# ---- design 1 ----
$ cat config.mk
export PLATFORM = sky130hd
export DESIGN_NAME = serial_adder
export DESIGN_NICKNAME = d
export VERILOG_FILES = /design/src/rtl/serial_adder_pkg.sv /design/src/rtl/fa_cell.sv /design/src/rtl/half_adder.sv /design/src/rtl/serial_adder.sv
export SDC_FILE = /design/constraint.sdc
export NUM_CORES = 1
export LEC_CHECK = 0
export ABC_AREA = 1
export CORE_ASPECT_RATIO = 1.5
export CORE_MARGIN = 1
export CORE_UTILIZATION = 30
export DETAILED_ROUTE_END_ITERATION = 6
export GPL_TIMING_DRIVEN = 0
export PLACE_DENSITY = 0.48
export SETUP_SLACK_MARGIN = 0.05
export SLEW_MARGIN = 20
export SYNTH_ARGS = -nofsm -noshare
export SYNTH_HDL_FRONTEND = slang
export SYNTH_SLANG_ARGS = --single-unit
export TNS_END_PERCENT = 5
$ cat constraint.sdc
create_clock -name clk -period 1.7 [get_ports clk]
set_clock_uncertainty 0.05 [all_clocks]
set_input_delay 0.425 -clock clk [delete_from_list [all_inputs] [get_ports clk]]
set_output_delay 0.425 -clock clk [all_outputs]
set_load 0.01 [all_outputs]
$ cat src/rtl/serial_adder_pkg.sv
// Shared types for the bit-serial adder: FSM state encoding.
package serial_adder_pkg;

  typedef enum logic [1:0] {
    StIdle  = 2'd0,
    StShift = 2'd1,
    StDone  = 2'd2
  } state_e;

endpackage

$ cat src/rtl/fa_cell.sv
// One-bit full adder built from two half adders and an OR of their carries.
module fa_cell (
  input  logic x,
  input  logic y,
  input  logic cin,
  output logic s,
  output logic co
);

  logic s0, c0, c1;

  half_adder u_ha0 (
    .x(x),
    .y(y),
    .s(s0),
    .c(c0)
  );

  half_adder u_ha1 (
    .x(s0),
    .y(cin),
    .s(s),
    .c(c1)
  );

  assign co = c0 | c1;

endmodule

$ cat src/rtl/half_adder.sv
// One-bit half adder: s = x ^ y, c = x & y.
module half_adder (
  input  logic x,
  input  logic y,
  output logic s,
  output logic c
);

  assign s = x ^ y;
  assign c = x & y;

endmodule

$ cat src/rtl/serial_adder.sv
// Bit-serial adder: WIDTH-bit unsigned add, one bit per clock LSB first, through a
// single full-adder cell with its carry fed back through a flop.
module serial_adder
  import serial_adder_pkg::*;
#(
  parameter int unsigned WIDTH = 8
) (
  input  logic             clk,
  input  logic             rst,
  input  logic             start,
  input  logic [WIDTH-1:0] a,
  input  logic [WIDTH-1:0] b,
  output logic [WIDTH-1:0] sum,
  output logic             cout,
  output logic             busy,
  output logic             done
);

  localparam int unsigned CntW = $clog2(WIDTH) + 1;

  state_e           state_q, state_d;
  logic [WIDTH-1:0] sra_q, srb_q, sr_sum_q;
  logic [CntW-1:0]  cnt_q;
  logic             c_q, cout_q;
  logic             bit_s, bit_co, last;

  fa_cell u_fa (
    .x  (sra_q[0]),
    .y  (srb_q[0]),
    .cin(c_q),
    .s  (bit_s),
    .co (bit_co)
  );

  assign last = (cnt_q == CntW'(WIDTH - 1));

  always_comb begin
    state_d = state_q;
    busy    = 1'b0;
    done    = 1'b0;
    case (state_q)
      StIdle: begin
        if (start) state_d = StShift;
      end
      StShift: begin
        busy = 1'b1;
        if (last) state_d = StDone;
      end
      StDone: begin
        done    = 1'b1;
        state_d = start ? StShift : StIdle;
      end
      default: state_d = StIdle;
    endcase
  end

  always_ff @(posedge clk or posedge rst) begin
    if (rst) begin
      state_q  <= StIdle;
      sra_q    <= '0;
      srb_q    <= '0;
      sr_sum_q <= '0;
      cnt_q    <= '0;
      c_q      <= 1'b0;
      cout_q   <= 1'b0;
    end else begin
      state_q <= state_d;
      case (state_q)
        StIdle, StDone: begin
          // cout deliberately holds until the new result is complete
          if (start) begin
            sra_q    <= a;
            srb_q    <= b;
            sr_sum_q <= '0;
            cnt_q    <= '0;
            c_q      <= 1'b0;
          end
        end
        StShift: begin
          sra_q    <= {1'b0, sra_q[WIDTH-1:1]};
          srb_q    <= {1'b0, srb_q[WIDTH-1:1]};
          sr_sum_q <= {bit_s, sr_sum_q[WIDTH-1:1]};
          c_q      <= bit_co;
          cnt_q    <= cnt_q + CntW'(1);
          if (last) cout_q <= bit_co;
        end
        default: ;
      endcase
    end
  end

  assign sum  = sr_sum_q;
  assign cout = cout_q;

endmodule

==> flow_summary.json <==
{
  "status": "finished clean",
  "p_total_w": 0.00339,
  "holdWs_ps": 417,
  "criticalPathCategory": "flip-flop to output pin",
  "pwr-share-clk": 0.177,
  "switching_share": 0.380,
  "seqPwrFrac": 0.379,
  "fp_nets": 206,
  "crit_fanout": 2,
  "power-top-group": "combinational cells",
  "drt_iter0_markers": 58,
  "synth.cell_area_mm2": 0.00148,
  "wl_per_cell_um": 10.3,
  "first_global_vias": 1176,
  "cts_buffer_depth": 2,
  "cp_num_buf_inv": 1,
  "grt.met3_usage": 0.0399,
  "wl_met1_mm": 1.21,
  "dp.cells": 278,
  "finalSetupViolCount": 0,
  "cts_made_buffers": 5,
  "final_max_slew_viol_count": 0,
  "syn_inst": 185,
  "power.leakage_nw": 1.05,
  "hold_viol_final": 0
}
cell type report:
cell class / count / area [um^2]
fillers: 489 / 2660
flip-flops and latches: 32 / 802
repair buffers: 31 / 303
plain buffers: 6 / 45.0
clock inverters: 2 / 10.0
multi-input cells: 115 / 512
inverters: 32 / 123
well taps: 64 / 80.1
clock buffers: 6 / 82.6
timing repair:
item	4_1_cts	5_1_grt
hold buffers	0	0
pin swaps	1	0
endpoints found under the setup margin	9	10
gates resized	8	1
endpoints found under the hold margin	0	0
gates cloned	0	0
buffers inserted	2	0
registers in the layout, indices dropped and copies added, names as in the netlist:
register / count
sra_q: 8
srb_q: 8
sum: 8
cnt_q: 4
state_q: 2
c_q: 1
cout: 1
final timing paths:
kind	to	cells past startpoint	slack [ps]	start
worst max-delay path	sum[7]	1	60	sum[7]
worst min-delay path	cout	2	420	cout
worst max register to register	srb_q[3]	7	370	state_q[0]
worst min register to register	cout	2	420	cout
max in group asynchronous	state_q[0]	2	600	rst
min in group asynchronous	sum[0]	2	510	rst
Yosys cell counts (2+ instances only):
cell type  number
dfrtp_1        32
o22ai_1         9
nand3_1         3
nor2_1          3
buf_6           2
buf_2           3
inv_1          30
nand2_1        90
Design 1, I/O nets highlighted:
Drawn at 6 px/um.
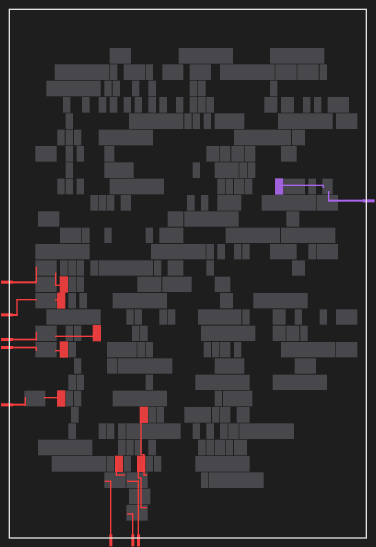
- b: red (direction input; end cells 8; wire 87.8 um)
- done: purple (direction output; end cells 1; wire 15.0 um)
# port buffers: 29
num ports: 30

Design 1, gate-type map:
Drawn at 4 px/um.
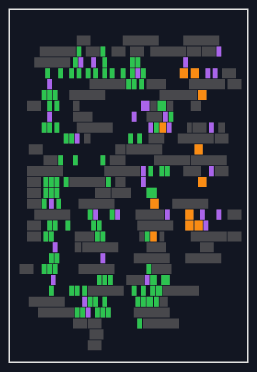
- inverters: purple (cells 32; most used inv_1; where widely spread)
- NAND gates: green (cells 96; most used nand2_1)
- inverting AOI/OAI gates: orange (cells 11; most used o22ai_1; where east)

Design 1, clock routing:
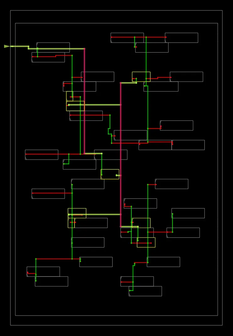
Clk power: 0.000599 W
Seq cells: 32


# ---- design 2 ----
File: config.mk
export PLATFORM = sky130hd
export DESIGN_NAME = instr_prefetch_decoder
export DESIGN_NICKNAME = d
export VERILOG_FILES = /design/src/rtl/instr_prefetch_decoder.sv
export SDC_FILE = /design/constraint.sdc
export NUM_CORES = 1
export LEC_CHECK = 0
export CORE_MARGIN = 10
export CORE_UTILIZATION = 35
export DETAILED_ROUTE_END_ITERATION = 6
export GPL_TIMING_DRIVEN = 0
export HOLD_SLACK_MARGIN = 0.1
export PLACE_DENSITY = 0.59
export SYNTH_ARGS = -nofsm -noshare
export SYNTH_HDL_FRONTEND = slang
export SYNTH_SLANG_ARGS = --single-unit
File: constraint.sdc
create_clock -name clk -period 4.14 [get_ports clk]
set_input_delay 1.242 -clock clk [delete_from_list [all_inputs] [get_ports clk]]
set_output_delay 1.242 -clock clk [all_outputs]
set_load 0.01 [all_outputs]
File: src/rtl/instr_prefetch_decoder.sv
// Halfword prefetch FIFO with group classification, group-5 pair assembly and a registered output stage.
// Define INSTR_DEC_ILLEGAL_TRAP_EN to add the sticky `illegal` trap that halts on an unknown-group head.
module instr_prefetch_decoder #(
    parameter int DEPTH = 4,
    parameter int PC_W  = 16
) (
    input  logic                   clk,
    input  logic                   rst_n,
    input  logic                   in_valid,
    output logic                   in_ready,
    input  logic [15:0]            in_word,
    input  logic [PC_W-1:0]        in_pc,
    input  logic                   flush,
    output logic                   out_valid,
    input  logic                   out_ready,
    output logic [2:0]             out_group,
    output logic [15:0]            out_instr_hi,
    output logic [15:0]            out_instr_lo,
    output logic                   out_is_long,
    output logic [PC_W-1:0]        out_pc,
    output logic [$clog2(DEPTH):0] fifo_count
`ifdef INSTR_DEC_ILLEGAL_TRAP_EN
    ,
    output logic                   illegal
`endif
);

    localparam int PW = $clog2(DEPTH);
    localparam int CW = PW + 1;
    localparam logic [CW-1:0] FULL = CW'(DEPTH);

    logic [15:0]     mem_word [DEPTH];
    logic [PC_W-1:0] mem_pc   [DEPTH];

    logic [PW-1:0]   wr_ptr;
    logic [PW-1:0]   rd_ptr;
    logic [PW-1:0]   rd_ptr_lo;
    logic [CW-1:0]   count;

    logic [15:0]     head_word;
    logic [15:0]     low_word;
    logic [PC_W-1:0] head_pc;
    logic [2:0]      head_group;
    logic            head_long;
    logic            has_one;
    logic            has_two;
    logic            head_complete;
    logic            can_take;
    logic            push;
    logic            load;
    logic [CW-1:0]   pop_cnt;

    function automatic logic [2:0] classify(input logic [15:0] w);
        logic [2:0] g;
        g = 3'd0;
        casez (w[15:10])
            6'b0?????: g = 3'd1;
            6'b10????: g = 3'd2;
            6'b1100??: g = 3'd3;
            6'b1101??: g = 3'd4;
            6'b111000: g = 3'd5;
            default:   g = 3'd0;
        endcase
        return g;
    endfunction

    assign in_ready   = rst_n && !flush && (count < FULL);
    assign push       = in_valid && in_ready;
    assign fifo_count = count;

    assign rd_ptr_lo  = rd_ptr + PW'(1);
    assign head_word  = mem_word[rd_ptr];
    assign head_pc    = mem_pc[rd_ptr];
    // The entry after a group-5 head is its low halfword and is never classified.
    assign low_word   = mem_word[rd_ptr_lo];
    assign head_group = classify(head_word);
    assign head_long  = (head_group == 3'd5);

    assign has_one       = (count != '0);
    assign has_two       = (count >= CW'(2));
    assign head_complete = has_one && (!head_long || has_two);
    assign can_take      = !out_valid || out_ready;

`ifdef INSTR_DEC_ILLEGAL_TRAP_EN
    logic head_bad;
    logic set_illegal;

    assign head_bad    = (head_group == 3'd0);
    assign set_illegal = !flush && has_one && head_bad;
    assign load        = !flush && head_complete && can_take && !illegal && !head_bad;

    always_ff @(posedge clk) begin
        if (!rst_n || flush) begin
            illegal <= 1'b0;
        end else if (set_illegal) begin
            illegal <= 1'b1;
        end
    end
`else
    assign load = !flush && head_complete && can_take;
`endif

    always_comb begin
        pop_cnt = '0;
        if (load) begin
            pop_cnt = head_long ? CW'(2) : CW'(1);
        end
    end

    // Storage is not reset: count gates every read of it.
    always_ff @(posedge clk) begin
        if (push) begin
            mem_word[wr_ptr] <= in_word;
            mem_pc[wr_ptr]   <= in_pc;
        end
    end

    always_ff @(posedge clk) begin
        if (!rst_n || flush) begin
            wr_ptr <= '0;
            rd_ptr <= '0;
            count  <= '0;
        end else begin
            if (push) begin
                wr_ptr <= wr_ptr + PW'(1);
            end
            rd_ptr <= rd_ptr + pop_cnt[PW-1:0];
            count  <= count + CW'(push) - pop_cnt;
        end
    end

    always_ff @(posedge clk) begin
        if (!rst_n) begin
            out_valid    <= 1'b0;
            out_group    <= 3'd0;
            out_instr_hi <= 16'h0000;
            out_instr_lo <= 16'h0000;
            out_is_long  <= 1'b0;
            out_pc       <= '0;
        end else if (flush) begin
            out_valid <= 1'b0;
        end else if (load) begin
            out_valid    <= 1'b1;
            out_group    <= head_group;
            out_instr_hi <= head_word;
            out_instr_lo <= head_long ? low_word : 16'h0000;
            out_is_long  <= head_long;
            out_pc       <= head_pc;
        end else if (out_ready) begin
            out_valid <= 1'b0;
        end
    end

endmodule

==> flow_summary.json <==
{
  "status": "finished clean",
  "top_layer_used": "met4",
  "grt_max_degree": 19,
  "nWellTaps": 275,
  "yosysTopAreaCell": "edfxtp_1",
  "worstSetupEndpointType": "output pin",
  "synth.cell_area_mm2": 0.00752,
  "avgSynthCellArea_um2": 15.9,
  "hp-start": "out_instr_hi[8]",
  "path_delay_family": "buffers and inverters",
  "ys.flops": 188,
  "timing.rr.end": "fifo_count[2]",
  "ys_cells": 472,
  "inverters": 4,
  "top_cell": "edfxtp_1",
  "r2r-start": "rd_ptr[0]",
  "power.leakage_nw": 3.03,
  "wl_met1_mm": 7.29,
  "gp_congestion": 0.748,
  "wl_per_cell_um": 20.2,
  "ff2ff_setup_slack_ps": 280
}
==> power by group <==
group / internal (W) / switching [W] / leakage (nW)
Sequential: 0.00203 / 0.0000135 / 1.64
Combinational: 0.000102 / 0.0000964 / 1.09
Clock: 0.00102 / 0.000675 / 0.295
==> kinds of logic after synthesis <==
group / synth area share
flip-flops: 0.671
AND/OR/NAND/NOR: 0.0785
AND-OR/OR-AND: 0.0636
multiplexers: 0.144
buffers and inverters: 0.0246
adder cells (fa/ha/maj): 0.0126
XOR/XNOR: 0.00583
==> flip-flops by register name (all words and copies together), names as in the netlist <==
name and cells:
mem_pc 64, mem_word 64, out_instr_hi 16, out_instr_lo 16, out_pc 16, fifo_count 3, out_group 3, rd_ptr 2
wr_ptr 2, out_is_long 1, out_valid 1
==> metrics by stage <==
| stage | utilization | total power, W | instance area, um^2 |
|---|---|---|---|
| 2_1_floorplan | - | 0.00217 | 7520 |
| 3_3_place_gp | 0.417 | 0.00228 | 8790 |
| 6_report | 0.452 | 0.00394 | 9540 |
| 3_5_place_dp | 0.422 | 0.00228 | 8910 |
| 5_1_grt | 0.452 | 0.00407 | 9540 |
| 4_1_cts | 0.452 | 0.00397 | 9530 |
Design 2, clock routing:
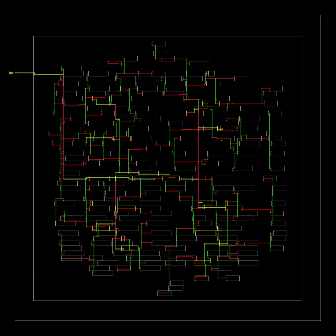
worst skew pair latency: 430 ps
CTS sink cnt: 188
Worst Skew: 10.1 ps
Seq cells: 188
TritonCTS buffer count: 17

Design 2, I/O nets highlighted:
Drawn at 3 px/um.
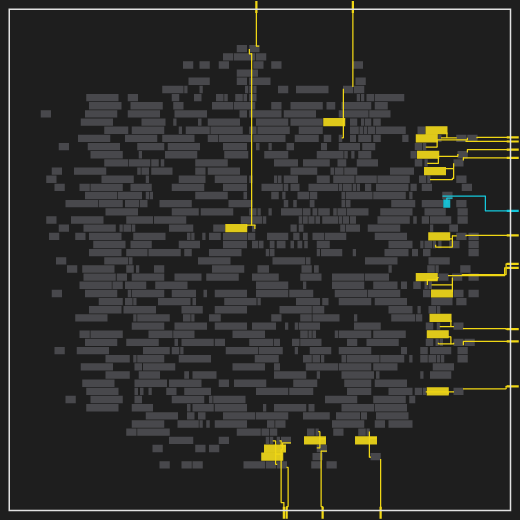
- out_instr_lo: yellow (direction output; end cells 16; wire 499 um)
- out_ready: cyan (direction input; end cells 1; wire 30.3 um)
num ports: 94
# port buffers: 93


# ---- design 3 ----
Design 3, I/O nets highlighted:
Drawn at 4 px/um.
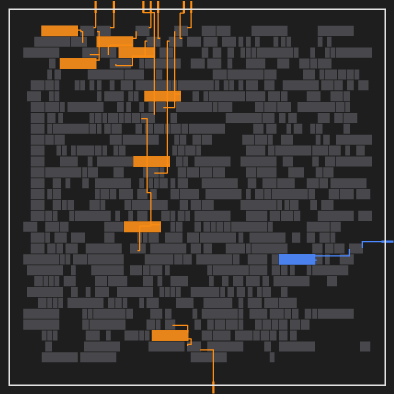
Design 3, clock routing:
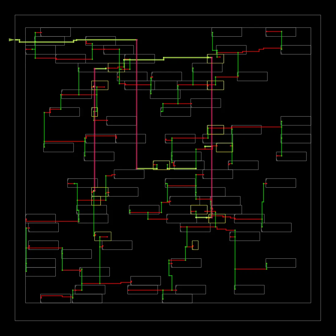
## config.mk

```make
export PLATFORM = sky130hd
export DESIGN_NAME = ccsds123_sample_source
export DESIGN_NICKNAME = d
export VERILOG_FILES = /design/src/rtl/ccsds123_sample_pkg.sv /design/src/rtl/ccsds123_lfsr16.sv /design/src/rtl/ccsds123_sample_source.sv
export SDC_FILE = /design/constraint.sdc
export NUM_CORES = 1
export LEC_CHECK = 0
export ABC_CLOCK_PERIOD_IN_PS = 8500
export CAP_MARGIN = 0
export CORE_MARGIN = 3
export CORE_UTILIZATION = 55
export DETAILED_ROUTE_END_ITERATION = 10
export GPL_TIMING_DRIVEN = 1
export PLACE_DENSITY_LB_ADDON = 0.05
export SLEW_MARGIN = 20
export SYNTH_ARGS = -nofsm -noshare
export SYNTH_HDL_FRONTEND = slang
export SYNTH_SLANG_ARGS = --single-unit
```

## constraint.sdc

```tcl
create_clock -name clk -period 8.5 [get_ports clk]
set_clock_uncertainty 0.15 [all_clocks]
set_input_delay 1.275 -clock clk [delete_from_list [all_inputs] [get_ports clk]]
set_output_delay 1.275 -clock clk [all_outputs]
set_load 0.01 [all_outputs]
```

## src/rtl/ccsds123_sample_pkg.sv

```systemverilog
// Shared types, constants and the LFSR step function for the CCSDS-123
// sample source.
package ccsds123_sample_pkg;

  typedef enum logic [1:0] {MODE_RAMP, MODE_CONST, MODE_LFSR, MODE_COORD} mode_e;
  typedef enum logic [1:0] {S_IDLE, S_RUN, S_DONE} state_e;

  localparam logic [15:0] LFSR_TAPS     = 16'hB400;
  localparam logic [15:0] THROTTLE_SEED = 16'hACE1;

  // One right-shifting Galois step: the bit shifted out of bit 0 folds the taps back in.
  function automatic logic [15:0] lfsr_next(input logic [15:0] s);
    return {1'b0, s[15:1]} ^ (s[0] ? LFSR_TAPS : 16'h0000);
  endfunction

endpackage

```

## src/rtl/ccsds123_lfsr16.sv

```systemverilog
// 16-bit Galois LFSR with synchronous load and step enable.
// Load has priority over step. RST_VAL selects the state coming out of reset.
module ccsds123_lfsr16
  import ccsds123_sample_pkg::*;
#(
  parameter logic [15:0] RST_VAL = 16'h0000
) (
  input  logic        clk,
  input  logic        aresetn,
  input  logic        load,
  input  logic [15:0] load_val,
  input  logic        step,
  output logic [15:0] q
);

  // State register: load a new value, or advance one step.
  always_ff @(posedge clk or negedge aresetn) begin
    if (!aresetn)  q <= RST_VAL;
    else if (load) q <= load_val;
    else if (step) q <= lfsr_next(q);
  end

endmodule

```

## src/rtl/ccsds123_sample_source.sv

```systemverilog
// AXI-Stream whole-image sample generator, BIP order (z fastest, then x, then y).
// Patterns: RAMP, CONST, LFSR, COORD. Runs of num_frames frames.
// Optional build macro SAMPLE_SOURCE_THROTTLE_EN: a free-running LFSR inserts
// idle cycles between beats. Data content is identical in both builds.
module ccsds123_sample_source
  import ccsds123_sample_pkg::*;
#(
  parameter int NX  = 4,
  parameter int NY  = 4,
  parameter int NZ  = 16,
  parameter int D   = 8,
  parameter int FRW = 8
) (
  input  logic           clk,
  input  logic           aresetn,
  input  logic           start,
  input  logic [1:0]     mode,
  input  logic [15:0]    seed,
  input  logic [FRW-1:0] num_frames,
  output logic [D-1:0]   m_axis_tdata,
  output logic           m_axis_tvalid,
  input  logic           m_axis_tready,
  output logic           m_axis_tlast,
  output logic           m_axis_tuser,
  output logic           busy,
  output logic           done
);

  localparam int XW = (NX > 1) ? $clog2(NX) : 1;
  localparam int YW = (NY > 1) ? $clog2(NY) : 1;
  localparam int ZW = (NZ > 1) ? $clog2(NZ) : 1;
  localparam logic SINGLE = (NX == 1) && (NY == 1) && (NZ == 1);

  state_e         r_state;
  mode_e          r_mode;
  logic [D-1:0]   r_const;
  logic [FRW-1:0] r_nframes;
  logic [FRW-1:0] r_frame;
  logic [D-1:0]   r_idx;
  logic [XW-1:0]  r_x;
  logic [YW-1:0]  r_y;
  logic [ZW-1:0]  r_z;
  logic [D-1:0]   r_tdata;
  logic           r_tvalid, r_tlast, r_tuser, r_busy, r_done;

  logic [15:0]    w_seed_fix, w_lfsr_q, w_lfsr_n;
  logic           w_start, w_xfer, w_gap;
  logic           w_z_wrap, w_x_wrap, w_y_wrap, w_frame_end, w_last_beat;
  logic [XW-1:0]  w_x_n;
  logic [YW-1:0]  w_y_n;
  logic [ZW-1:0]  w_z_n;
  logic [FRW-1:0] w_frame_inc;
  logic           w_tlast_n, w_tuser_n;

  assign w_seed_fix = (seed == 16'h0000) ? 16'h0001 : seed;
  assign w_start    = (r_state == S_IDLE) && start;
  assign w_xfer     = (r_state == S_RUN) && r_tvalid && m_axis_tready;
  assign w_lfsr_n   = lfsr_next(w_lfsr_q);

  // Pattern state: holds the value of the beat currently presented.
  ccsds123_lfsr16 #(.RST_VAL(16'h0000)) u_data_lfsr (
    .clk      (clk),
    .aresetn  (aresetn),
    .load     (w_start),
    .load_val (w_seed_fix),
    .step     (w_xfer),
    .q        (w_lfsr_q)
  );

`ifdef SAMPLE_SOURCE_THROTTLE_EN
  logic [15:0] w_thr_q;
  ccsds123_lfsr16 #(.RST_VAL(THROTTLE_SEED)) u_thr_lfsr (
    .clk      (clk),
    .aresetn  (aresetn),
    .load     (1'b0),
    .load_val (16'h0000),
    .step     (1'b1),
    .q        (w_thr_q)
  );
  assign w_gap = (w_thr_q[1:0] == 2'b00);
`else
  assign w_gap = 1'b0;
`endif

  // Next coordinates after a transfer: z carries into x, x into y.
  assign w_z_wrap    = (r_z == ZW'(NZ - 1));
  assign w_x_wrap    = (r_x == XW'(NX - 1));
  assign w_y_wrap    = (r_y == YW'(NY - 1));
  assign w_z_n       = w_z_wrap ? '0 : r_z + ZW'(1);
  assign w_x_n       = !w_z_wrap ? r_x : (w_x_wrap ? '0 : r_x + XW'(1));
  assign w_y_n       = !(w_z_wrap && w_x_wrap) ? r_y : (w_y_wrap ? '0 : r_y + YW'(1));
  assign w_frame_end = w_z_wrap && w_x_wrap && w_y_wrap;
  assign w_frame_inc = r_frame + FRW'(1);
  assign w_last_beat = r_tlast && (w_frame_inc == r_nframes);
  assign w_tlast_n   = (w_x_n == XW'(NX - 1)) && (w_y_n == YW'(NY - 1)) && (w_z_n == ZW'(NZ - 1));
  assign w_tuser_n   = (w_x_n == '0) && (w_y_n == '0) && (w_z_n == '0);

  function automatic logic [D-1:0] pat(input mode_e m, input logic [D-1:0] idx,
                                       input logic [XW-1:0] x, input logic [YW-1:0] y,
                                       input logic [ZW-1:0] z, input logic [15:0] lf,
                                       input logic [D-1:0] cv);
    logic [D-1:0] v;
    case (m)
      MODE_RAMP:  v = idx;
      MODE_CONST: v = cv;
      MODE_LFSR:  v = lf[D-1:0];
      default:    v = D'(32'(x) + 32'(y) + 32'(z));
    endcase
    return v;
  endfunction

  // Run FSM with registered stream outputs; data for the next beat is
  // computed from the post-transfer coordinates so it lands with tvalid.
  always_ff @(posedge clk or negedge aresetn) begin
    if (!aresetn) begin
      r_state   <= S_IDLE;
      r_mode    <= MODE_RAMP;
      r_const   <= '0;
      r_nframes <= '0;
      r_frame   <= '0;
      r_idx     <= '0;
      r_x       <= '0;
      r_y       <= '0;
      r_z       <= '0;
      r_tdata   <= '0;
      r_tvalid  <= 1'b0;
      r_tlast   <= 1'b0;
      r_tuser   <= 1'b0;
      r_busy    <= 1'b0;
      r_done    <= 1'b0;
    end else begin
      r_done <= 1'b0;
      case (r_state)
        S_IDLE: if (start) begin
          r_mode    <= mode_e'(mode);
          r_const   <= seed[D-1:0];
          r_nframes <= (num_frames == '0) ? FRW'(1) : num_frames;
          r_frame   <= '0;
          r_idx     <= '0;
          r_x       <= '0;
          r_y       <= '0;
          r_z       <= '0;
          r_tdata   <= pat(mode_e'(mode), '0, '0, '0, '0, w_seed_fix, seed[D-1:0]);
          r_tvalid  <= 1'b1;
          r_tuser   <= 1'b1;
          r_tlast   <= SINGLE;
          r_busy    <= 1'b1;
          r_state   <= S_RUN;
        end
        S_RUN: begin
          if (!r_tvalid) begin
            r_tvalid <= 1'b1;
          end else if (m_axis_tready) begin
            if (w_last_beat) begin
              r_tvalid <= 1'b0;
              r_tlast  <= 1'b0;
              r_tuser  <= 1'b0;
              r_busy   <= 1'b0;
              r_done   <= 1'b1;
              r_state  <= S_DONE;
            end else begin
              r_idx    <= r_idx + D'(1);
              r_x      <= w_x_n;
              r_y      <= w_y_n;
              r_z      <= w_z_n;
              if (w_frame_end) r_frame <= w_frame_inc;
              r_tdata  <= pat(r_mode, r_idx + D'(1), w_x_n, w_y_n, w_z_n, w_lfsr_n, r_const);
              r_tlast  <= w_tlast_n;
              r_tuser  <= w_tuser_n;
              r_tvalid <= !w_gap;
            end
          end
        end
        S_DONE:  r_state <= S_IDLE;
        default: r_state <= S_IDLE;
      endcase
    end
  end

  assign m_axis_tdata  = r_tdata;
  assign m_axis_tvalid = r_tvalid;
  assign m_axis_tlast  = r_tlast;
  assign m_axis_tuser  = r_tuser;
  assign busy          = r_busy;
  assign done          = r_done;

endmodule

```

==> flow_summary.json <==
{
  "cts-root-buf": "clkbuf_8",
  "synthTopCellsByCount": "nand2_1 (86), dfrtp_1 (73), o21ai_0 (32)",
  "ys.flops": 73,
  "crit_chain": "ha_1 -> and3_1 -> nand2_1 -> mux2i_1 -> fa_1 -> inv_1 -> ha_1 -> inv_1 -> fa_1 -> nand2_1 -> o211ai_1 -> o21ai_0 -> a22o_1 -> mux2_2",
  "area_growth_pct": 14.6,
  "p_total_w": 0.00103,
  "ant_nets": 0,
  "rsz0062_at_grt": "false",
  "status": "finished clean",
  "filler_cell_count": 632,
  "worstSetupPathDepth": 14,
  "worstSetupEndpointType": "flip-flop",
  "place_ws_ps": 4840,
  "finalCriticalPeriod_ps": 3720,
  "finalSetupViolCount": 0,
  "warnings": 29,
  "largest_reg_flops": 16,
  "flop_area_mm2": 0.00183,
  "final_max_slew_viol_count": 0,
  "relSlewSlack": 0.367,
  "dp.cells": 584,
  "synth.top_cell.area_share": 0.433
}
## Picture notes: 'I/O nets highlighted' of design 3
- m_axis_tdata: orange (direction output; end cells 8; wire 228 um)
- m_axis_tuser: blue (direction output; end cells 1; wire 17.7 um)

## Picture notes: 'clock routing' of design 3
Clk power: 0.000245 W
TritonCTS buffer count: 9
Seq cells: 73
worst skew pair latency: 350 ps
clkbuf count: 11

metal layers:
| layer | wire length (um) | share of wire | vias up | track usage |
|---|---|---|---|---|
| met3 | 617 | 0.057 | 20 | 0.0507 |
| met4 | 236 | 0.022 | 0 | 0.113 |
| met5 | 0 | 0 | - | 0 |
| met2 | 5310 | 0.49 | 132 | 0.431 |
| met1 | 4690 | 0.43 | 1833 | 0.345 |
| li1 | - | - | 1732 | - |
cell families after synthesis:
family | Yosys count | share of synthesized area
multiplexers | 18 | 0.0524
AND/OR/NAND/NOR | 183 | 0.197
AND-OR/OR-AND | 121 | 0.201
adder cells (fa/ha/maj) | 14 | 0.0468
flip-flops | 73 | 0.433
buffers and inverters | 46 | 0.0453
XOR/XNOR | 12 | 0.0249
final cells by class:
type,instances,area share
Clock inverter,3,0.00362
Clock buffer,11,0.0313
Inverter,18,0.0140
Multi-Input combinational cell,348,0.456
Timing Repair Buffer,46,0.0926
Sequential cell,73,0.377
Tap cell,99,0.0256
power by group:
group,leakage (nW),switching (W),internal [W]
Combinational,1.16,0.000148,0.000151
Clock,0.0871,0.000128,0.000118
Sequential,0.934,0.0000669,0.000414

# ---- design 4 ----
Design 4, I/O nets highlighted:
Drawn at 4 px/um.
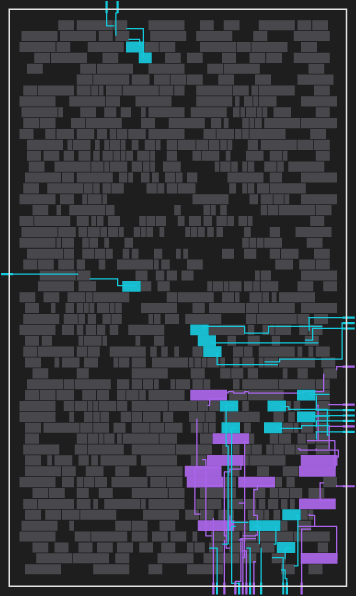
Design 4, sequential cells colored by netlist name:
Drawn at 2 px/um. Other sequential cells in the stronger gray, the rest of the logic in the fainter gray.
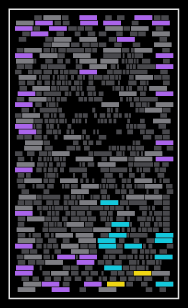
<file path="src/rtl/dds_phase_gen.sv">
// dds_phase_gen: phase accumulator (NCO) front end for a 2^ADDR_WIDTH sine lookup.
// Adds the active tuning word to the accumulator each enabled cycle, applies a
// left-aligned phase offset and drives the truncated phase as the lookup address.
// Tuning words arrive over valid/ready and are applied immediately or at wrap.
// Optional build macro PHASE_DITHER_EN adds LFSR dither below the truncation point.
module dds_phase_gen #(
   parameter int ACC_WIDTH   = 32,
   parameter int ADDR_WIDTH  = 11,
   parameter int LUT_LATENCY = 3
) (
   input  logic                  clk,
   input  logic                  rst_n,
   input  logic                  en,
   input  logic                  phase_clr,
   input  logic                  upd_on_wrap,
   input  logic [ACC_WIDTH-1:0]  ftw_in,
   input  logic                  ftw_valid,
   output logic                  ftw_ready,
   input  logic [15:0]           phase_off,
   output logic [ADDR_WIDTH-1:0] addr,
   output logic                  addr_valid,
   output logic                  wrap,
   output logic                  sample_valid
);

   logic [ACC_WIDTH-1:0]   acc_reg;
   logic [ACC_WIDTH-1:0]   ftw_active_reg;
   logic [ACC_WIDTH-1:0]   ftw_pend_reg;
   logic                   pend_reg;
   logic                   wrap_pend_reg;
   logic [LUT_LATENCY-1:0] pipe_reg;

   logic [ACC_WIDTH:0]     acc_sum;
   logic                   carry;
   logic                   wrap_evt;
   logic                   transfer;
   logic [ACC_WIDTH-1:0]   off_ext;
   logic [ACC_WIDTH-1:0]   phase_sum;
   logic [ADDR_WIDTH-1:0]  addr_next;

   // Extra bit catches the accumulator carry-out.
   assign acc_sum  = {1'b0, acc_reg} + {1'b0, ftw_active_reg};
   assign carry    = acc_sum[ACC_WIDTH];
   // A clear overrides the increment, so its carry is not a real wrap.
   assign wrap_evt = en & carry & ~phase_clr;
   // Pending word moves to active next edge, or only on a wrap edge when coherent.
   assign transfer  = pend_reg & (upd_on_wrap ? wrap_evt : 1'b1);
   assign ftw_ready = ~pend_reg;
   assign off_ext   = ACC_WIDTH'(phase_off) << (ACC_WIDTH - 16);

`ifdef PHASE_DITHER_EN
   localparam int DITH_W = ((ACC_WIDTH - ADDR_WIDTH) > 16) ? 16 : (ACC_WIDTH - ADDR_WIDTH);
   localparam logic [15:0] DITH_MASK = 16'((32'd1 << DITH_W) - 32'd1);

   logic [15:0] lfsr_reg;
   logic        lfsr_fb;

   assign lfsr_fb = lfsr_reg[15] ^ lfsr_reg[14] ^ lfsr_reg[12] ^ lfsr_reg[3];

   // Maximal-length LFSR (taps 16,15,13,4), stepped once per RUN cycle.
   always_ff @(posedge clk or negedge rst_n) begin
      if (!rst_n)
         lfsr_reg <= 16'hACE1;
      else if (en)
         lfsr_reg <= {lfsr_reg[14:0], lfsr_fb};
   end

   assign phase_sum = acc_reg + off_ext + ACC_WIDTH'(lfsr_reg & DITH_MASK);
`else
   assign phase_sum = acc_reg + off_ext;
`endif

   assign addr_next = ADDR_WIDTH'(phase_sum >> (ACC_WIDTH - ADDR_WIDTH));

   // Accumulator: clear has priority, otherwise advance only while running.
   always_ff @(posedge clk or negedge rst_n) begin
      if (!rst_n)
         acc_reg <= '0;
      else if (phase_clr)
         acc_reg <= '0;
      else if (en)
         acc_reg <= acc_sum[ACC_WIDTH-1:0];
   end

   // Address path; wrap is held until the first sample taken after the carry.
   always_ff @(posedge clk or negedge rst_n) begin
      if (!rst_n) begin
         addr          <= '0;
         addr_valid    <= 1'b0;
         wrap          <= 1'b0;
         wrap_pend_reg <= 1'b0;
      end else begin
         addr_valid <= en;
         wrap       <= en & wrap_pend_reg;
         if (en)
            addr <= addr_next;
         if (wrap_evt)
            wrap_pend_reg <= 1'b1;
         else if (en)
            wrap_pend_reg <= 1'b0;
      end
   end

   // FTW handshake: single holding register, transfer wins over a new accept.
   always_ff @(posedge clk or negedge rst_n) begin
      if (!rst_n) begin
         ftw_active_reg <= '0;
         ftw_pend_reg   <= '0;
         pend_reg       <= 1'b0;
      end else if (transfer) begin
         ftw_active_reg <= ftw_pend_reg;
         pend_reg       <= 1'b0;
      end else if (ftw_valid && !pend_reg) begin
         ftw_pend_reg <= ftw_in;
         pend_reg     <= 1'b1;
      end
   end

   // Valid delay line matching the lookup latency; keeps shifting while idle.
   generate
      for (genvar gi = 0; gi < LUT_LATENCY; gi++) begin : g_pipe
         if (gi == 0) begin : g_first
            // First stage samples addr_valid.
            always_ff @(posedge clk or negedge rst_n) begin
               if (!rst_n)
                  pipe_reg[0] <= 1'b0;
               else
                  pipe_reg[0] <= addr_valid;
            end
         end else begin : g_rest
            // Later stages shift the previous stage.
            always_ff @(posedge clk or negedge rst_n) begin
               if (!rst_n)
                  pipe_reg[gi] <= 1'b0;
               else
                  pipe_reg[gi] <= pipe_reg[gi-1];
            end
         end
      end
   endgenerate

   assign sample_valid = pipe_reg[LUT_LATENCY-1];

endmodule

</file>
<file path="config.mk">
export PLATFORM = sky130hd
export DESIGN_NAME = dds_phase_gen
export DESIGN_NICKNAME = d
export VERILOG_FILES = /design/src/rtl/dds_phase_gen.sv
export SDC_FILE = /design/constraint.sdc
export NUM_CORES = 1
export LEC_CHECK = 0
export CORE_ASPECT_RATIO = 1.75
export CORE_MARGIN = 2
export CORE_UTILIZATION = 58
export DETAILED_ROUTE_END_ITERATION = 8
export PLACE_DENSITY_LB_ADDON = 0.15
export SYNTH_ARGS = -nofsm -noshare
export SYNTH_HDL_FRONTEND = slang
export SYNTH_SLANG_ARGS = --single-unit
</file>
<file path="constraint.sdc">
create_clock -name clk -period 6.2 [get_ports clk]
set_clock_uncertainty 0.15 [all_clocks]
set_input_delay 1.24 -clock clk [delete_from_list [all_inputs] [get_ports clk]]
set_output_delay 1.24 -clock clk [all_outputs]
set_load 0.01 [all_outputs]
</file>
==> flow_summary.json <==
{
  "status": "finished clean",
  "top_logic_kind": "AND-OR/OR-AND gates",
  "antenna_found_initial": 0,
  "synthTopCellsByCount": "dfrtp_1 (114), ha_1 (46), a21oi_1 (41)",
  "cp_num_buf_inv": 1,
  "rsz0062_at_grt": "false",
  "hold_viol_final": 0,
  "cts_tree": "done",
  "ir_drop_uv": 361,
  "synth.cell_area_mm2": 0.00648,
  "core_area_mm2": 0.0110,
  "ff_type": "dfrtp_1",
  "min_to": "sample_valid",
  "tns_ps": 0,
  "simple_gate_area_frac": 0.0974,
  "crit_chain": "ha_1 -> fa_1 -> a21o_1 -> a21o_1 -> a2111o_1 -> a31oi_2 -> o221a_2 -> o21ai_2 -> a41oi_4 -> buf_4 -> mux2_2",
  "port_buffers": 68,
  "wl_per_cell_um": 18.9,
  "std_cell_rows": 51,
  "edf_count": 0,
  "worst_path_max_delay_cell": "a41oi_4",
  "yosysTopAreaCell": "dfrtp_1",
  "placed_cell_area_mm2": 0.00728,
  "track_usage": 0.271
}
## Picture notes: 'I/O nets highlighted' of design 4
- addr: purple (direction output; end cells 11; wire 353 um)
- phase_off: cyan (direction input; end cells 16; wire 423 um)

## Picture notes: 'sequential cells colored by netlist name' of design 4
- pipe_reg: yellow (placed flops 2)
- addr: cyan (placed flops 11)
- ftw_pend_reg: purple (placed flops 32; where widely spread)
- not colored: 69
post-layout util: 0.710
register area: 0.00285 mm^2
sequential power: 0.00132 W
sequential cell area share: 0.364

[metal layers]
layer,global-route usage,part of all wire,up-vias
met5,0,0,-
met4,0.136,0.039,0
met3,0.0563,0.029,35
met2,0.511,0.56,114
met1,0.281,0.37,2438
li1,-,-,2349
[power breakdown]
group	switching, W	total (W)	internal (W)
logic	0.00111	0.00210	0.000990
registers	0.000235	0.00132	0.00108
clock network	0.000373	0.000926	0.000553
[final cells by class]
| cell class | instances | area [um^2] | share of cell area |
|---|---|---|---|
| clock buffer | 17 | 425 | 0.0543 |
| clock inverter | 15 | 136 | 0.0174 |
| inverter | 17 | 63.8 | 0.00814 |
| multi-input combinational | 442 | 3480 | 0.444 |
| sequential | 114 | 2850 | 0.364 |
| tap | 132 | 165 | 0.0211 |
| timing repair buffer | 74 | 718 | 0.0916 |
[how the worst max path moves through the flow]
stage | endpoint | slack (ps) | cells after the start
global placement | addr[6] | 1910 | 10
global route | ftw_active_reg[2] | 1800 | 11
floorplan | addr[6] | 2630 | 9
detailed placement | addr[6] | 1900 | 10
CTS | ftw_active_reg[2] | 1970 | 11
finish | ftw_active_reg[31] | 2020 | 11

# ---- design 5 ----
Design 5, gate-type map:
Drawn at 4 px/um.
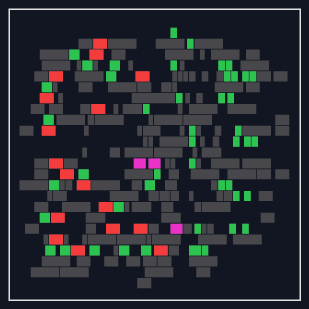
$ cat config.mk
export PLATFORM = sky130hd
export DESIGN_NAME = serial_adder
export DESIGN_NICKNAME = d
export VERILOG_FILES = /design/src/rtl/serial_adder.sv
export SDC_FILE = /design/constraint.sdc
export NUM_CORES = 1
export LEC_CHECK = 0
export CORE_MARGIN = 2
export CORE_UTILIZATION = 35
export CTS_CLUSTER_DIAMETER = 120
export DETAILED_ROUTE_END_ITERATION = 7
export MAX_ROUTING_LAYER = met4
export PLACE_DENSITY_LB_ADDON = 0.08
export SYNTH_ARGS = -nofsm -noshare
export SYNTH_HDL_FRONTEND = slang
export SYNTH_SLANG_ARGS = --single-unit
$ cat constraint.sdc
create_clock -name clk -period 2.5 [get_ports clk]
set_clock_uncertainty 0.1 [all_clocks]
set_input_delay 0.25 -clock clk [delete_from_list [all_inputs] [get_ports clk]]
set_output_delay 0.25 -clock clk [all_outputs]
set_load 0.01 [all_outputs]
$ cat src/rtl/serial_adder.sv
// Bit-serial adder: one full-adder cell plus a carry flop, sequenced LSB-first
// across a WIDTH-bit word. The result, carry-out and signed overflow are held until the next operation.
module serial_adder #(
   parameter int WIDTH = 8
) (
   input  logic             clk,
   input  logic             rst,
   input  logic             start,
   input  logic [WIDTH-1:0] a,
   input  logic [WIDTH-1:0] b,
   input  logic             cin,
   output logic             busy,
   output logic             done,
   output logic [WIDTH-1:0] sum,
   output logic             cout,
   output logic             ovf
);

   localparam int CNT_W = $clog2(WIDTH + 1);

   typedef enum logic [1:0] {IDLE, SHIFT, DONE} state_t;

   state_t           state, state_nx;
   logic [WIDTH-1:0] ra, rb, acc, acc_nx;
   logic [CNT_W-1:0] cnt;
   logic             c, s, c_nx, last, accept;

   function automatic logic maj3(input logic x, input logic y, input logic z);
      return (x & y) | (z & (x ^ y));
   endfunction

   assign s      = ra[0] ^ rb[0] ^ c;
   assign c_nx   = maj3(ra[0], rb[0], c);
   assign acc_nx = (acc >> 1) | (WIDTH'(s) << (WIDTH - 1));
   assign last   = (cnt == CNT_W'(WIDTH - 1));
   assign accept = start && (state != SHIFT);

   always_ff @(posedge clk) begin
      if (rst) state <= IDLE;
      else     state <= state_nx;
   end

   always_comb begin
      state_nx = state;
      case (state)
         IDLE:    state_nx = start ? SHIFT : IDLE;
         SHIFT:   state_nx = last ? DONE : SHIFT;
         DONE:    state_nx = start ? SHIFT : IDLE;
         default: state_nx = IDLE;
      endcase
   end

   always_comb begin
      busy = (state == SHIFT);
      done = (state == DONE);
   end

   // Datapath: the final bit writes the result registers directly, so they
   // change exactly on the edge that enters DONE. The carry into the MSB is
   // the current c on that last bit.
   always_ff @(posedge clk) begin
      if (rst) begin
         ra   <= '0;
         rb   <= '0;
         c    <= 1'b0;
         acc  <= '0;
         cnt  <= '0;
         sum  <= '0;
         cout <= 1'b0;
         ovf  <= 1'b0;
      end else if (accept) begin
         ra  <= a;
         rb  <= b;
         c   <= cin;
         acc <= '0;
         cnt <= '0;
      end else if (state == SHIFT) begin
         ra  <= ra >> 1;
         rb  <= rb >> 1;
         c   <= c_nx;
         acc <= acc_nx;
         cnt <= cnt + 1'b1;
         if (last) begin
            sum  <= acc_nx;
            cout <= c_nx;
            ovf  <= c ^ c_nx;
         end
      end
   end

endmodule
==> flow_summary.json <==
{
  "hp-class": "flip-flop to flip-flop",
  "core_area_mm2": 0.00441,
  "crit_fanout": 4,
  "finalCritPeriodShare": 0.729,
  "h-tree-depth": 2,
  "finalCriticalPeriod_ps": 1820,
  "crit_chain": "nand2b_1 -> inv_1 -> clkdlybuf4s50_1",
  "finalSetupViolCount": 0,
  "warnings": 26,
  "seq_cell_count": 40,
  "power.leakage_nw": 0.774,
  "cts_made_buffers": 5,
  "criticalPathCategory": "flip-flop to output pin",
  "ant_nets": 0,
  "inverters": 2,
  "synth_cell_types": 24,
  "r2r-start": "state[0]",
  "status": "finished clean",
  "avgSynthCellArea_um2": 9.03,
  "pwr_density_cell_mw_per_mm2": 660,
  "ff2ff_setup_slack_ps": 910,
  "placed_cell_area_mm2": 0.00197,
  "worstSetupPathDepth": 3,
  "ys_cells": 181,
  "cts_buffer_depth": 2,
  "synthTopCellsByArea": "dfxtp_1 (49%), mux2i_1 (10%), a211oi_1 (6.9%)"
}
Notes on 'gate-type map' of design 5 above:
- inverting AOI/OAI gates: green (cells 46; most used a21oi_1; where widely spread)
- XOR/XNOR gates: magenta (cells 3; most used xnor2_1)
- multiplexers: red (cells 17; most used mux2i_1)
Top cell excl fill/tap: dfxtp_1
final cell count without fillers: 261
fraction of area in multi-input gates: 0.360

through the flow:
step | hold WS, ps | util | setup WS [ps] | cells
after detailed placement | 360 | 0.447 | 777 | 253
after CTS | 372 | 0.473 | 660 | 261
after global routing | 396 | 0.473 | 587 | 261
final | 373 | 0.473 | 678 | 261
after global placement | 353 | 0.447 | 805 | 253
after floorplan | 310 | - | 1160 | 181
where the power goes:
group | switching, W | total, W | internal, W
logic | 0.0000775 | 0.000153 | 0.0000751
clock network | 0.000240 | 0.000540 | 0.000301
registers | 0.0000193 | 0.000685 | 0.000666
metal layers:
metal	global-route usage	routed length, um
met5	-	0
met2	0.240	1580
met1	0.175	1560
met4	0.0566	62
met3	0.0403	191
flip-flops by register name, indices dropped and copies added (netlist names):
register / count
c: 1
acc: 7
cout: 1
sum: 8
ovf: 1
ra: 8
cnt: 4
rb: 8
state: 2
Yosys cell counts (3+ instances only):
library cell,number
nand2_1,17
xnor2_1,3
mux2i_1,17
o21ai_0,9
nor3_1,3
dfxtp_1,40
clkbuf_1,8
a211oi_1,15
nand3_1,9
buf_2,6
a21oi_1,20
nor2_1,18

# ---- design 6 ----
Design 6, I/O nets highlighted:
Drawn at 4 px/um.
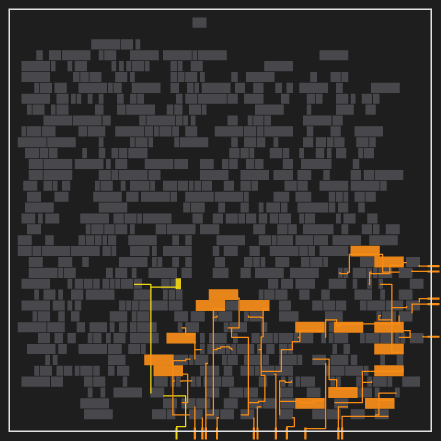
Design 6, wiring by layer:
Drawn at 4 px/um.
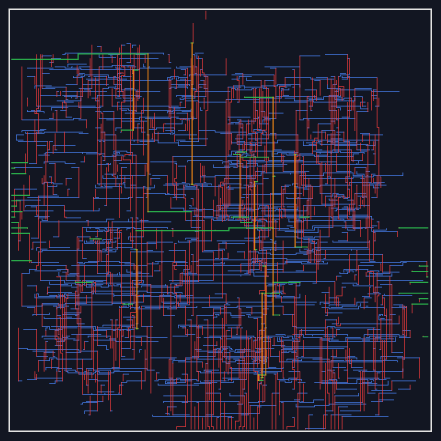
Design 6, hierarchy map of the flops:
Drawn at 4 px/um. Other sequential cells in the stronger gray, the rest of the logic in the fainter gray.
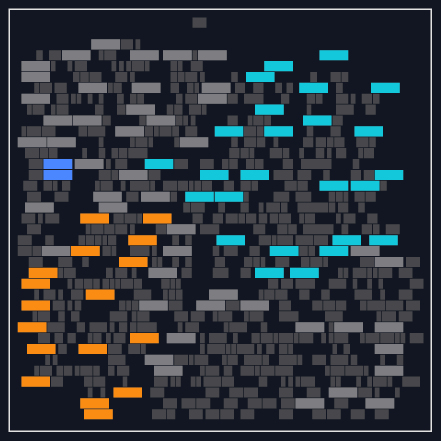
`src/rtl/p20_game_pkg.sv`:
```
// p20 game controller shared types.
// State encoding and counter width helpers.
package p20_game_pkg;

  typedef enum logic [1:0] {
    ST_OVER  = 2'd0,
    ST_START = 2'd1,
    ST_RUN   = 2'd2,
    ST_PAUSE = 2'd3
  } state_e;

  function automatic int unsigned cnt_w(
    input int unsigned max_v
  );
    return (max_v < 1) ? 1 : $clog2(max_v + 1);
  endfunction

  function automatic int unsigned max_u(
    input int unsigned a,
    input int unsigned b
  );
    return (a > b) ? a : b;
  endfunction

endpackage

```
`src/rtl/p20_sat_counter.sv`:
```
// Up counter that stops at MAX.
// Clear wins over enable.
module p20_sat_counter #(
  parameter int unsigned MAX = 1,
  parameter int unsigned W   = 1
) (
  input  logic         clk,
  input  logic         rst,
  input  logic         clr,
  input  logic         en,
  output logic [W-1:0] cnt
);

  localparam logic [W-1:0] MAX_V = W'(MAX);

  logic [W-1:0] cnt_q;
  logic [W-1:0] cnt_d;

  always_comb begin
    cnt_d = cnt_q;
    if (clr) begin
      cnt_d = '0;
    end else if (en && (cnt_q != MAX_V)) begin
      cnt_d = cnt_q + 1'b1;
    end
  end

  always_ff @(posedge clk) begin
    if (rst) begin
      cnt_q <= '0;
    end else begin
      cnt_q <= cnt_d;
    end
  end

  assign cnt = cnt_q;

endmodule

```
`src/rtl/p20_game_ctrl.sv`:
```
// p20 runner game-state controller: over/start/run/pause,
// restart re-arm, blink, obstacle latching, high score.
module p20_game_ctrl
  import p20_game_pkg::*;
#(
  parameter int unsigned START_TIME = 30000000,
  parameter int unsigned REARM_TIME = 100000,
  parameter int unsigned N_OBST     = 3,
  parameter int unsigned BLINK_BIT  = 22,
  parameter int unsigned SCORE_W    = 16
) (
  input  logic               clk,
  input  logic               sys_rst,
  input  logic               jump_in,
  input  logic               halt_in,
  input  logic               debug_in,
  input  logic               pause_in,
  input  logic               collision,
  input  logic [N_OBST-1:0]  obstacle_select,
  input  logic [N_OBST-1:0]  random,
  input  logic [SCORE_W-1:0] score,
  output logic               game_reset,
  output logic               game_halt,
  output logic               game_over,
  output logic               start_blink,
  output logic [N_OBST-1:0]  obstacle_type,
  output logic [SCORE_W-1:0] high_score,
  output logic               new_high,
  output logic [1:0]         state
);

  localparam int unsigned NJ_MAX = REARM_TIME + 1;
  localparam int unsigned NJ_W   = cnt_w(NJ_MAX);
  localparam int unsigned SC_MAX = START_TIME - 1;
  localparam int unsigned SC_W   =
    max_u(cnt_w(SC_MAX), BLINK_BIT + 1);
  localparam int unsigned BL_W   = BLINK_BIT + 1;

  localparam logic [NJ_W-1:0] NJ_ARM  = NJ_W'(REARM_TIME);
  localparam logic [SC_W-1:0] SC_LAST = SC_W'(SC_MAX);

  state_e             state_q;
  state_e             state_d;
  logic [SCORE_W-1:0] high_q;
  logic [SCORE_W-1:0] high_d;
  logic               new_high_q;
  logic               new_high_d;
  logic               pause_q;
  logic [BL_W-1:0]    blink_q;
  logic [BL_W-1:0]    blink_d;

  logic [NJ_W-1:0]    nj_ctr;
  logic [SC_W-1:0]    start_ctr;
  logic               pause_edge;
  logic               hit;

  p20_sat_counter #(
    .MAX (NJ_MAX),
    .W   (NJ_W)
  ) u_nj_ctr (
    .clk (clk),
    .rst (sys_rst),
    .clr (jump_in),
    .en  (1'b1),
    .cnt (nj_ctr)
  );

  p20_sat_counter #(
    .MAX (SC_MAX),
    .W   (SC_W)
  ) u_start_ctr (
    .clk (clk),
    .rst (sys_rst),
    .clr (game_reset),
    .en  (state_q == ST_START),
    .cnt (start_ctr)
  );

  assign pause_edge = pause_in & ~pause_q;
  assign hit        = collision & ~debug_in;

  assign game_reset = (state_q == ST_OVER) & jump_in &
                      (nj_ctr > NJ_ARM);

  always_comb begin
    state_d    = state_q;
    high_d     = high_q;
    new_high_d = new_high_q;
    blink_d    = blink_q + 1'b1;
    unique case (state_q)
      ST_OVER: begin
        if (game_reset) begin
          state_d    = ST_START;
          new_high_d = 1'b0;
        end
      end
      ST_START: begin
        if (start_ctr == SC_LAST) begin
          state_d = ST_RUN;
        end
      end
      ST_RUN: begin
        // collision outranks a simultaneous pause press
        if (hit) begin
          state_d = ST_OVER;
          if (score > high_q) begin
            high_d     = score;
            new_high_d = 1'b1;
          end
        end else if (pause_edge) begin
          state_d = ST_PAUSE;
        end
      end
      ST_PAUSE: begin
        if (pause_edge) begin
          state_d = ST_RUN;
        end
      end
      default: state_d = ST_OVER;
    endcase
  end

  always_ff @(posedge clk) begin
    if (sys_rst) begin
      state_q    <= ST_OVER;
      high_q     <= '0;
      new_high_q <= 1'b0;
      pause_q    <= 1'b0;
      blink_q    <= '0;
    end else begin
      state_q    <= state_d;
      high_q     <= high_d;
      new_high_q <= new_high_d;
      pause_q    <= pause_in;
      blink_q    <= blink_d;
    end
  end

  always_comb begin
    start_blink = 1'b1;
    unique case (state_q)
      ST_START: start_blink = start_ctr[BLINK_BIT];
      ST_PAUSE: start_blink = blink_q[BLINK_BIT];
      default:  start_blink = 1'b1;
    endcase
  end

  for (genvar i = 0; i < N_OBST; i++) begin : g_obst
    logic sel_q;
    logic type_q;
    logic type_d;

    assign type_d = (obstacle_select[i] & ~sel_q) ?
                    random[i] : type_q;

    always_ff @(posedge clk) begin
      if (sys_rst) begin
        sel_q  <= 1'b0;
        type_q <= 1'b0;
      end else begin
        sel_q  <= obstacle_select[i];
        type_q <= type_d;
      end
    end

    assign obstacle_type[i] = type_q;
  end

  assign game_over  = (state_q == ST_OVER);
  assign game_halt  = (state_q != ST_RUN) | halt_in;
  assign high_score = high_q;
  assign new_high   = new_high_q;
  assign state      = state_q;

endmodule

```
`config.mk`:
```
export PLATFORM = sky130hd
export DESIGN_NAME = p20_game_ctrl
export DESIGN_NICKNAME = d
export VERILOG_FILES = /design/src/rtl/p20_game_pkg.sv /design/src/rtl/p20_sat_counter.sv /design/src/rtl/p20_game_ctrl.sv
export SDC_FILE = /design/constraint.sdc
export NUM_CORES = 1
export LEC_CHECK = 0
export CORE_MARGIN = 1.5
export CORE_UTILIZATION = 45
export DETAILED_ROUTE_END_ITERATION = 6
export HOLD_SLACK_MARGIN = 0.05
export PLACE_DENSITY = 0.65
export SLEW_MARGIN = 5
export SYNTH_ARGS = -nofsm -noshare
export SYNTH_HDL_FRONTEND = slang
export SYNTH_SLANG_ARGS = --single-unit
```
`constraint.sdc`:
```
create_clock -name clk -period 3.9 [get_ports clk]
set_input_delay 0.78 -clock clk [delete_from_list [all_inputs] [get_ports clk]]
set_output_delay 0.78 -clock clk [all_outputs]
set_load 0.005 [all_outputs]
```
==> flow_summary.json <==
{
  "filler_cell_count": 944,
  "wl_per_cell_um": 13.5,
  "h-tree-depth": 3,
  "combGateArea_mm2": 0.00263,
  "clock_sinks": 91,
  "rsz0062_at_grt": "false",
  "ir_drop_uv": 160,
  "worstSetupEndpointType": "output pin",
  "p_sw_w": 0.000423,
  "ys_sh_adder": 0.0560,
  "use_met1": 0.252,
  "fp_util": 0.459,
  "core_area_mm2": 0.0102,
  "status": "finished clean",
  "routed_wl_mm": 9.86,
  "std_cell_rows": 37,
  "power.leakage_nw": 1.83,
  "comb_share": 0.478,
  "ff2ff_path_depth": 8,
  "place_ws_ps": 770
}
## Picture notes: 'I/O nets highlighted' of design 6
- high_score: orange (direction output; end cells 16; wire 494 um)
- game_over: yellow (direction output; end cells 1; wire 54.4 um)
num ports: 55
# port buffers: 54

## Picture notes: 'wiring by layer' of design 6
- met2: red (wire length 4460 um)
- met4: orange (wire length 269 um)
- met3: green (wire length 209 um)
- met1: blue (wire length 4910 um)

## Picture notes: 'hierarchy map of the flops' of design 6
- u_start_ctr: cyan (placed flops 25)
- u_nj_ctr: orange (placed flops 17)
- g_obst[2]: blue (placed flops 2)
final cell count without fillers: 731
post-layout util: 0.539
die area: 0.0111 mm^2

## cells in the final DEF, fill, tap and decap left out, types with 17 or more instances in the layout
master	Yosys	final
a21oi_1	29	29
clkdlybuf4s50_1	0	54
dfxtp_1	91	91
ha_1	21	21
inv_1	29	29
mux2i_1	26	26
nand2_1	58	58
nand3_1	22	22
nor2_1	51	51
or4_1	17	17
xnor2_1	21	21
## metrics by stage
step | area, um^2 | std cells | util
detailed placement | 5320 | 715 | 0.520
global route | 5510 | 731 | 0.539
floorplan | 4700 | 545 | -
finish | 5510 | 731 | 0.539
CTS | 5510 | 731 | 0.539
global placement | 5320 | 715 | 0.520
## power groups by stage
stage | registers [W] | logic (W) | clock network, W
2_1_floorplan | 0.000962 | 0.0000556 | 0
4_1_cts | 0.000942 | 0.000101 | 0.000645
3_3_place_gp | 0.000963 | 0.0000981 | 0
6_report | 0.000942 | 0.000100 | 0.000617
3_5_place_dp | 0.000963 | 0.000101 | 0
5_1_grt | 0.000943 | 0.000111 | 0.000680
## critical path: stages
cell and delay (ps):
clkdlybuf4s50_1 500, nand4_1 130, nor2_1 170, clkdlybuf4s50_1 540

# ---- design 7 ----
Design 7, wiring by layer:
Drawn at 4 px/um.
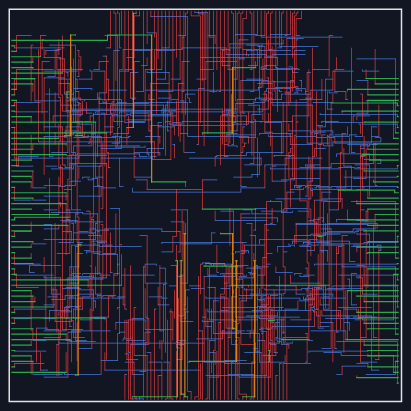
Design 7, clock routing:
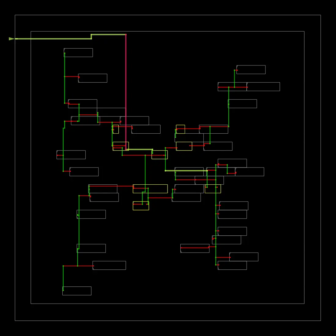
--- src/rtl/axis_txc_pkg.sv ---
// Shared constants for the TX control stream checker.
// Register offsets, CTRL bit positions, counter widths, FSM states.
package axis_txc_pkg;

  localparam logic [3:0] ADDR_CTRL     = 4'h0;
  localparam logic [3:0] ADDR_EXPECT   = 4'h4;
  localparam logic [3:0] ADDR_WORD_CNT = 4'h8;
  localparam logic [3:0] ADDR_STATUS   = 4'hC;

  localparam logic [1:0] IDX_CTRL     = ADDR_CTRL[3:2];
  localparam logic [1:0] IDX_EXPECT   = ADDR_EXPECT[3:2];
  localparam logic [1:0] IDX_WORD_CNT = ADDR_WORD_CNT[3:2];
  localparam logic [1:0] IDX_STATUS   = ADDR_STATUS[3:2];

  localparam int CTRL_EN     = 0;
  localparam int CTRL_CLR    = 1;
  localparam int CTRL_CAP    = 2;
  localparam int CTRL_STICKY = 31;

  localparam logic [1:0] RESP_OKAY = 2'b00;

  localparam int WORD_CNT_W  = 32;
  localparam int ERR_CNT_W   = 16;
  localparam int FRAME_CNT_W = 16;

  typedef enum logic {
    W_IDLE = 1'b0,
    W_RESP = 1'b1
  } wr_state_t;

  typedef enum logic {
    R_IDLE = 1'b0,
    R_DATA = 1'b1
  } rd_state_t;

  function automatic logic [31:0] apply_strb(
    input logic [31:0] cur,
    input logic [31:0] wdata,
    input logic [3:0]  strb
  );
    logic [31:0] res;
    res = cur;
    for (int b = 0; b < 4; b++) begin
      if (strb[b]) res[8*b +: 8] = wdata[8*b +: 8];
    end
    return res;
  endfunction

endpackage

--- src/rtl/axis_txc_lite_regs.sv ---
// AXI4-Lite slave for the checker: write/read FSMs and CTRL bits.
// EXPECT and the counters live in the top; this block muxes them.
module axis_txc_lite_regs
  import axis_txc_pkg::*;
#(
  parameter int ADDR_W = 4
) (
  input  logic              clk,
  input  logic              rst,
  input  logic [ADDR_W-1:0] awaddr,
  input  logic              awvalid,
  output logic              awready,
  input  logic [31:0]       wdata,
  input  logic [3:0]        wstrb,
  input  logic              wvalid,
  output logic              wready,
  output logic              bvalid,
  input  logic              bready,
  input  logic [ADDR_W-1:0] araddr,
  input  logic              arvalid,
  output logic              arready,
  output logic [31:0]       rdata,
  output logic              rvalid,
  input  logic              rready,
  output logic              en,
  output logic              cap,
  output logic              clr,
  output logic              expect_wr,
  output logic [31:0]       expect_wdata,
  input  logic              sticky,
  input  logic [31:0]       expect_cur,
  input  logic [31:0]       word_cnt,
  input  logic [15:0]       err_cnt,
  input  logic [15:0]       frame_cnt
);

  wr_state_t   wr_state;
  wr_state_t   wr_next;
  rd_state_t   rd_state;
  rd_state_t   rd_next;
  logic        wr_fire;
  logic        rd_fire;
  logic        ctrl_wr;
  logic [1:0]  wr_idx;
  logic [1:0]  rd_idx;
  logic [31:0] ctrl_word;
  logic [31:0] rd_word;
  logic        unused_ok;

  assign wr_idx = awaddr[3:2];
  assign rd_idx = araddr[3:2];
  assign unused_ok = ^{awaddr, araddr};

  // Write FSM state register
  always_ff @(posedge clk or posedge rst) begin
    if (rst) wr_state <= W_IDLE;
    else     wr_state <= wr_next;
  end

  // AW and W are taken together in one cycle, then B is held
  always_comb begin
    wr_next = wr_state;
    awready = 1'b0;
    wready  = 1'b0;
    wr_fire = 1'b0;
    unique case (wr_state)
      W_IDLE: begin
        if (awvalid && wvalid) begin
          awready = 1'b1;
          wready  = 1'b1;
          wr_fire = 1'b1;
          wr_next = W_RESP;
        end
      end
      W_RESP: begin
        if (bready) wr_next = W_IDLE;
      end
    endcase
  end

  assign bvalid = (wr_state == W_RESP);

  assign ctrl_wr = wr_fire && (wr_idx == IDX_CTRL) && wstrb[0];
  assign clr     = ctrl_wr && wdata[CTRL_CLR];

  assign expect_wr    = wr_fire && (wr_idx == IDX_EXPECT);
  assign expect_wdata = apply_strb(expect_cur, wdata, wstrb);

  // CTRL RW bits; all of them sit in byte 0
  always_ff @(posedge clk or posedge rst) begin
    if (rst) begin
      en  <= 1'b0;
      cap <= 1'b0;
    end else if (ctrl_wr) begin
      en  <= wdata[CTRL_EN];
      cap <= wdata[CTRL_CAP];
    end
  end

  // Read FSM state register
  always_ff @(posedge clk or posedge rst) begin
    if (rst) rd_state <= R_IDLE;
    else     rd_state <= rd_next;
  end

  // AR accepted in idle, data then held until RREADY
  always_comb begin
    rd_next = rd_state;
    arready = 1'b0;
    rd_fire = 1'b0;
    unique case (rd_state)
      R_IDLE: begin
        if (arvalid) begin
          arready = 1'b1;
          rd_fire = 1'b1;
          rd_next = R_DATA;
        end
      end
      R_DATA: begin
        if (rready) rd_next = R_IDLE;
      end
    endcase
  end

  assign rvalid = (rd_state == R_DATA);

  // CTRL readback image; CLR always reads as zero
  always_comb begin
    ctrl_word              = '0;
    ctrl_word[CTRL_EN]     = en;
    ctrl_word[CTRL_CAP]    = cap;
    ctrl_word[CTRL_STICKY] = sticky;
  end

  // Register read mux
  always_comb begin
    rd_word = '0;
    unique case (1'b1)
      rd_idx == IDX_CTRL:     rd_word = ctrl_word;
      rd_idx == IDX_EXPECT:   rd_word = expect_cur;
      rd_idx == IDX_WORD_CNT: rd_word = word_cnt;
      rd_idx == IDX_STATUS:   rd_word = {frame_cnt, err_cnt};
      default:                rd_word = '0;
    endcase
  end

  // Read data captured at the address handshake and held
  always_ff @(posedge clk or posedge rst) begin
    if (rst)          rdata <= '0;
    else if (rd_fire) rdata <= rd_word;
  end

endmodule

--- config.mk ---
export PLATFORM = sky130hd
export DESIGN_NAME = axis_txc_lite_regs
export DESIGN_NICKNAME = d
export VERILOG_FILES = /design/src/rtl/axis_txc_pkg.sv /design/src/rtl/axis_txc_lite_regs.sv
export SDC_FILE = /design/constraint.sdc
export NUM_CORES = 1
export LEC_CHECK = 0
export CAP_MARGIN = 10
export CORE_MARGIN = 5
export CORE_UTILIZATION = 31
export DETAILED_ROUTE_END_ITERATION = 10
export PLACE_DENSITY = 0.85
export SYNTH_ARGS = -nofsm -noshare
export SYNTH_HDL_FRONTEND = slang
export SYNTH_SLANG_ARGS = --single-unit
export TNS_END_PERCENT = 100
--- constraint.sdc ---
create_clock -name clk -period 1.66 [get_ports clk]
set_input_delay 0.166 -clock clk [delete_from_list [all_inputs] [get_ports clk]]
set_output_delay 0.166 -clock clk [all_outputs]
set_load 0.1 [all_outputs]
==> flow_summary.json <==
{
  "clock_area_frac": 0.0198,
  "ant_nets": 0,
  "synth-async-reset-ratio": 1.00,
  "comb_cells": 170,
  "status": "finished, violations left",
  "tns_ps": -808,
  "synthTopCellsByCount": "mux2_2 (61), nor2_1 (59), dfrtp_1 (36)",
  "finalWorstSetupSlack_ps": -269,
  "ff2ff_setup_slack_ps": -150,
  "dr.pass1.iters": 4,
  "final_util": 0.738,
  "grt_max_degree": 33,
  "clkbuf_count": 5,
  "largestClassByArea": "non-clock buffers",
  "timing.fmax_mhz": 519,
  "violations": "negative setup slack",
  "cts_tree": "done",
  "skew_ps": 7.33,
  "finalSetupViolCount": 6,
  "post-route-drc-count": 0,
  "overflow": 0
}
About 'wiring by layer' of design 7:
- met1: blue (wire length 3450 um)
- met4: orange (wire length 331 um)
- met3: green (wire length 969 um)
- met2: red (wire length 5770 um)
total number of vias: 2786
routed len/inst: 18.9 um
DRT Wirelength: 10.5 mm

About 'clock routing' of design 7:
worst skew pair latency: 280 ps
Seq cells: 36
CTS sink cnt: 36
Clk power: 0.000761 W

cell usage in the layout (no fill, tap or decap), types with 2 or more instances in the layout:
| master | instances |
|---|---|
| inv_1 | 5 |
| buf_4 | 14 |
| buf_6 | 3 |
| mux2_2 | 61 |
| clkinvlp_4 | 2 |
| clkdlybuf4s50_1 | 141 |
| nand2_1 | 9 |
| nor2_1 | 58 |
| o21ai_0 | 2 |
| clkbuf_8 | 5 |
| mux4_2 | 3 |
| dfrtp_1 | 34 |
| buf_12 | 74 |
| a221oi_1 | 29 |
| mux2_4 | 2 |
| dfrtp_4 | 2 |
per-layer routing:
metal | vias up | part of all wire | GRT usage
met5 | - | 0 | 0
met4 | 0 | 0.031 | 0.0671
met3 | 22 | 0.092 | 0.0840
met2 | 161 | 0.55 | 0.400
met1 | 1322 | 0.33 | 0.207
li1 | 1281 | - | -
state kept, by name (all words and copies together) (netlist names):
signal / cells
bvalid: 1
en: 1
cap: 1
rdata: 32
rvalid: 1
power by group:
part | switching (W) | internal [W] | leakage [nW]
registers | 0.000231 | 0.00108 | 0.415
clock network | 0.000317 | 0.000444 | 0.0541
logic | 0.00255 | 0.00162 | 1.88
total | 0.00310 | 0.00314 | 2.34

# ---- design 8 ----
[src/rtl/uart_tx_sched.sv]
// Round-robin merge of two byte producers into a FIFO that feeds a single
// async_transmitter, one start/busy/done handshake per byte.
module uart_tx_sched #(
   parameter int unsigned DEPTH_LOG2   = 4,
   parameter int unsigned BUSY_TIMEOUT = 4
) (
   input  logic                  clk,
   input  logic                  reset,
   input  logic                  req0_valid,
   input  logic [7:0]            req0_data,
   output logic                  req0_ready,
   input  logic                  req1_valid,
   input  logic [7:0]            req1_data,
   output logic                  req1_ready,
   output logic                  tx_start,
   output logic [7:0]            tx_data,
   input  logic                  tx_busy,
   output logic                  byte_sent,
   output logic [DEPTH_LOG2:0]   fifo_count,
   output logic                  fifo_full,
   output logic                  fifo_empty
);

   localparam int unsigned DEPTH = 2 ** DEPTH_LOG2;
   localparam int unsigned TW    = (BUSY_TIMEOUT > 1) ? $clog2(BUSY_TIMEOUT) : 1;
   localparam logic [TW-1:0] WAIT_LAST = TW'(BUSY_TIMEOUT - 1);

   typedef enum logic [1:0] {
      IDLE,
      WAIT_BUSY,
      WAIT_DONE
   } state_t;

   state_t                state;
   state_t                state_next;
   logic [7:0]            mem [DEPTH];
   logic [DEPTH_LOG2-1:0] wr_ptr;
   logic [DEPTH_LOG2-1:0] rd_ptr;
   logic [DEPTH_LOG2:0]   count;
   logic                  last_grant;
   logic [TW-1:0]         wait_cnt;
   logic [TW-1:0]         wait_cnt_next;
   logic                  grant0;
   logic                  grant1;
   logic                  push;
   logic                  pop;
   logic                  sent_next;
   logic [7:0]            push_data;

   assign fifo_count = count;
   assign fifo_full  = (count == (DEPTH_LOG2 + 1)'(DEPTH));
   assign fifo_empty = (count == '0);

   // Idle or contended cycles both offer the slot to whoever did not win last.
   always_comb begin
      req0_ready = 1'b0;
      req1_ready = 1'b0;
      if (!fifo_full) begin
         if (req0_valid != req1_valid) begin
            req0_ready = req0_valid;
            req1_ready = req1_valid;
         end else begin
            req0_ready = last_grant;
            req1_ready = !last_grant;
         end
      end
   end

   assign grant0    = req0_valid && req0_ready;
   assign grant1    = req1_valid && req1_ready;
   assign push      = grant0 || grant1;
   assign push_data = grant0 ? req0_data : req1_data;

   always_comb begin
      state_next    = state;
      wait_cnt_next = wait_cnt;
      pop           = 1'b0;
      sent_next     = 1'b0;
      case (state)
         IDLE: begin
            if (!fifo_empty && !tx_busy) begin
               pop           = 1'b1;
               wait_cnt_next = '0;
               state_next    = WAIT_BUSY;
            end
         end
         WAIT_BUSY: begin
            if (tx_busy) begin
               state_next = WAIT_DONE;
            end else if (wait_cnt == WAIT_LAST) begin
               state_next = IDLE;
            end else begin
               wait_cnt_next = wait_cnt + TW'(1);
            end
         end
         WAIT_DONE: begin
            if (!tx_busy) begin
               sent_next  = 1'b1;
               state_next = IDLE;
            end
         end
         default: state_next = IDLE;
      endcase
   end

   always_ff @(posedge clk or posedge reset) begin
      if (reset) begin
         state      <= IDLE;
         wait_cnt   <= '0;
         wr_ptr     <= '0;
         rd_ptr     <= '0;
         count      <= '0;
         last_grant <= 1'b1;
         tx_start   <= 1'b0;
         tx_data    <= '0;
         byte_sent  <= 1'b0;
      end else begin
         state     <= state_next;
         wait_cnt  <= wait_cnt_next;
         tx_start  <= pop;
         byte_sent <= sent_next;
         if (pop) begin
            tx_data <= mem[rd_ptr];
            rd_ptr  <= rd_ptr + DEPTH_LOG2'(1);
         end
         if (push) begin
            wr_ptr     <= wr_ptr + DEPTH_LOG2'(1);
            last_grant <= !grant0;
         end
         if (push && !pop) begin
            count <= count + (DEPTH_LOG2 + 1)'(1);
         end else if (pop && !push) begin
            count <= count - (DEPTH_LOG2 + 1)'(1);
         end
      end
   end

   always_ff @(posedge clk) begin
      if (push) begin
         mem[wr_ptr] <= push_data;
      end
   end

endmodule

[config.mk]
export PLATFORM = sky130hd
export DESIGN_NAME = uart_tx_sched
export DESIGN_NICKNAME = d
export VERILOG_FILES = /design/src/rtl/uart_tx_sched.sv
export SDC_FILE = /design/constraint.sdc
export NUM_CORES = 1
export LEC_CHECK = 0
export CAP_MARGIN = 15
export CELL_PAD_IN_SITES_DETAIL_PLACEMENT = 2
export CELL_PAD_IN_SITES_GLOBAL_PLACEMENT = 2
export CORE_MARGIN = 3
export CORE_UTILIZATION = 45
export CTS_CLUSTER_DIAMETER = 200
export DETAILED_ROUTE_END_ITERATION = 10
export HOLD_SLACK_MARGIN = 0.06
export PLACE_DENSITY_LB_ADDON = 0.1
export SLEW_MARGIN = 30
export SYNTH_ARGS = -nofsm -noshare
export SYNTH_HDL_FRONTEND = slang
export SYNTH_SLANG_ARGS = --single-unit
[constraint.sdc]
create_clock -name clk -period 7.8 [get_ports clk]
set_input_delay 1.56 -clock clk [delete_from_list [all_inputs] [get_ports clk]]
set_output_delay 1.56 -clock clk [all_outputs]
set_load 0.02 [all_outputs]
Design 8, clock routing:
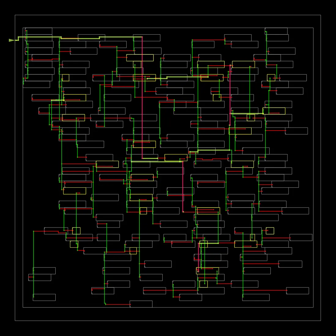
clkbuf count: 17
Clk power: 0.000826 W
worst skew pair latency: 420 ps

==> flow_summary.json <==
{
  "cts_hold_buffers": 0,
  "cts_buffer_depth": 2,
  "cts-root-buf": "clkbuf_16",
  "final_common_cell": "edfxtp_1",
  "use_met1": 0.288,
  "pwr_density_cell_mw_per_mm2": 403,
  "area_growth_pct": 17.8,
  "layout.nets": 416,
  "drt_iter0_markers": 246,
  "ff_type": "edfxtp_1",
  "status": "finished clean",
  "hpwl_mm": 10.4,
  "ant_nets": 0,
  "fp_nets": 372,
  "synth.yosys.warnings": 0,
  "worstSetupStartpoint": "req1_valid",
  "layout.cells.non_filler": 573,
  "min_to": "byte_sent",
  "ys_sh_aoi": 0.0399,
  "finalCritPeriodShare": 0.608,
  "ff2ff_path_depth": 9,
  "largestClassByArea": "registers"
}
Design 8, gate-type map:
Drawn at 3 px/um.
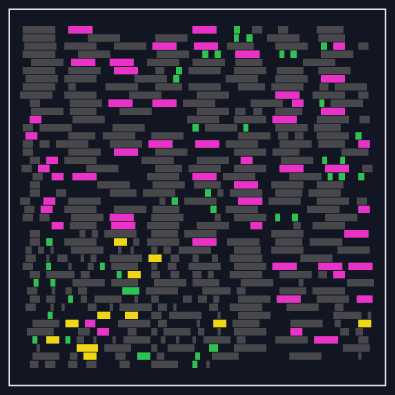
- inverting AOI/OAI gates: green (cells 39; most used o22ai_1; where widely spread)
- adder and majority cells: yellow (cells 11; most used ha_1)
- multiplexers: magenta (cells 51; most used mux4_2; where widely spread)

[synth_stat cells, types with 2 or more instances]
master,number,share of area
o21ai_1,2,0.0016
o21ai_0,3,0.0024
a21o_1,2,0.0024
nor2_1,6,0.0035
a21oi_1,14,0.011
edfxtp_1,128,0.60
mux2_1,8,0.014
xor2_1,2,0.0028
buf_6,2,0.0035
and4_1,4,0.0055
mux2_2,9,0.016
mux4_2,32,0.11
ha_1,10,0.020
inv_2,2,0.0012
xnor2_1,9,0.012
buf_2,2,0.0016
buf_4,2,0.0024
nand2_1,8,0.0047
nor4_1,2,0.0020
inv_1,7,0.0041
o22ai_1,16,0.016
nand4_1,2,0.0020
and3b_1,2,0.0028
and2_1,13,0.013
clkbuf_1,9,0.0053
dfrtp_1,27,0.11
[stage by stage]
stage | area [um^2] | hold WS, ps | util
6_report | 7500 | 522 | 0.553
5_1_grt | 7500 | 553 | 0.553
4_1_cts | 7500 | 524 | 0.553
3_5_place_dp | 6910 | 520 | 0.509
3_3_place_gp | 6910 | 497 | 0.509
2_1_floorplan | 6360 | 468 | -

# ---- design 9 ----
Design 9, gate-type map:
Drawn at 6 px/um.
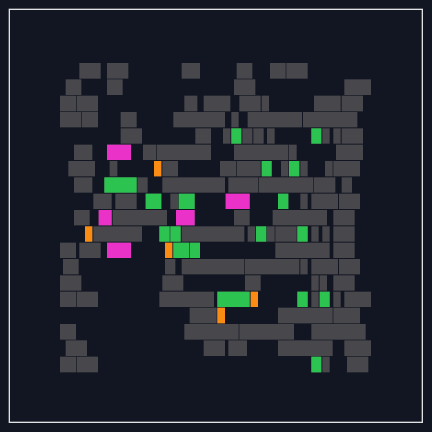
Design 9, wiring by layer:
Drawn at 6 px/um.
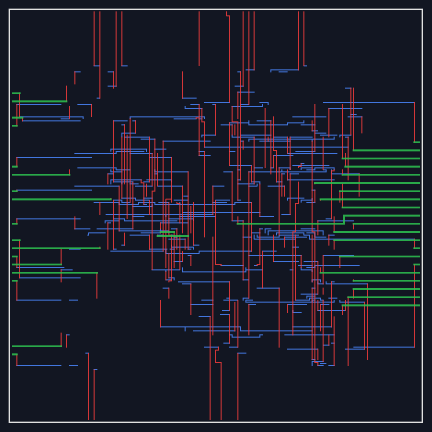
**src/rtl/ctrl_callret_seq_if.sv**
```systemverilog
// Call/return sequencer bus: request handshake, stack strobes, redirect and error status.
interface ctrl_callret_seq_if;
  localparam int unsigned AW = 10;
  localparam int unsigned DW = 3;

  logic          req_valid;
  logic          req_type;
  logic [AW-1:0] req_link;
  logic          req_ready;
  logic          stk_push;
  logic          stk_pop;
  logic [AW-1:0] stk_push_addr;
  logic [AW-1:0] stk_ret_addr;
  logic          redir_valid;
  logic [AW-1:0] redir_target;
  logic [DW-1:0] depth;
  logic          err_ovf;
  logic          err_unf;
  logic          err_clr;

  modport master (
    output req_valid, req_type, req_link, stk_ret_addr, err_clr,
    input  req_ready, stk_push, stk_pop, stk_push_addr,
           redir_valid, redir_target, depth, err_ovf, err_unf
  );

  modport slave (
    input  req_valid, req_type, req_link, stk_ret_addr, err_clr,
    output req_ready, stk_push, stk_pop, stk_push_addr,
           redir_valid, redir_target, depth, err_ovf, err_unf
  );
endinterface

```
**src/rtl/ctrl_callret_seq.sv**
```systemverilog
// Call/return sequencer: drives a 7-deep return stack, issues return redirects, tracks depth and errors.
// Optional macro CALLRET_OVF_TRAP_EN stalls a call at full depth instead of dropping its push.
module ctrl_callret_seq (
  input  logic                clk,
  input  logic                reset,
  ctrl_callret_seq_if.slave   bus
);
  localparam int unsigned AW = 10;
  localparam int unsigned DW = 3;
  localparam logic [DW-1:0] DEPTH_MAX = DW'(7);

  localparam logic [0:0] IDLE   = 1'b0;
  localparam logic [0:0] SETTLE = 1'b1;

  logic [0:0]    r_state;
  logic [0:0]    w_state_nxt;
  logic [DW-1:0] r_depth;
  logic          r_redir_valid;
  logic [AW-1:0] r_redir_target;
  logic          r_err_ovf;
  logic          r_err_unf;

  logic w_full, w_empty, w_idle;
  logic w_call_req, w_ret_req, w_block;
  logic w_ready, w_hs_call, w_hs_ret;
  logic w_ovf_evt, w_unf_evt;

  assign w_full     = (r_depth == DEPTH_MAX);
  assign w_empty    = (r_depth == '0);
  assign w_idle     = reset & (r_state == IDLE);
  assign w_call_req = bus.req_valid & ~bus.req_type;
  assign w_ret_req  = bus.req_valid &  bus.req_type;

`ifdef CALLRET_OVF_TRAP_EN
  // A call at full depth is refused but still flags overflow; returns keep flowing.
  assign w_block   = w_call_req & w_full;
  assign w_ovf_evt = w_idle & w_call_req & w_full;
`else
  assign w_block   = 1'b0;
  assign w_ovf_evt = w_hs_call & w_full;
`endif

  assign w_ready   = w_idle & ~w_block;
  assign w_hs_call = w_call_req & w_ready;
  assign w_hs_ret  = w_ret_req  & w_ready;
  assign w_unf_evt = w_hs_ret & w_empty;

  // State register
  always_ff @(posedge clk or negedge reset) begin
    if (!reset) r_state <= IDLE;
    else        r_state <= w_state_nxt;
  end

  // Next state: every accepted request costs one SETTLE cycle for the stack to catch up
  always_comb begin
    w_state_nxt = r_state;
    case (r_state)
      IDLE:    if (w_hs_call | w_hs_ret) w_state_nxt = SETTLE;
      SETTLE:  w_state_nxt = IDLE;
      default: w_state_nxt = IDLE;
    endcase
  end

  // Depth, redirect and sticky error registers
  always_ff @(posedge clk or negedge reset) begin
    if (!reset) begin
      r_depth        <= '0;
      r_redir_valid  <= 1'b0;
      r_redir_target <= '0;
      r_err_ovf      <= 1'b0;
      r_err_unf      <= 1'b0;
    end else begin
      if (w_hs_call && !w_full)      r_depth <= r_depth + DW'(1);
      else if (w_hs_ret && !w_empty) r_depth <= r_depth - DW'(1);

      r_redir_valid <= w_hs_ret;
      if (w_hs_ret) r_redir_target <= w_empty ? '0 : bus.stk_ret_addr;

      if (w_ovf_evt)        r_err_ovf <= 1'b1;
      else if (bus.err_clr) r_err_ovf <= 1'b0;

      if (w_unf_evt)        r_err_unf <= 1'b1;
      else if (bus.err_clr) r_err_unf <= 1'b0;
    end
  end

  assign bus.req_ready     = w_ready;
  assign bus.stk_push      = w_hs_call & ~w_full;
  assign bus.stk_pop       = w_hs_ret  & ~w_empty;
  assign bus.stk_push_addr = bus.req_link;
  assign bus.redir_valid   = r_redir_valid;
  assign bus.redir_target  = r_redir_target;
  assign bus.depth         = r_depth;
  assign bus.err_ovf       = r_err_ovf;
  assign bus.err_unf       = r_err_unf;
endmodule
```
**src/flat_wrapper.sv**
```systemverilog
// flat-port wrapper written by rule: the top's interface ports become plain ports
module ctrl_callret_seq_flat 
  (clk, reset, bus_req_valid, bus_req_type, bus_req_link, bus_stk_ret_addr, bus_err_clr, bus_req_ready, bus_stk_push, bus_stk_pop, bus_stk_push_addr, bus_redir_valid, bus_redir_target, bus_depth, bus_err_ovf, bus_err_unf);
  ctrl_callret_seq_if bus_i ();
  input  logic clk;
  input  logic reset;
  input wire logic [$bits(bus_i.req_valid)-1:0] bus_req_valid;
  input wire logic [$bits(bus_i.req_type)-1:0] bus_req_type;
  input wire logic [$bits(bus_i.req_link)-1:0] bus_req_link;
  input wire logic [$bits(bus_i.stk_ret_addr)-1:0] bus_stk_ret_addr;
  input wire logic [$bits(bus_i.err_clr)-1:0] bus_err_clr;
  output wire logic [$bits(bus_i.req_ready)-1:0] bus_req_ready;
  output wire logic [$bits(bus_i.stk_push)-1:0] bus_stk_push;
  output wire logic [$bits(bus_i.stk_pop)-1:0] bus_stk_pop;
  output wire logic [$bits(bus_i.stk_push_addr)-1:0] bus_stk_push_addr;
  output wire logic [$bits(bus_i.redir_valid)-1:0] bus_redir_valid;
  output wire logic [$bits(bus_i.redir_target)-1:0] bus_redir_target;
  output wire logic [$bits(bus_i.depth)-1:0] bus_depth;
  output wire logic [$bits(bus_i.err_ovf)-1:0] bus_err_ovf;
  output wire logic [$bits(bus_i.err_unf)-1:0] bus_err_unf;
  assign bus_i.req_valid = bus_req_valid;
  assign bus_i.req_type = bus_req_type;
  assign bus_i.req_link = bus_req_link;
  assign bus_i.stk_ret_addr = bus_stk_ret_addr;
  assign bus_i.err_clr = bus_err_clr;
  assign bus_req_ready = bus_i.req_ready;
  assign bus_stk_push = bus_i.stk_push;
  assign bus_stk_pop = bus_i.stk_pop;
  assign bus_stk_push_addr = bus_i.stk_push_addr;
  assign bus_redir_valid = bus_i.redir_valid;
  assign bus_redir_target = bus_i.redir_target;
  assign bus_depth = bus_i.depth;
  assign bus_err_ovf = bus_i.err_ovf;
  assign bus_err_unf = bus_i.err_unf;
  ctrl_callret_seq u_core (.clk(clk), .reset(reset), .bus(bus_i));
endmodule
```
**config.mk**
```make
export PLATFORM = sky130hd
export DESIGN_NAME = ctrl_callret_seq_flat
export DESIGN_NICKNAME = d
export VERILOG_FILES = /design/src/rtl/ctrl_callret_seq_if.sv /design/src/rtl/ctrl_callret_seq.sv /design/src/flat_wrapper.sv
export SDC_FILE = /design/constraint.sdc
export NUM_CORES = 1
export LEC_CHECK = 0
export CAP_MARGIN = 20
export CORE_MARGIN = 8
export CORE_UTILIZATION = 33
export CTS_CLUSTER_DIAMETER = 120
export DETAILED_ROUTE_END_ITERATION = 6
export GPL_TIMING_DRIVEN = 0
export PLACE_DENSITY = 0.75
export SLEW_MARGIN = 20
export SYNTH_ARGS = -nofsm -noshare
export SYNTH_HDL_FRONTEND = slang
export SYNTH_SLANG_ARGS = --single-unit
```
**constraint.sdc**
```tcl
create_clock -name clk -period 2.3 [get_ports clk]
set_clock_uncertainty 0.15 [all_clocks]
set_input_delay 0.345 -clock clk [delete_from_list [all_inputs] [get_ports clk]]
set_output_delay 0.345 -clock clk [all_outputs]
set_load 0.1 [all_outputs]
```
==> flow_summary.json <==
{
  "seq_cell_count": 17,
  "p_sw_w": 0.000929,
  "ys_cells": 93,
  "post_cts_resized": 22,
  "std_cell_rows": 19,
  "clkbuf_count": 4,
  "dr.pass1.iters": 4,
  "layout.nets": 169,
  "routed_wl_mm": 2.44,
  "clkTransAtPathRegs_ps": 90,
  "placed_cell_area_mm2": 0.00140,
  "hpwl_mm": 1.89,
  "timing.fmax_mhz": 444,
  "hp-class": "input pin to flip-flop",
  "status": "finished clean",
  "r2r-start": "u_core.bus.depth[2]",
  "largestClassByArea": "non-clock buffers",
  "ff2ff_path_depth": 6
}
Notes on 'gate-type map' of design 9 above:
- inverters: orange (cells 5; most used inv_1)
- AND and OR gates: magenta (cells 5; most used or3_4; where west)
- inverting AOI/OAI gates: green (cells 18; most used o21ai_1)

Notes on 'wiring by layer' of design 9 above:
- met3: green (wire length 354 um)
- met1: blue (wire length 967 um)
- met2: red (wire length 1120 um)

-- sequential cells by signal, indices dropped and copies added, names as in the netlist --
signal / flops
u_core.bus.depth: 3
u_core.bus.err_ovf: 1
u_core.bus.err_unf: 1
u_core.bus.redir_target: 10
u_core.bus.redir_valid: 1
u_core.r_state: 1
-- routing by layer --
layer  vias to the layer above  track usage  part of all wire
met5                         -            0                 0
met2                        42        0.153              0.46
li1                        402            -                 -
met3                         0       0.0420              0.14
met4                         0       0.0230                 0
met1                       372        0.112              0.40
-- power by group through the flow --
| stage | clock network (W) | registers [W] | logic (W) |
|---|---|---|---|
| after detailed placement | 0 | 0.000472 | 0.00102 |
| after global placement | 0 | 0.000469 | 0.00101 |
| after floorplan | 0 | 0.000947 | 0.000295 |
| after CTS | 0.000160 | 0.000465 | 0.00100 |
| final | 0.000153 | 0.000469 | 0.00102 |
| after global routing | 0.000173 | 0.000485 | 0.00107 |
-- logic make-up after synthesis --
logic type                 Yosys count  synth area share
AOI/OAI and AO/OA                   19             0.133
adders and majority gates            1            0.0219
buffers and inverters               18             0.126
DFF                                 17             0.466
muxes                                1            0.0110
and+or+nand+nor                     37             0.242

# ---- design 10 ----
## config.mk

```make
export PLATFORM = sky130hd
export DESIGN_NAME = poly1305_mulred_arbiter
export DESIGN_NICKNAME = d
export VERILOG_FILES = /design/src/rtl/poly1305_mulred_arbiter.sv
export SDC_FILE = /design/constraint.sdc
export NUM_CORES = 2
export LEC_CHECK = 0
export ABC_CLOCK_PERIOD_IN_PS = 37200
export CORE_AREA = 2 2 621 623
export DETAILED_ROUTE_END_ITERATION = 10
export DIE_AREA = 0 0 623 625
export PLACE_DENSITY = 0.3
export SYNTH_ARGS = -nofsm -noshare
export SYNTH_HDL_FRONTEND = slang
export SYNTH_SLANG_ARGS = --single-unit
```

## constraint.sdc

```tcl
create_clock -name clk -period 37.2 [get_ports clk]
set_input_delay 11.16 -clock clk [delete_from_list [all_inputs] [get_ports clk]]
set_output_delay 11.16 -clock clk [all_outputs]
set_load 0.005 [all_outputs]
```

## src/rtl/poly1305_mulred_arbiter.sv

```systemverilog
// Round-robin arbiter sharing one Poly1305 multiply/reduce unit pair between two requesters.
// Latches operands, sequences the start/done handshakes and aborts on a per-phase watchdog.
module poly1305_mulred_arbiter #(
    parameter int unsigned TIMEOUT_CYCLES = 256
) (
    input  logic         clk,
    input  logic         rst,
    input  logic         req0_valid,
    input  logic [129:0] req0_a,
    input  logic [127:0] req0_b,
    output logic         req0_ready,
    output logic         rsp0_valid,
    output logic         rsp0_err,
    input  logic         req1_valid,
    input  logic [129:0] req1_a,
    input  logic [127:0] req1_b,
    output logic         req1_ready,
    output logic         rsp1_valid,
    output logic         rsp1_err,
    output logic [129:0] rsp_data,
    output logic         mul_start,
    output logic [129:0] mul_a,
    output logic [127:0] mul_b,
    input  logic [257:0] mul_product,
    input  logic         mul_done,
    output logic         red_start,
    output logic [257:0] red_value,
    input  logic [129:0] red_out,
    input  logic         red_done,
    output logic         busy,
    output logic [15:0]  op_count
);

    typedef enum logic [2:0] {
        IDLE      = 3'd0,
        ISSUE_MUL = 3'd1,
        WAIT_MUL  = 3'd2,
        ISSUE_RED = 3'd3,
        WAIT_RED  = 3'd4,
        RESP      = 3'd5
    } state_t;

    localparam logic [15:0] TIMEOUT_LAST = 16'(TIMEOUT_CYCLES - 1);

    state_t       state_q, state_d;
    logic         ptr_q, ptr_d;
    logic         owner_q, owner_d;
    logic [129:0] mul_a_q, mul_a_d;
    logic [127:0] mul_b_q, mul_b_d;
    logic [257:0] red_value_q, red_value_d;
    logic [129:0] rsp_data_q, rsp_data_d;
    logic [15:0]  cnt_q, cnt_d;
    logic [15:0]  op_count_q, op_count_d;
    logic         mul_start_q, mul_start_d;
    logic         red_start_q, red_start_d;
    logic         rsp0_valid_q, rsp0_valid_d;
    logic         rsp1_valid_q, rsp1_valid_d;
    logic         rsp0_err_q, rsp0_err_d;
    logic         rsp1_err_q, rsp1_err_d;
    logic         grant0, grant1;
    logic         timeout;

    // The pointer only breaks ties; a lone valid requester always wins.
    assign grant1 = req1_valid && (!req0_valid || ptr_q);
    assign grant0 = req0_valid && !grant1;

    // Ready is gated by rst so every output reads 0 while reset is held.
    assign req0_ready = (state_q == IDLE) && grant0 && !rst;
    assign req1_ready = (state_q == IDLE) && grant1 && !rst;
    assign timeout    = (cnt_q == TIMEOUT_LAST);

    // NOTE: every signal written here gets a default first, so no path leaves one unassigned and no latch is inferred.
    always_comb begin
        state_d     = state_q;
        ptr_d       = ptr_q;
        owner_d     = owner_q;
        mul_a_d     = mul_a_q;
        mul_b_d     = mul_b_q;
        red_value_d = red_value_q;
        rsp_data_d  = rsp_data_q;
        cnt_d       = cnt_q;
        op_count_d  = op_count_q;
        rsp0_err_d  = 1'b0;
        rsp1_err_d  = 1'b0;

        case (state_q)
            IDLE: begin
                if (grant0 || grant1) begin
                    state_d = ISSUE_MUL;
                    owner_d = grant1;
                    ptr_d   = !grant1;
                    mul_a_d = grant1 ? req1_a : req0_a;
                    mul_b_d = grant1 ? req1_b : req0_b;
                    cnt_d   = '0;
                end
            end
            ISSUE_MUL: begin
                state_d = WAIT_MUL;
                cnt_d   = '0;
            end
            WAIT_MUL: begin
                // A done on the final watchdog cycle still wins over the abort.
                if (mul_done) begin
                    state_d     = ISSUE_RED;
                    red_value_d = mul_product;
                end else if (timeout) begin
                    state_d    = IDLE;
                    rsp0_err_d = !owner_q;
                    rsp1_err_d = owner_q;
                end else begin
                    cnt_d = cnt_q + 16'd1;
                end
            end
            ISSUE_RED: begin
                state_d = WAIT_RED;
                cnt_d   = '0;
            end
            WAIT_RED: begin
                if (red_done) begin
                    state_d    = RESP;
                    rsp_data_d = red_out;
                end else if (timeout) begin
                    state_d    = IDLE;
                    rsp0_err_d = !owner_q;
                    rsp1_err_d = owner_q;
                end else begin
                    cnt_d = cnt_q + 16'd1;
                end
            end
            RESP: begin
                state_d = IDLE;
                if (op_count_q != 16'hFFFF) op_count_d = op_count_q + 16'd1;
            end
            default: state_d = IDLE;
        endcase

        mul_start_d  = (state_d == ISSUE_MUL);
        red_start_d  = (state_d == ISSUE_RED);
        rsp0_valid_d = (state_d == RESP) && !owner_d;
        rsp1_valid_d = (state_d == RESP) && owner_d;
    end

    // NOTE: state flops use non-blocking assignments so every flop samples pre-edge values regardless of statement order.
    always_ff @(posedge clk or posedge rst) begin
        if (rst) begin
            state_q      <= IDLE;
            ptr_q        <= 1'b0;
            owner_q      <= 1'b0;
            mul_a_q      <= '0;
            mul_b_q      <= '0;
            red_value_q  <= '0;
            rsp_data_q   <= '0;
            cnt_q        <= '0;
            op_count_q   <= '0;
            mul_start_q  <= 1'b0;
            red_start_q  <= 1'b0;
            rsp0_valid_q <= 1'b0;
            rsp1_valid_q <= 1'b0;
            rsp0_err_q   <= 1'b0;
            rsp1_err_q   <= 1'b0;
        end else begin
            state_q      <= state_d;
            ptr_q        <= ptr_d;
            owner_q      <= owner_d;
            mul_a_q      <= mul_a_d;
            mul_b_q      <= mul_b_d;
            red_value_q  <= red_value_d;
            rsp_data_q   <= rsp_data_d;
            cnt_q        <= cnt_d;
            op_count_q   <= op_count_d;
            mul_start_q  <= mul_start_d;
            red_start_q  <= red_start_d;
            rsp0_valid_q <= rsp0_valid_d;
            rsp1_valid_q <= rsp1_valid_d;
            rsp0_err_q   <= rsp0_err_d;
            rsp1_err_q   <= rsp1_err_d;
        end
    end

    assign mul_start  = mul_start_q;
    assign mul_a      = mul_a_q;
    assign mul_b      = mul_b_q;
    assign red_start  = red_start_q;
    assign red_value  = red_value_q;
    assign rsp_data   = rsp_data_q;
    assign rsp0_valid = rsp0_valid_q;
    assign rsp1_valid = rsp1_valid_q;
    assign rsp0_err   = rsp0_err_q;
    assign rsp1_err   = rsp1_err_q;
    assign op_count   = op_count_q;
    assign busy       = (state_q != IDLE);

endmodule

```

==> flow_summary.json <==
{
  "crit_end": "req0_ready",
  "core_area_mm2": 0.384,
  "mux_share": 0.194,
  "status": "finished clean",
  "hpwl_mm": 204,
  "std_cell_rows": 228,
  "post-route-drc-count": 0,
  "fp_util": 0.0740,
  "clk_latency_ps": 830,
  "simple_gate_area_frac": 0.107,
  "routed_wl_mm": 239,
  "gp_congestion": 0.845,
  "ys_sh_xor": 0.00370,
  "grt_max_degree": 185,
  "tightestPinTransition_ps": 1100,
  "final_max_slew_viol_count": 0,
  "relSlewSlack": 0.260,
  "synth-async-reset-ratio": 1.00,
  "warnings": 36,
  "place_ws_ps": 12670,
  "hold_viol_final": 0,
  "largest_reg_flops": 258
}
[worst reg2reg max path, delay by kind of cell, from the launching register on]
kind,cells,cell delay (ps)
simple gates,1,360
buf+inv,7,4250
mux,1,480
flops,1,350
[final cells by class]
type                            count  area share
Timing Repair Buffer             1614       0.300
Inverter                           10    0.000840
Clock buffer                      144      0.0543
Multi-Input combinational cell   1599       0.194
Antenna cell                       72     0.00336
Sequential cell                   689       0.322
Clock inverter                     34     0.00810
Tap cell                         5060       0.118
[routing by layer]
layer	wire length, um	track usage	vias up
li1	-	-	11600
met1	85000	0.124	12600
met2	125000	0.219	1158
met3	21800	0.0478	347
met4	7330	0.0292	88
met5	586	0	-
[power groups by stage]
stage	sequential [W]	clock [W]	combinational (W)
6_report	0.00134	0.00101	0.00176
3_3_place_gp	0.00134	0	0.00185
5_1_grt	0.00138	0.00109	0.00190
3_5_place_dp	0.00135	0	0.00184
4_1_cts	0.00134	0.00107	0.00184
2_1_floorplan	0.00132	0	0.000518
Design 10, sequential cells colored by netlist name:
Drawn at 1 px/um. Other sequential cells in the stronger gray, the rest of the logic in the fainter gray.
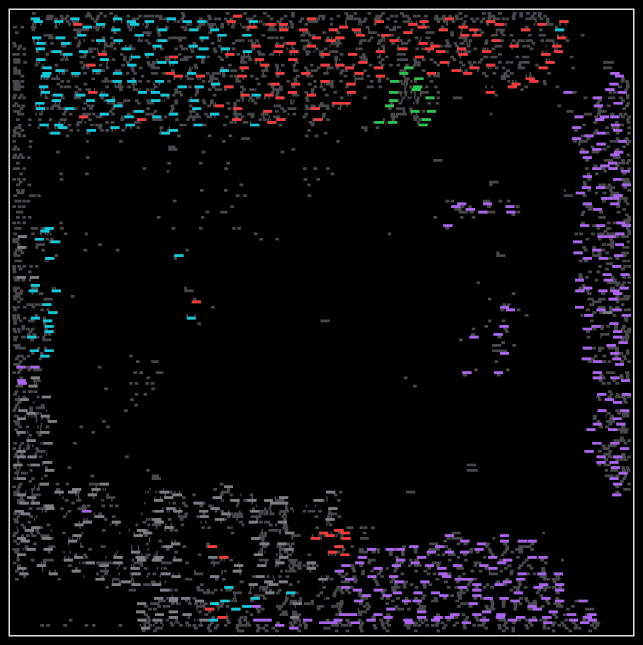
- red_value: purple (placed flops 258)
- mul_b: cyan (placed flops 128)
- mul_a: red (placed flops 130)
- op_count: green (placed flops 16)

Design 10, I/O nets highlighted:
Drawn at 1 px/um.
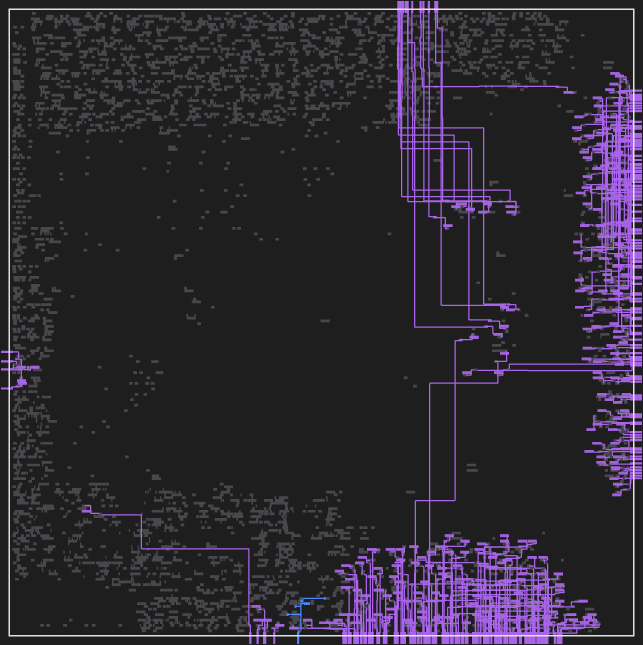
- req0_valid: blue (direction input; end cells 5; wire 82.6 um)
- red_value: purple (direction output; end cells 258; wire 19900 um)
# port buffers: 1580
num ports: 1581


# ---- design 11 ----
Design 11, I/O nets highlighted:
Drawn at 3 px/um.
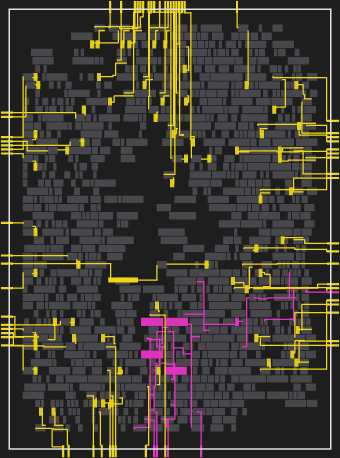
Design 11, clock routing:
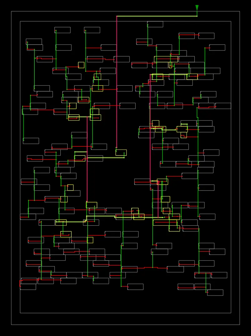
Design 11, gate-type map:
Drawn at 2 px/um.
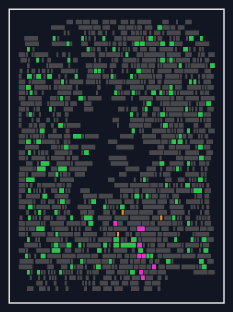
[src/rtl/regfile_reader_pkg.sv]
// regfile_reader_pkg: shared types and default sizes for the register-file
// dump reader. Holds the FSM state encoding, the default widths of the
// 32x64 register file and the index of the hard-wired zero register.
package regfile_reader_pkg;

  localparam int DATA_WIDTH = 64;
  localparam int ADDR_WIDTH = 5;
  localparam int NUM_REGS   = 32;
  localparam int ZERO_REG   = 31;

  typedef enum logic [2:0] {
    IDLE  = 3'd0,
    READ  = 3'd1,
    SEND0 = 3'd2,
    SEND1 = 3'd3,
    DONE  = 3'd4
  } state_e;

endpackage

[src/rtl/regfile_pair_buffer.sv]
// regfile_pair_buffer: captures one even/odd register pair from the two
// register-file read ports and presents one of the two words on the output.
// Ports:
//   clk_i, reset_i   clock, synchronous active-high reset
//   capture_i        load bus_a_i/bus_b_i into the pair buffers
//   rb_i             odd read address; the zero register is stored as zero
//   bus_a_i/bus_b_i  register-file read data (even / odd)
//   sel_i            0 = present even word, 1 = present odd word
//   pair_i           pair number, forms the upper index bits
//   data_o/index_o   selected word and its register index
module regfile_pair_buffer
  import regfile_reader_pkg::*;
#(
  parameter int DATA_WIDTH = regfile_reader_pkg::DATA_WIDTH,
  parameter int ADDR_WIDTH = regfile_reader_pkg::ADDR_WIDTH
) (
  input  logic                  clk_i,
  input  logic                  reset_i,
  input  logic                  capture_i,
  input  logic [ADDR_WIDTH-1:0] rb_i,
  input  logic [DATA_WIDTH-1:0] bus_a_i,
  input  logic [DATA_WIDTH-1:0] bus_b_i,
  input  logic                  sel_i,
  input  logic [ADDR_WIDTH-2:0] pair_i,
  output logic [DATA_WIDTH-1:0] data_o,
  output logic [ADDR_WIDTH-1:0] index_o
);

  logic [DATA_WIDTH-1:0] buf0_q;
  logic [DATA_WIDTH-1:0] buf1_q;

  always_ff @(posedge clk_i) begin
    if (reset_i) begin
      buf0_q <= '0;
      buf1_q <= '0;
    end else if (capture_i) begin
      buf0_q <= bus_a_i;
      // Register 31 is streamed as zero regardless of what the bus shows.
      buf1_q <= (rb_i == ADDR_WIDTH'(ZERO_REG)) ? '0 : bus_b_i;
    end
  end

  assign data_o  = sel_i ? buf1_q : buf0_q;
  assign index_o = {pair_i, sel_i};

endmodule

[src/rtl/regfile_dump_reader.sv]
// regfile_dump_reader: walks all registers of the register file two at a time
// through its read ports and streams each value with its index over a
// valid/ready channel.
// Ports:
//   Clk, Reset        clock, synchronous active-high reset
//   Start, Abort      begin a dump (IDLE only) / cancel a dump
//   Busy, Done        not-idle flag / one-cycle completion pulse
//   RA, RB            registered read addresses (even / odd)
//   BusA, BusB        register-file read data
//   OutValid/OutReady output handshake
//   OutData/OutIndex  register value and its index
//   DbgState          current FSM state
//
// Handshake: a beat transfers on a rising edge where OutValid and OutReady are
// both high. OutValid never depends on OutReady, and OutData/OutIndex hold
// while OutValid is high and OutReady low; only Abort or Reset withdraw a beat.
module regfile_dump_reader
  import regfile_reader_pkg::*;
#(
  parameter int DATA_WIDTH = regfile_reader_pkg::DATA_WIDTH,
  parameter int ADDR_WIDTH = regfile_reader_pkg::ADDR_WIDTH,
  parameter int NUM_REGS   = regfile_reader_pkg::NUM_REGS
) (
  input  logic                  Clk,
  input  logic                  Reset,
  input  logic                  Start,
  input  logic                  Abort,
  output logic                  Busy,
  output logic                  Done,
  output logic [ADDR_WIDTH-1:0] RA,
  output logic [ADDR_WIDTH-1:0] RB,
  input  logic [DATA_WIDTH-1:0] BusA,
  input  logic [DATA_WIDTH-1:0] BusB,
  output logic                  OutValid,
  input  logic                  OutReady,
  output logic [DATA_WIDTH-1:0] OutData,
  output logic [ADDR_WIDTH-1:0] OutIndex,
  output state_e                DbgState
);

  localparam int PW = ADDR_WIDTH - 1;
  localparam logic [PW-1:0] LAST_P = PW'(NUM_REGS / 2 - 1);

  state_e                state_q;
  logic [PW-1:0]         p_q;
  logic [ADDR_WIDTH-1:0] ra_q;
  logic [ADDR_WIDTH-1:0] rb_q;

  always_ff @(posedge Clk) begin
    if (Reset) begin
      state_q <= IDLE;
      p_q     <= '0;
      ra_q    <= '0;
      rb_q    <= '0;
    end else if (Abort && (state_q != IDLE)) begin
      state_q <= IDLE;
    end else begin
      case (state_q)
        IDLE: begin
          // Start together with Abort is treated as no request.
          if (Start && !Abort) begin
            state_q <= READ;
            p_q     <= '0;
            ra_q    <= '0;
            rb_q    <= ADDR_WIDTH'(1);
          end
        end
        READ:  state_q <= SEND0;
        SEND0: if (OutReady) state_q <= SEND1;
        SEND1: begin
          if (OutReady) begin
            if (p_q == LAST_P) begin
              state_q <= DONE;
            end else begin
              p_q     <= p_q + 1'b1;
              ra_q    <= {p_q + 1'b1, 1'b0};
              rb_q    <= {p_q + 1'b1, 1'b1};
              state_q <= READ;
            end
          end
        end
        DONE:    state_q <= IDLE;
        default: state_q <= IDLE;
      endcase
    end
  end

  assign Busy     = (state_q != IDLE);
  assign Done     = (state_q == DONE);
  assign OutValid = (state_q == SEND0) || (state_q == SEND1);
  assign RA       = ra_q;
  assign RB       = rb_q;
  assign DbgState = state_q;

  regfile_pair_buffer #(
    .DATA_WIDTH(DATA_WIDTH),
    .ADDR_WIDTH(ADDR_WIDTH)
  ) u_pair_buffer (
    .clk_i    (Clk),
    .reset_i  (Reset),
    .capture_i(state_q == READ),
    .rb_i     (rb_q),
    .bus_a_i  (BusA),
    .bus_b_i  (BusB),
    .sel_i    (state_q == SEND1),
    .pair_i   (p_q),
    .data_o   (OutData),
    .index_o  (OutIndex)
  );

endmodule

[config.mk]
export PLATFORM = sky130hd
export DESIGN_NAME = regfile_dump_reader
export DESIGN_NICKNAME = d
export VERILOG_FILES = /design/src/rtl/regfile_reader_pkg.sv /design/src/rtl/regfile_pair_buffer.sv /design/src/rtl/regfile_dump_reader.sv
export SDC_FILE = /design/constraint.sdc
export NUM_CORES = 1
export LEC_CHECK = 0
export CAP_MARGIN = 40
export CORE_ASPECT_RATIO = 1.4
export CORE_MARGIN = 4
export CORE_UTILIZATION = 41
export CTS_BUF_LIST = sky130_fd_sc_hd__clkbuf_8
export DETAILED_ROUTE_END_ITERATION = 10
export GPL_TIMING_DRIVEN = 1
export PLACE_DENSITY = 0.79
export SKIP_CTS_REPAIR_TIMING = 1
export SLEW_MARGIN = 5
export SYNTH_ARGS = -nofsm -noshare
export SYNTH_HDL_FRONTEND = slang
export SYNTH_SLANG_ARGS = --single-unit
[constraint.sdc]
create_clock -name Clk -period 1.5 [get_ports Clk]
set_input_delay 0.15 -clock Clk [delete_from_list [all_inputs] [get_ports Clk]]
set_output_delay 0.15 -clock Clk [all_outputs]
set_load 0.02 [all_outputs]
==> flow_summary.json <==
{
  "status": "finished, violations left",
  "avgSynthCellArea_um2": 7.36,
  "first_global_vias": 5735,
  "grt.met2_usage": 0.386,
  "routed-wl-met3_mm": 1.44,
  "ys_sh_aoi": 0.159,
  "ys_sh_xor": 0,
  "clkTransAtPathRegs_ps": 80,
  "synthTopCellsByCount": "nand2_1 (324), dfxtp_1 (136), nor2_1 (67)",
  "violations": "negative setup slack",
  "arrival_ps": 1770,
  "yosys_area_mm2": 0.00559,
  "criticalPathCategory": "flip-flop to output pin",
  "finalSetupViolCount": 198,
  "dieArea_mm2": 0.0156,
  "h-tree-depth": 4,
  "syn_inst": 759,
  "worst_path_max_delay_cell": "dfxtp_1",
  "gp_congestion": 0.848,
  "finalCritPeriodShare": 1.28,
  "viasPerCell": 5.11,
  "drt_iter0_markers": 325,
  "max_stage_delay_ps": 320,
  "ir_drop_uv": 579,
  "final_util": 0.657,
  "finalWorstSetupSlack_ps": -420,
  "std_cell_rows": 50,
  "mostFrequentLayoutCells": "nand2_1 (279), dfxtp_1 (134), clkdlybuf4s50_1 (131)",
  "warnings": 29
}
## Picture notes: 'I/O nets highlighted' of design 11
- OutIndex: magenta (direction output; end cells 5; wire 361 um)
- BusA: yellow (direction input; end cells 64; wire 1800 um)

## Picture notes: 'clock routing' of design 11
Worst Skew: 12.3 ps
Seq cells: 136
TritonCTS buffer count: 17
CTS sink cnt: 136

## Picture notes: 'gate-type map' of design 11
- AND and OR gates: magenta (cells 8; most used or3_1; where south)
- inverters: orange (cells 3; most used inv_1)
- inverting AOI/OAI gates: green (cells 136; most used a21oi_1; where widely spread)
Top cell excl fill/tap: nand2_1
fraction of area in multi-input gates: 0.306
final cell count without fillers: 1171

## metrics by stage
step	hold slack, ps	TNS (ps)
floorplan	286	-6890
detailed placement	447	-33240
CTS	10.2	-71100
global route	22.3	-56590
global placement	442	-27830
finish	27.4	-43020
## report_power, final
part	internal (W)	total, W	switching, W	leakage, nW
logic	0.000682	0.00128	0.000594	2.63
registers	0.00375	0.00383	0.0000826	1.11
clock network	0.00152	0.00311	0.00159	0.195
total	0.00596	0.00822	0.00227	3.93
## worst paths after layout
path	depth (start not counted)	endpoint	slack (ps)	from
setup / recovery	7	OutData[38]	-420	DbgState[2]
setup reg to reg	6	u_pair_buffer.buf1_q[33]	-240	DbgState[1]
hold reg to reg	2	u_pair_buffer.buf0_q[27]	460	u_pair_buffer.buf0_q[27]
hold / removal	3	DbgState[2]	30	Reset
## area by class of cell
class,count,area (um^2)
clock buffer,17,234
clock inverter,15,169
fill,1164,4590
inverter,3,11.3
multi-input combinational,553,2690
sequential,136,2730
tap,182,228
timing repair buffer,265,2740
## flip-flops by register name, summed over array words and instances (netlist names)
name / flops
DbgState: 3
RB: 4
RA: 1
u_pair_buffer.buf0_q: 64
u_pair_buffer.buf1_q: 64

# ---- design 12 ----
Design 12, I/O nets highlighted:
Drawn at 6 px/um.
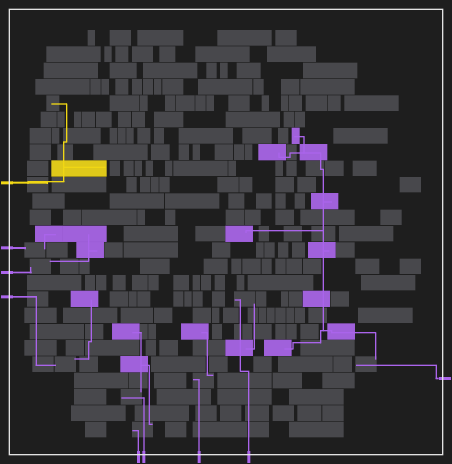
Design 12, clock routing:
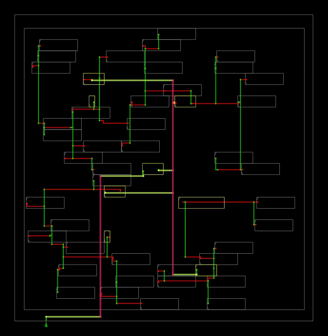
$ cat src/rtl/dot_acc_int8_pkg.sv
`default_nettype none
// ============================================================================
// Module      : dot_acc_int8_pkg
// Description : Shared constants and types for the INT8 dot-product
//               accumulator: INT8/INT16 range limits, the 16-bit signed
//               accumulator word and the result-buffer state encoding.
// Revision    : 1.0 - initial release
// ============================================================================
package dot_acc_int8_pkg;

    localparam int INT8_MIN  = -128;
    localparam int INT8_MAX  = 127;
    localparam int INT16_MIN = -32768;
    localparam int INT16_MAX = 32767;

    typedef logic signed [15:0] acc_t;

    typedef enum logic [0:0] {
        BUF_EMPTY = 1'b0,
        BUF_FULL  = 1'b1
    } buf_state_t;

endpackage : dot_acc_int8_pkg
`default_nettype wire

$ cat src/rtl/dot_acc_int8_reg.sv
`default_nettype none
// ============================================================================
// Module      : dot_acc_int8_reg
// Description : Basic register primitive: W-bit flop, asynchronous
//               active-high reset to zero.
// Ports       : clk - clock
//               rst - asynchronous active-high reset
//               d   - next value
//               q   - registered value
// Revision    : 1.0 - initial release
// ============================================================================
module dot_acc_int8_reg #(
    parameter int W = 1
) (
    input  logic         clk,
    input  logic         rst,
    input  logic [W-1:0] d,
    output logic [W-1:0] q
);

    always_ff @(posedge clk or posedge rst) begin
        if (rst) begin
            q <= '0;
        end else begin
            q <= d;
        end
    end

endmodule : dot_acc_int8_reg
`default_nettype wire

$ cat src/rtl/dot_acc_int8_sat_add16.sv
`default_nettype none
// ============================================================================
// Module      : sat_add16
// Description : Combinational 16-bit signed adder. Reports signed overflow;
//               with DOT_ACC_SAT_EN defined the sum clamps to the INT16
//               limits on overflow, otherwise it wraps (two's complement).
// Ports       : a, b - signed operands
//               sum  - result (saturated or wrapped)
//               ovf  - signed overflow of the raw add
// Config      : DOT_ACC_SAT_EN - enables saturation
// Revision    : 1.0 - initial release
// ============================================================================
module sat_add16
    import dot_acc_int8_pkg::*;
(
    input  acc_t a,
    input  acc_t b,
    output acc_t sum,
    output logic ovf
);

    acc_t raw_sum;

    always_comb begin
        raw_sum = a + b;
        // Overflow only when both operands share a sign the result lacks.
        ovf     = (a[15] == b[15]) && (raw_sum[15] != a[15]);
`ifdef DOT_ACC_SAT_EN
        if (ovf) begin
            sum = a[15] ? acc_t'(INT16_MIN) : acc_t'(INT16_MAX);
        end else begin
            sum = raw_sum;
        end
`else
        sum = raw_sum;
`endif
    end

endmodule : sat_add16
`default_nettype wire

$ cat src/rtl/dot_acc_int8.sv
`default_nettype none
// ============================================================================
// Module      : dot_acc_int8
// Description : Accumulates LEN signed INT8 products into a signed 16-bit
//               dot product and presents each result through a one-entry
//               valid/ready buffer. The input side never stalls: a result
//               finishing while the buffer is full and not being popped is
//               dropped and flagged on the sticky ovf output.
// Ports       : clk, rst          - clock, async active-high reset
//               in_val, in_data   - product stream (signed INT8)
//               clr               - synchronous abort of current vector
//               out_val, out_rdy  - result handshake
//               out_data          - signed 16-bit dot product
//               ovf               - sticky dropped-result flag
//               sat               - buffered result saturated
// Config      : DOT_ACC_SAT_EN - saturating accumulation; sat is 0 when
//               undefined.
// Revision    : 1.0 - initial release
// ============================================================================
module dot_acc_int8
    import dot_acc_int8_pkg::*;
#(
    parameter int LEN   = 4,
    parameter int CNT_W = 8
) (
    input  logic        clk,
    input  logic        rst,
    input  logic        in_val,
    input  logic [7:0]  in_data,
    input  logic        clr,
    output logic        out_val,
    input  logic        out_rdy,
    output logic [15:0] out_data,
    output logic        ovf,
    output logic        sat
);

    localparam logic [CNT_W-1:0] LAST_IDX = CNT_W'(LEN - 1);
`ifdef DOT_ACC_SAT_EN
    localparam logic SAT_EN = 1'b1;
`else
    localparam logic SAT_EN = 1'b0;
`endif

    acc_t             acc_q, acc_d;
    logic [CNT_W-1:0] cnt_q, cnt_d;
    logic             sat_run_q, sat_run_d;
    buf_state_t       buf_state_q, buf_state_d;
    logic             buf_state_raw_q;
    acc_t             out_data_q, out_data_d;
    logic             ovf_q, ovf_d;
    logic             sat_q, sat_d;

    acc_t             add_sum;
    logic             add_ovf;
    logic             accept;
    logic             last;
    logic             pop;
    logic             load;

    sat_add16 u_add (
        .a   (acc_q),
        .b   ({{8{in_data[7]}}, in_data}),
        .sum (add_sum),
        .ovf (add_ovf)
    );

    assign buf_state_q = buf_state_t'(buf_state_raw_q);

    always_comb begin
        accept = in_val && !clr;
        last   = accept && (cnt_q == LAST_IDX);
        pop    = (buf_state_q == BUF_FULL) && out_rdy;
        // A completing vector may land in the buffer when it is empty or
        // being drained on this same edge (replace with no bubble).
        load   = last && ((buf_state_q == BUF_EMPTY) || pop);
    end

    // Accumulator, element counter and running-saturation flag
    always_comb begin
        acc_d     = acc_q;
        cnt_d     = cnt_q;
        sat_run_d = sat_run_q;
        if (clr) begin
            acc_d     = '0;
            cnt_d     = '0;
            sat_run_d = 1'b0;
        end else if (accept) begin
            if (last) begin
                acc_d     = '0;
                cnt_d     = '0;
                sat_run_d = 1'b0;
            end else begin
                acc_d     = add_sum;
                cnt_d     = cnt_q + CNT_W'(1);
                sat_run_d = sat_run_q | add_ovf;
            end
        end
    end

    // Output buffer
    always_comb begin
        buf_state_d = buf_state_q;
        out_data_d  = out_data_q;
        sat_d       = sat_q;
        ovf_d       = ovf_q | (last && !load);
        if (load) begin
            buf_state_d = BUF_FULL;
            out_data_d  = add_sum;
            sat_d       = SAT_EN & (sat_run_q | add_ovf);
        end else if (pop) begin
            buf_state_d = BUF_EMPTY;
        end
    end

    dot_acc_int8_reg #(.W(16))    u_acc_reg     (.clk(clk), .rst(rst), .d(acc_d),      .q(acc_q));
    dot_acc_int8_reg #(.W(CNT_W)) u_cnt_reg     (.clk(clk), .rst(rst), .d(cnt_d),      .q(cnt_q));
    dot_acc_int8_reg #(.W(1))     u_sat_run_reg (.clk(clk), .rst(rst), .d(sat_run_d),  .q(sat_run_q));
    dot_acc_int8_reg #(.W(1))     u_buf_st_reg  (.clk(clk), .rst(rst), .d(buf_state_d), .q(buf_state_raw_q));
    dot_acc_int8_reg #(.W(16))    u_data_reg    (.clk(clk), .rst(rst), .d(out_data_d), .q(out_data_q));
    dot_acc_int8_reg #(.W(1))     u_ovf_reg     (.clk(clk), .rst(rst), .d(ovf_d),      .q(ovf_q));
    dot_acc_int8_reg #(.W(1))     u_sat_reg     (.clk(clk), .rst(rst), .d(sat_d),      .q(sat_q));

    assign out_val  = (buf_state_q == BUF_FULL);
    assign out_data = out_data_q;
    assign ovf      = ovf_q;
    assign sat      = sat_q;

endmodule : dot_acc_int8
`default_nettype wire

$ cat config.mk
export PLATFORM = sky130hd
export DESIGN_NAME = dot_acc_int8
export DESIGN_NICKNAME = d
export VERILOG_FILES = /design/src/rtl/dot_acc_int8_pkg.sv /design/src/rtl/dot_acc_int8_reg.sv /design/src/rtl/dot_acc_int8_sat_add16.sv /design/src/rtl/dot_acc_int8.sv
export SDC_FILE = /design/constraint.sdc
export NUM_CORES = 1
export LEC_CHECK = 0
export CORE_AREA = 2 2 70 72
export CTS_CLUSTER_SIZE = 10
export DETAILED_ROUTE_END_ITERATION = 8
export DIE_AREA = 0 0 72 74
export PLACE_DENSITY = 0.78
export SYNTH_ARGS = -nofsm -noshare
export SYNTH_HDL_FRONTEND = slang
export SYNTH_SLANG_ARGS = --single-unit
$ cat constraint.sdc
create_clock -name clk -period 3.3 [get_ports clk]
set_input_delay 0.495 -clock clk [delete_from_list [all_inputs] [get_ports clk]]
set_output_delay 0.495 -clock clk [all_outputs]
set_load 0.02 [all_outputs]
==> flow_summary.json <==
{
  "vias": 1817,
  "final_max_slew_viol_count": 0,
  "drive_gt1_frac": 0.104,
  "clock_area_frac": 0.0369,
  "final_util": 0.626,
  "grt.met2_usage": 0.333,
  "wl_per_cell_um": 15.1,
  "hpwl_mm": 3.41,
  "routed_wl_mm": 4.76,
  "routed-wl-met3_um": 222,
  "placed_cell_area_mm2": 0.00277,
  "core_area_mm2": 0.00460,
  "track_usage": 0.204,
  "cp_num_buf_inv": 1,
  "ff2ff_path_depth": 8,
  "fin_area_mm2": 0.00288,
  "inverters": 5,
  "synth.yosys.warnings": 0,
  "cts_hold_buffers": 0,
  "ys.flops": 42,
  "criticalPathCategory": "input pin to flip-flop",
  "warnings": 26,
  "status": "finished clean",
  "wl_met1_mm": 2.13,
  "hold_depth": 1
}
Notes on 'I/O nets highlighted' of design 12 above:
- out_val: yellow (direction output; end cells 1; wire 35.0 um)
- in_data: purple (direction input; end cells 17; wire 249 um)
# port buffers: 30
num ports: 32

Notes on 'clock routing' of design 12 above:
worst skew pair latency: 300 ps
CTS sink cnt: 42
Worst Skew: 8.19 ps

cell families after synthesis:
group           share of synthesized area
simple gates                        0.136
mux                                0.0860
fa+ha+maj                          0.0906
flops                               0.433
buf+inv                            0.0268
xor+xnor                           0.0597
other cells                       0.00154
compound gates                      0.166
cell usage after synthesis, types with 2 or more instances:
master    number  area (um^2)
mux2_2         7         78.8
inv_1          5         18.8
and3_1         4         25.0
a21o_1         2         15.0
and2_1         2         12.5
nor2_1        11         41.3
nor3_1         2         10.0
o21ai_1        3         15.0
xor2_1         9         78.8
a22o_1        14          123
o211ai_1       3         22.5
ha_1          16          200
buf_2          4         20.0
nand3_1        7         35.0
nand2_1       19         71.3
nand4_1        2         12.5
a21oi_1       14         70.1
nor2b_1        4         25.0
xnor2_1        5         43.8
dfrtp_1       42         1050
nand2b_1       3         18.8
o21bai_1       2         15.0
mux2_4         8          120
o21ai_0       20          100
clkbuf_1       2         7.51
power breakdown:
part | switching (W) | internal (W) | total, W | leakage [nW]
Combinational | 0.000292 | 0.000281 | 0.000573 | 0.749
Sequential | 0.0000467 | 0.000595 | 0.000642 | 0.567
Clock | 0.000174 | 0.000226 | 0.000401 | 0.0524
Total | 0.000513 | 0.00110 | 0.00162 | 1.37


==> gallery <==
Clock routing.
image #1
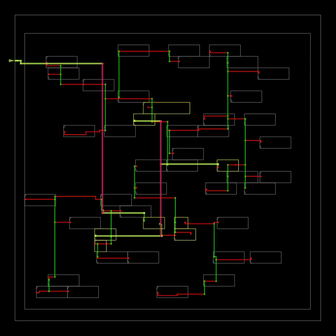
image #2
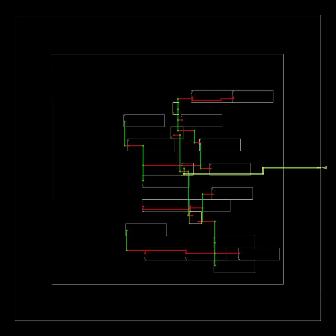
image #3
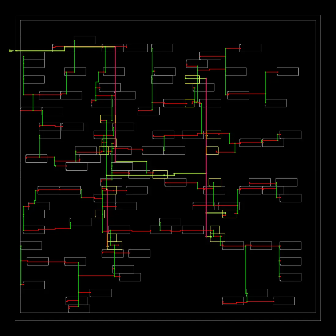
image #4
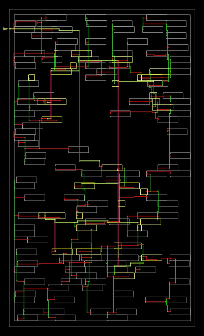
image #5
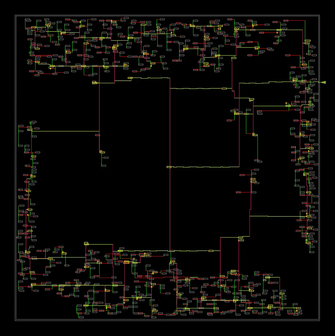
The one with the fewest sequential cells is image #2.
The one with the most sequential cells is image #5.
design 9 -> image #2
design 10 -> image #5
design 5 -> image #1
design 4 -> image #4
design 6 -> image #3


==> gallery <==
I/O nets highlighted.
shot_01.png
Drawn at 4 px/um.
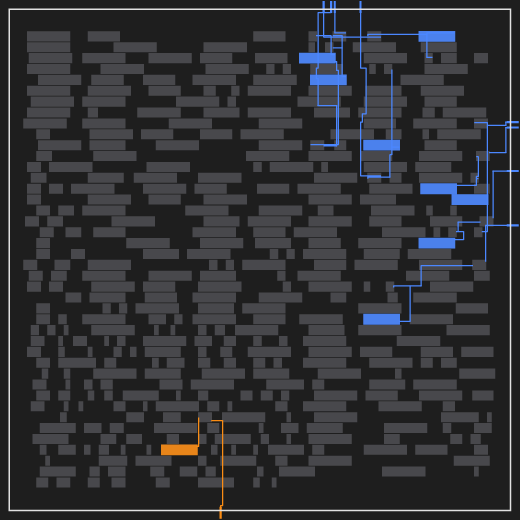
shot_02.png
Drawn at 4 px/um.
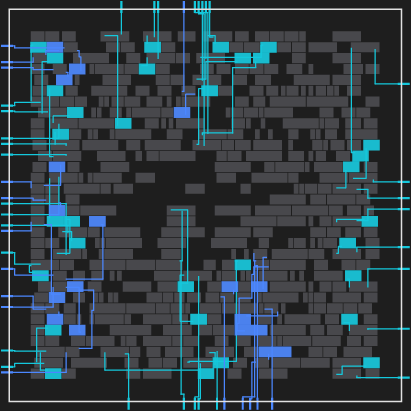
shot_03.png
Drawn at 6 px/um.
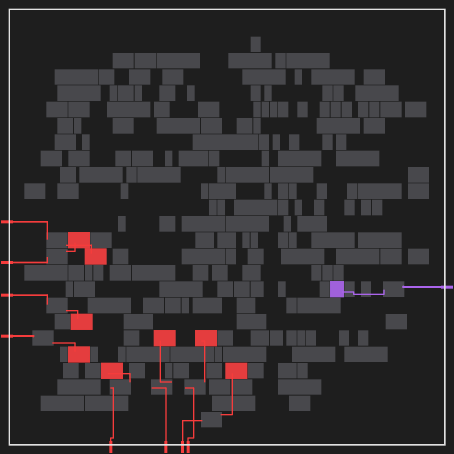
shot_04.png
Drawn at 6 px/um.
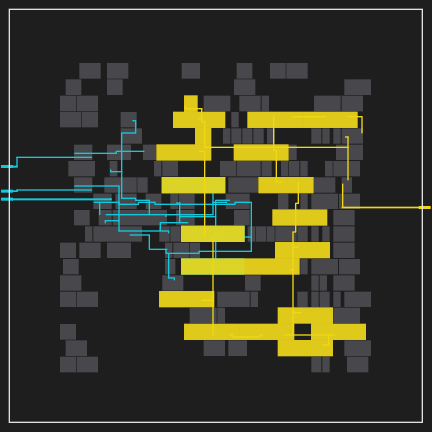
For design 7, see shot_02.png.
For design 5, see shot_03.png.
For design 9, see shot_04.png.
For design 8, see shot_01.png.

Key to shot_01.png:
- tx_data: blue (direction output; end cells 8; wire 386 um)
- byte_sent: orange (direction output; end cells 1; wire 32.8 um)

Power and IR drop assume default switching activity.
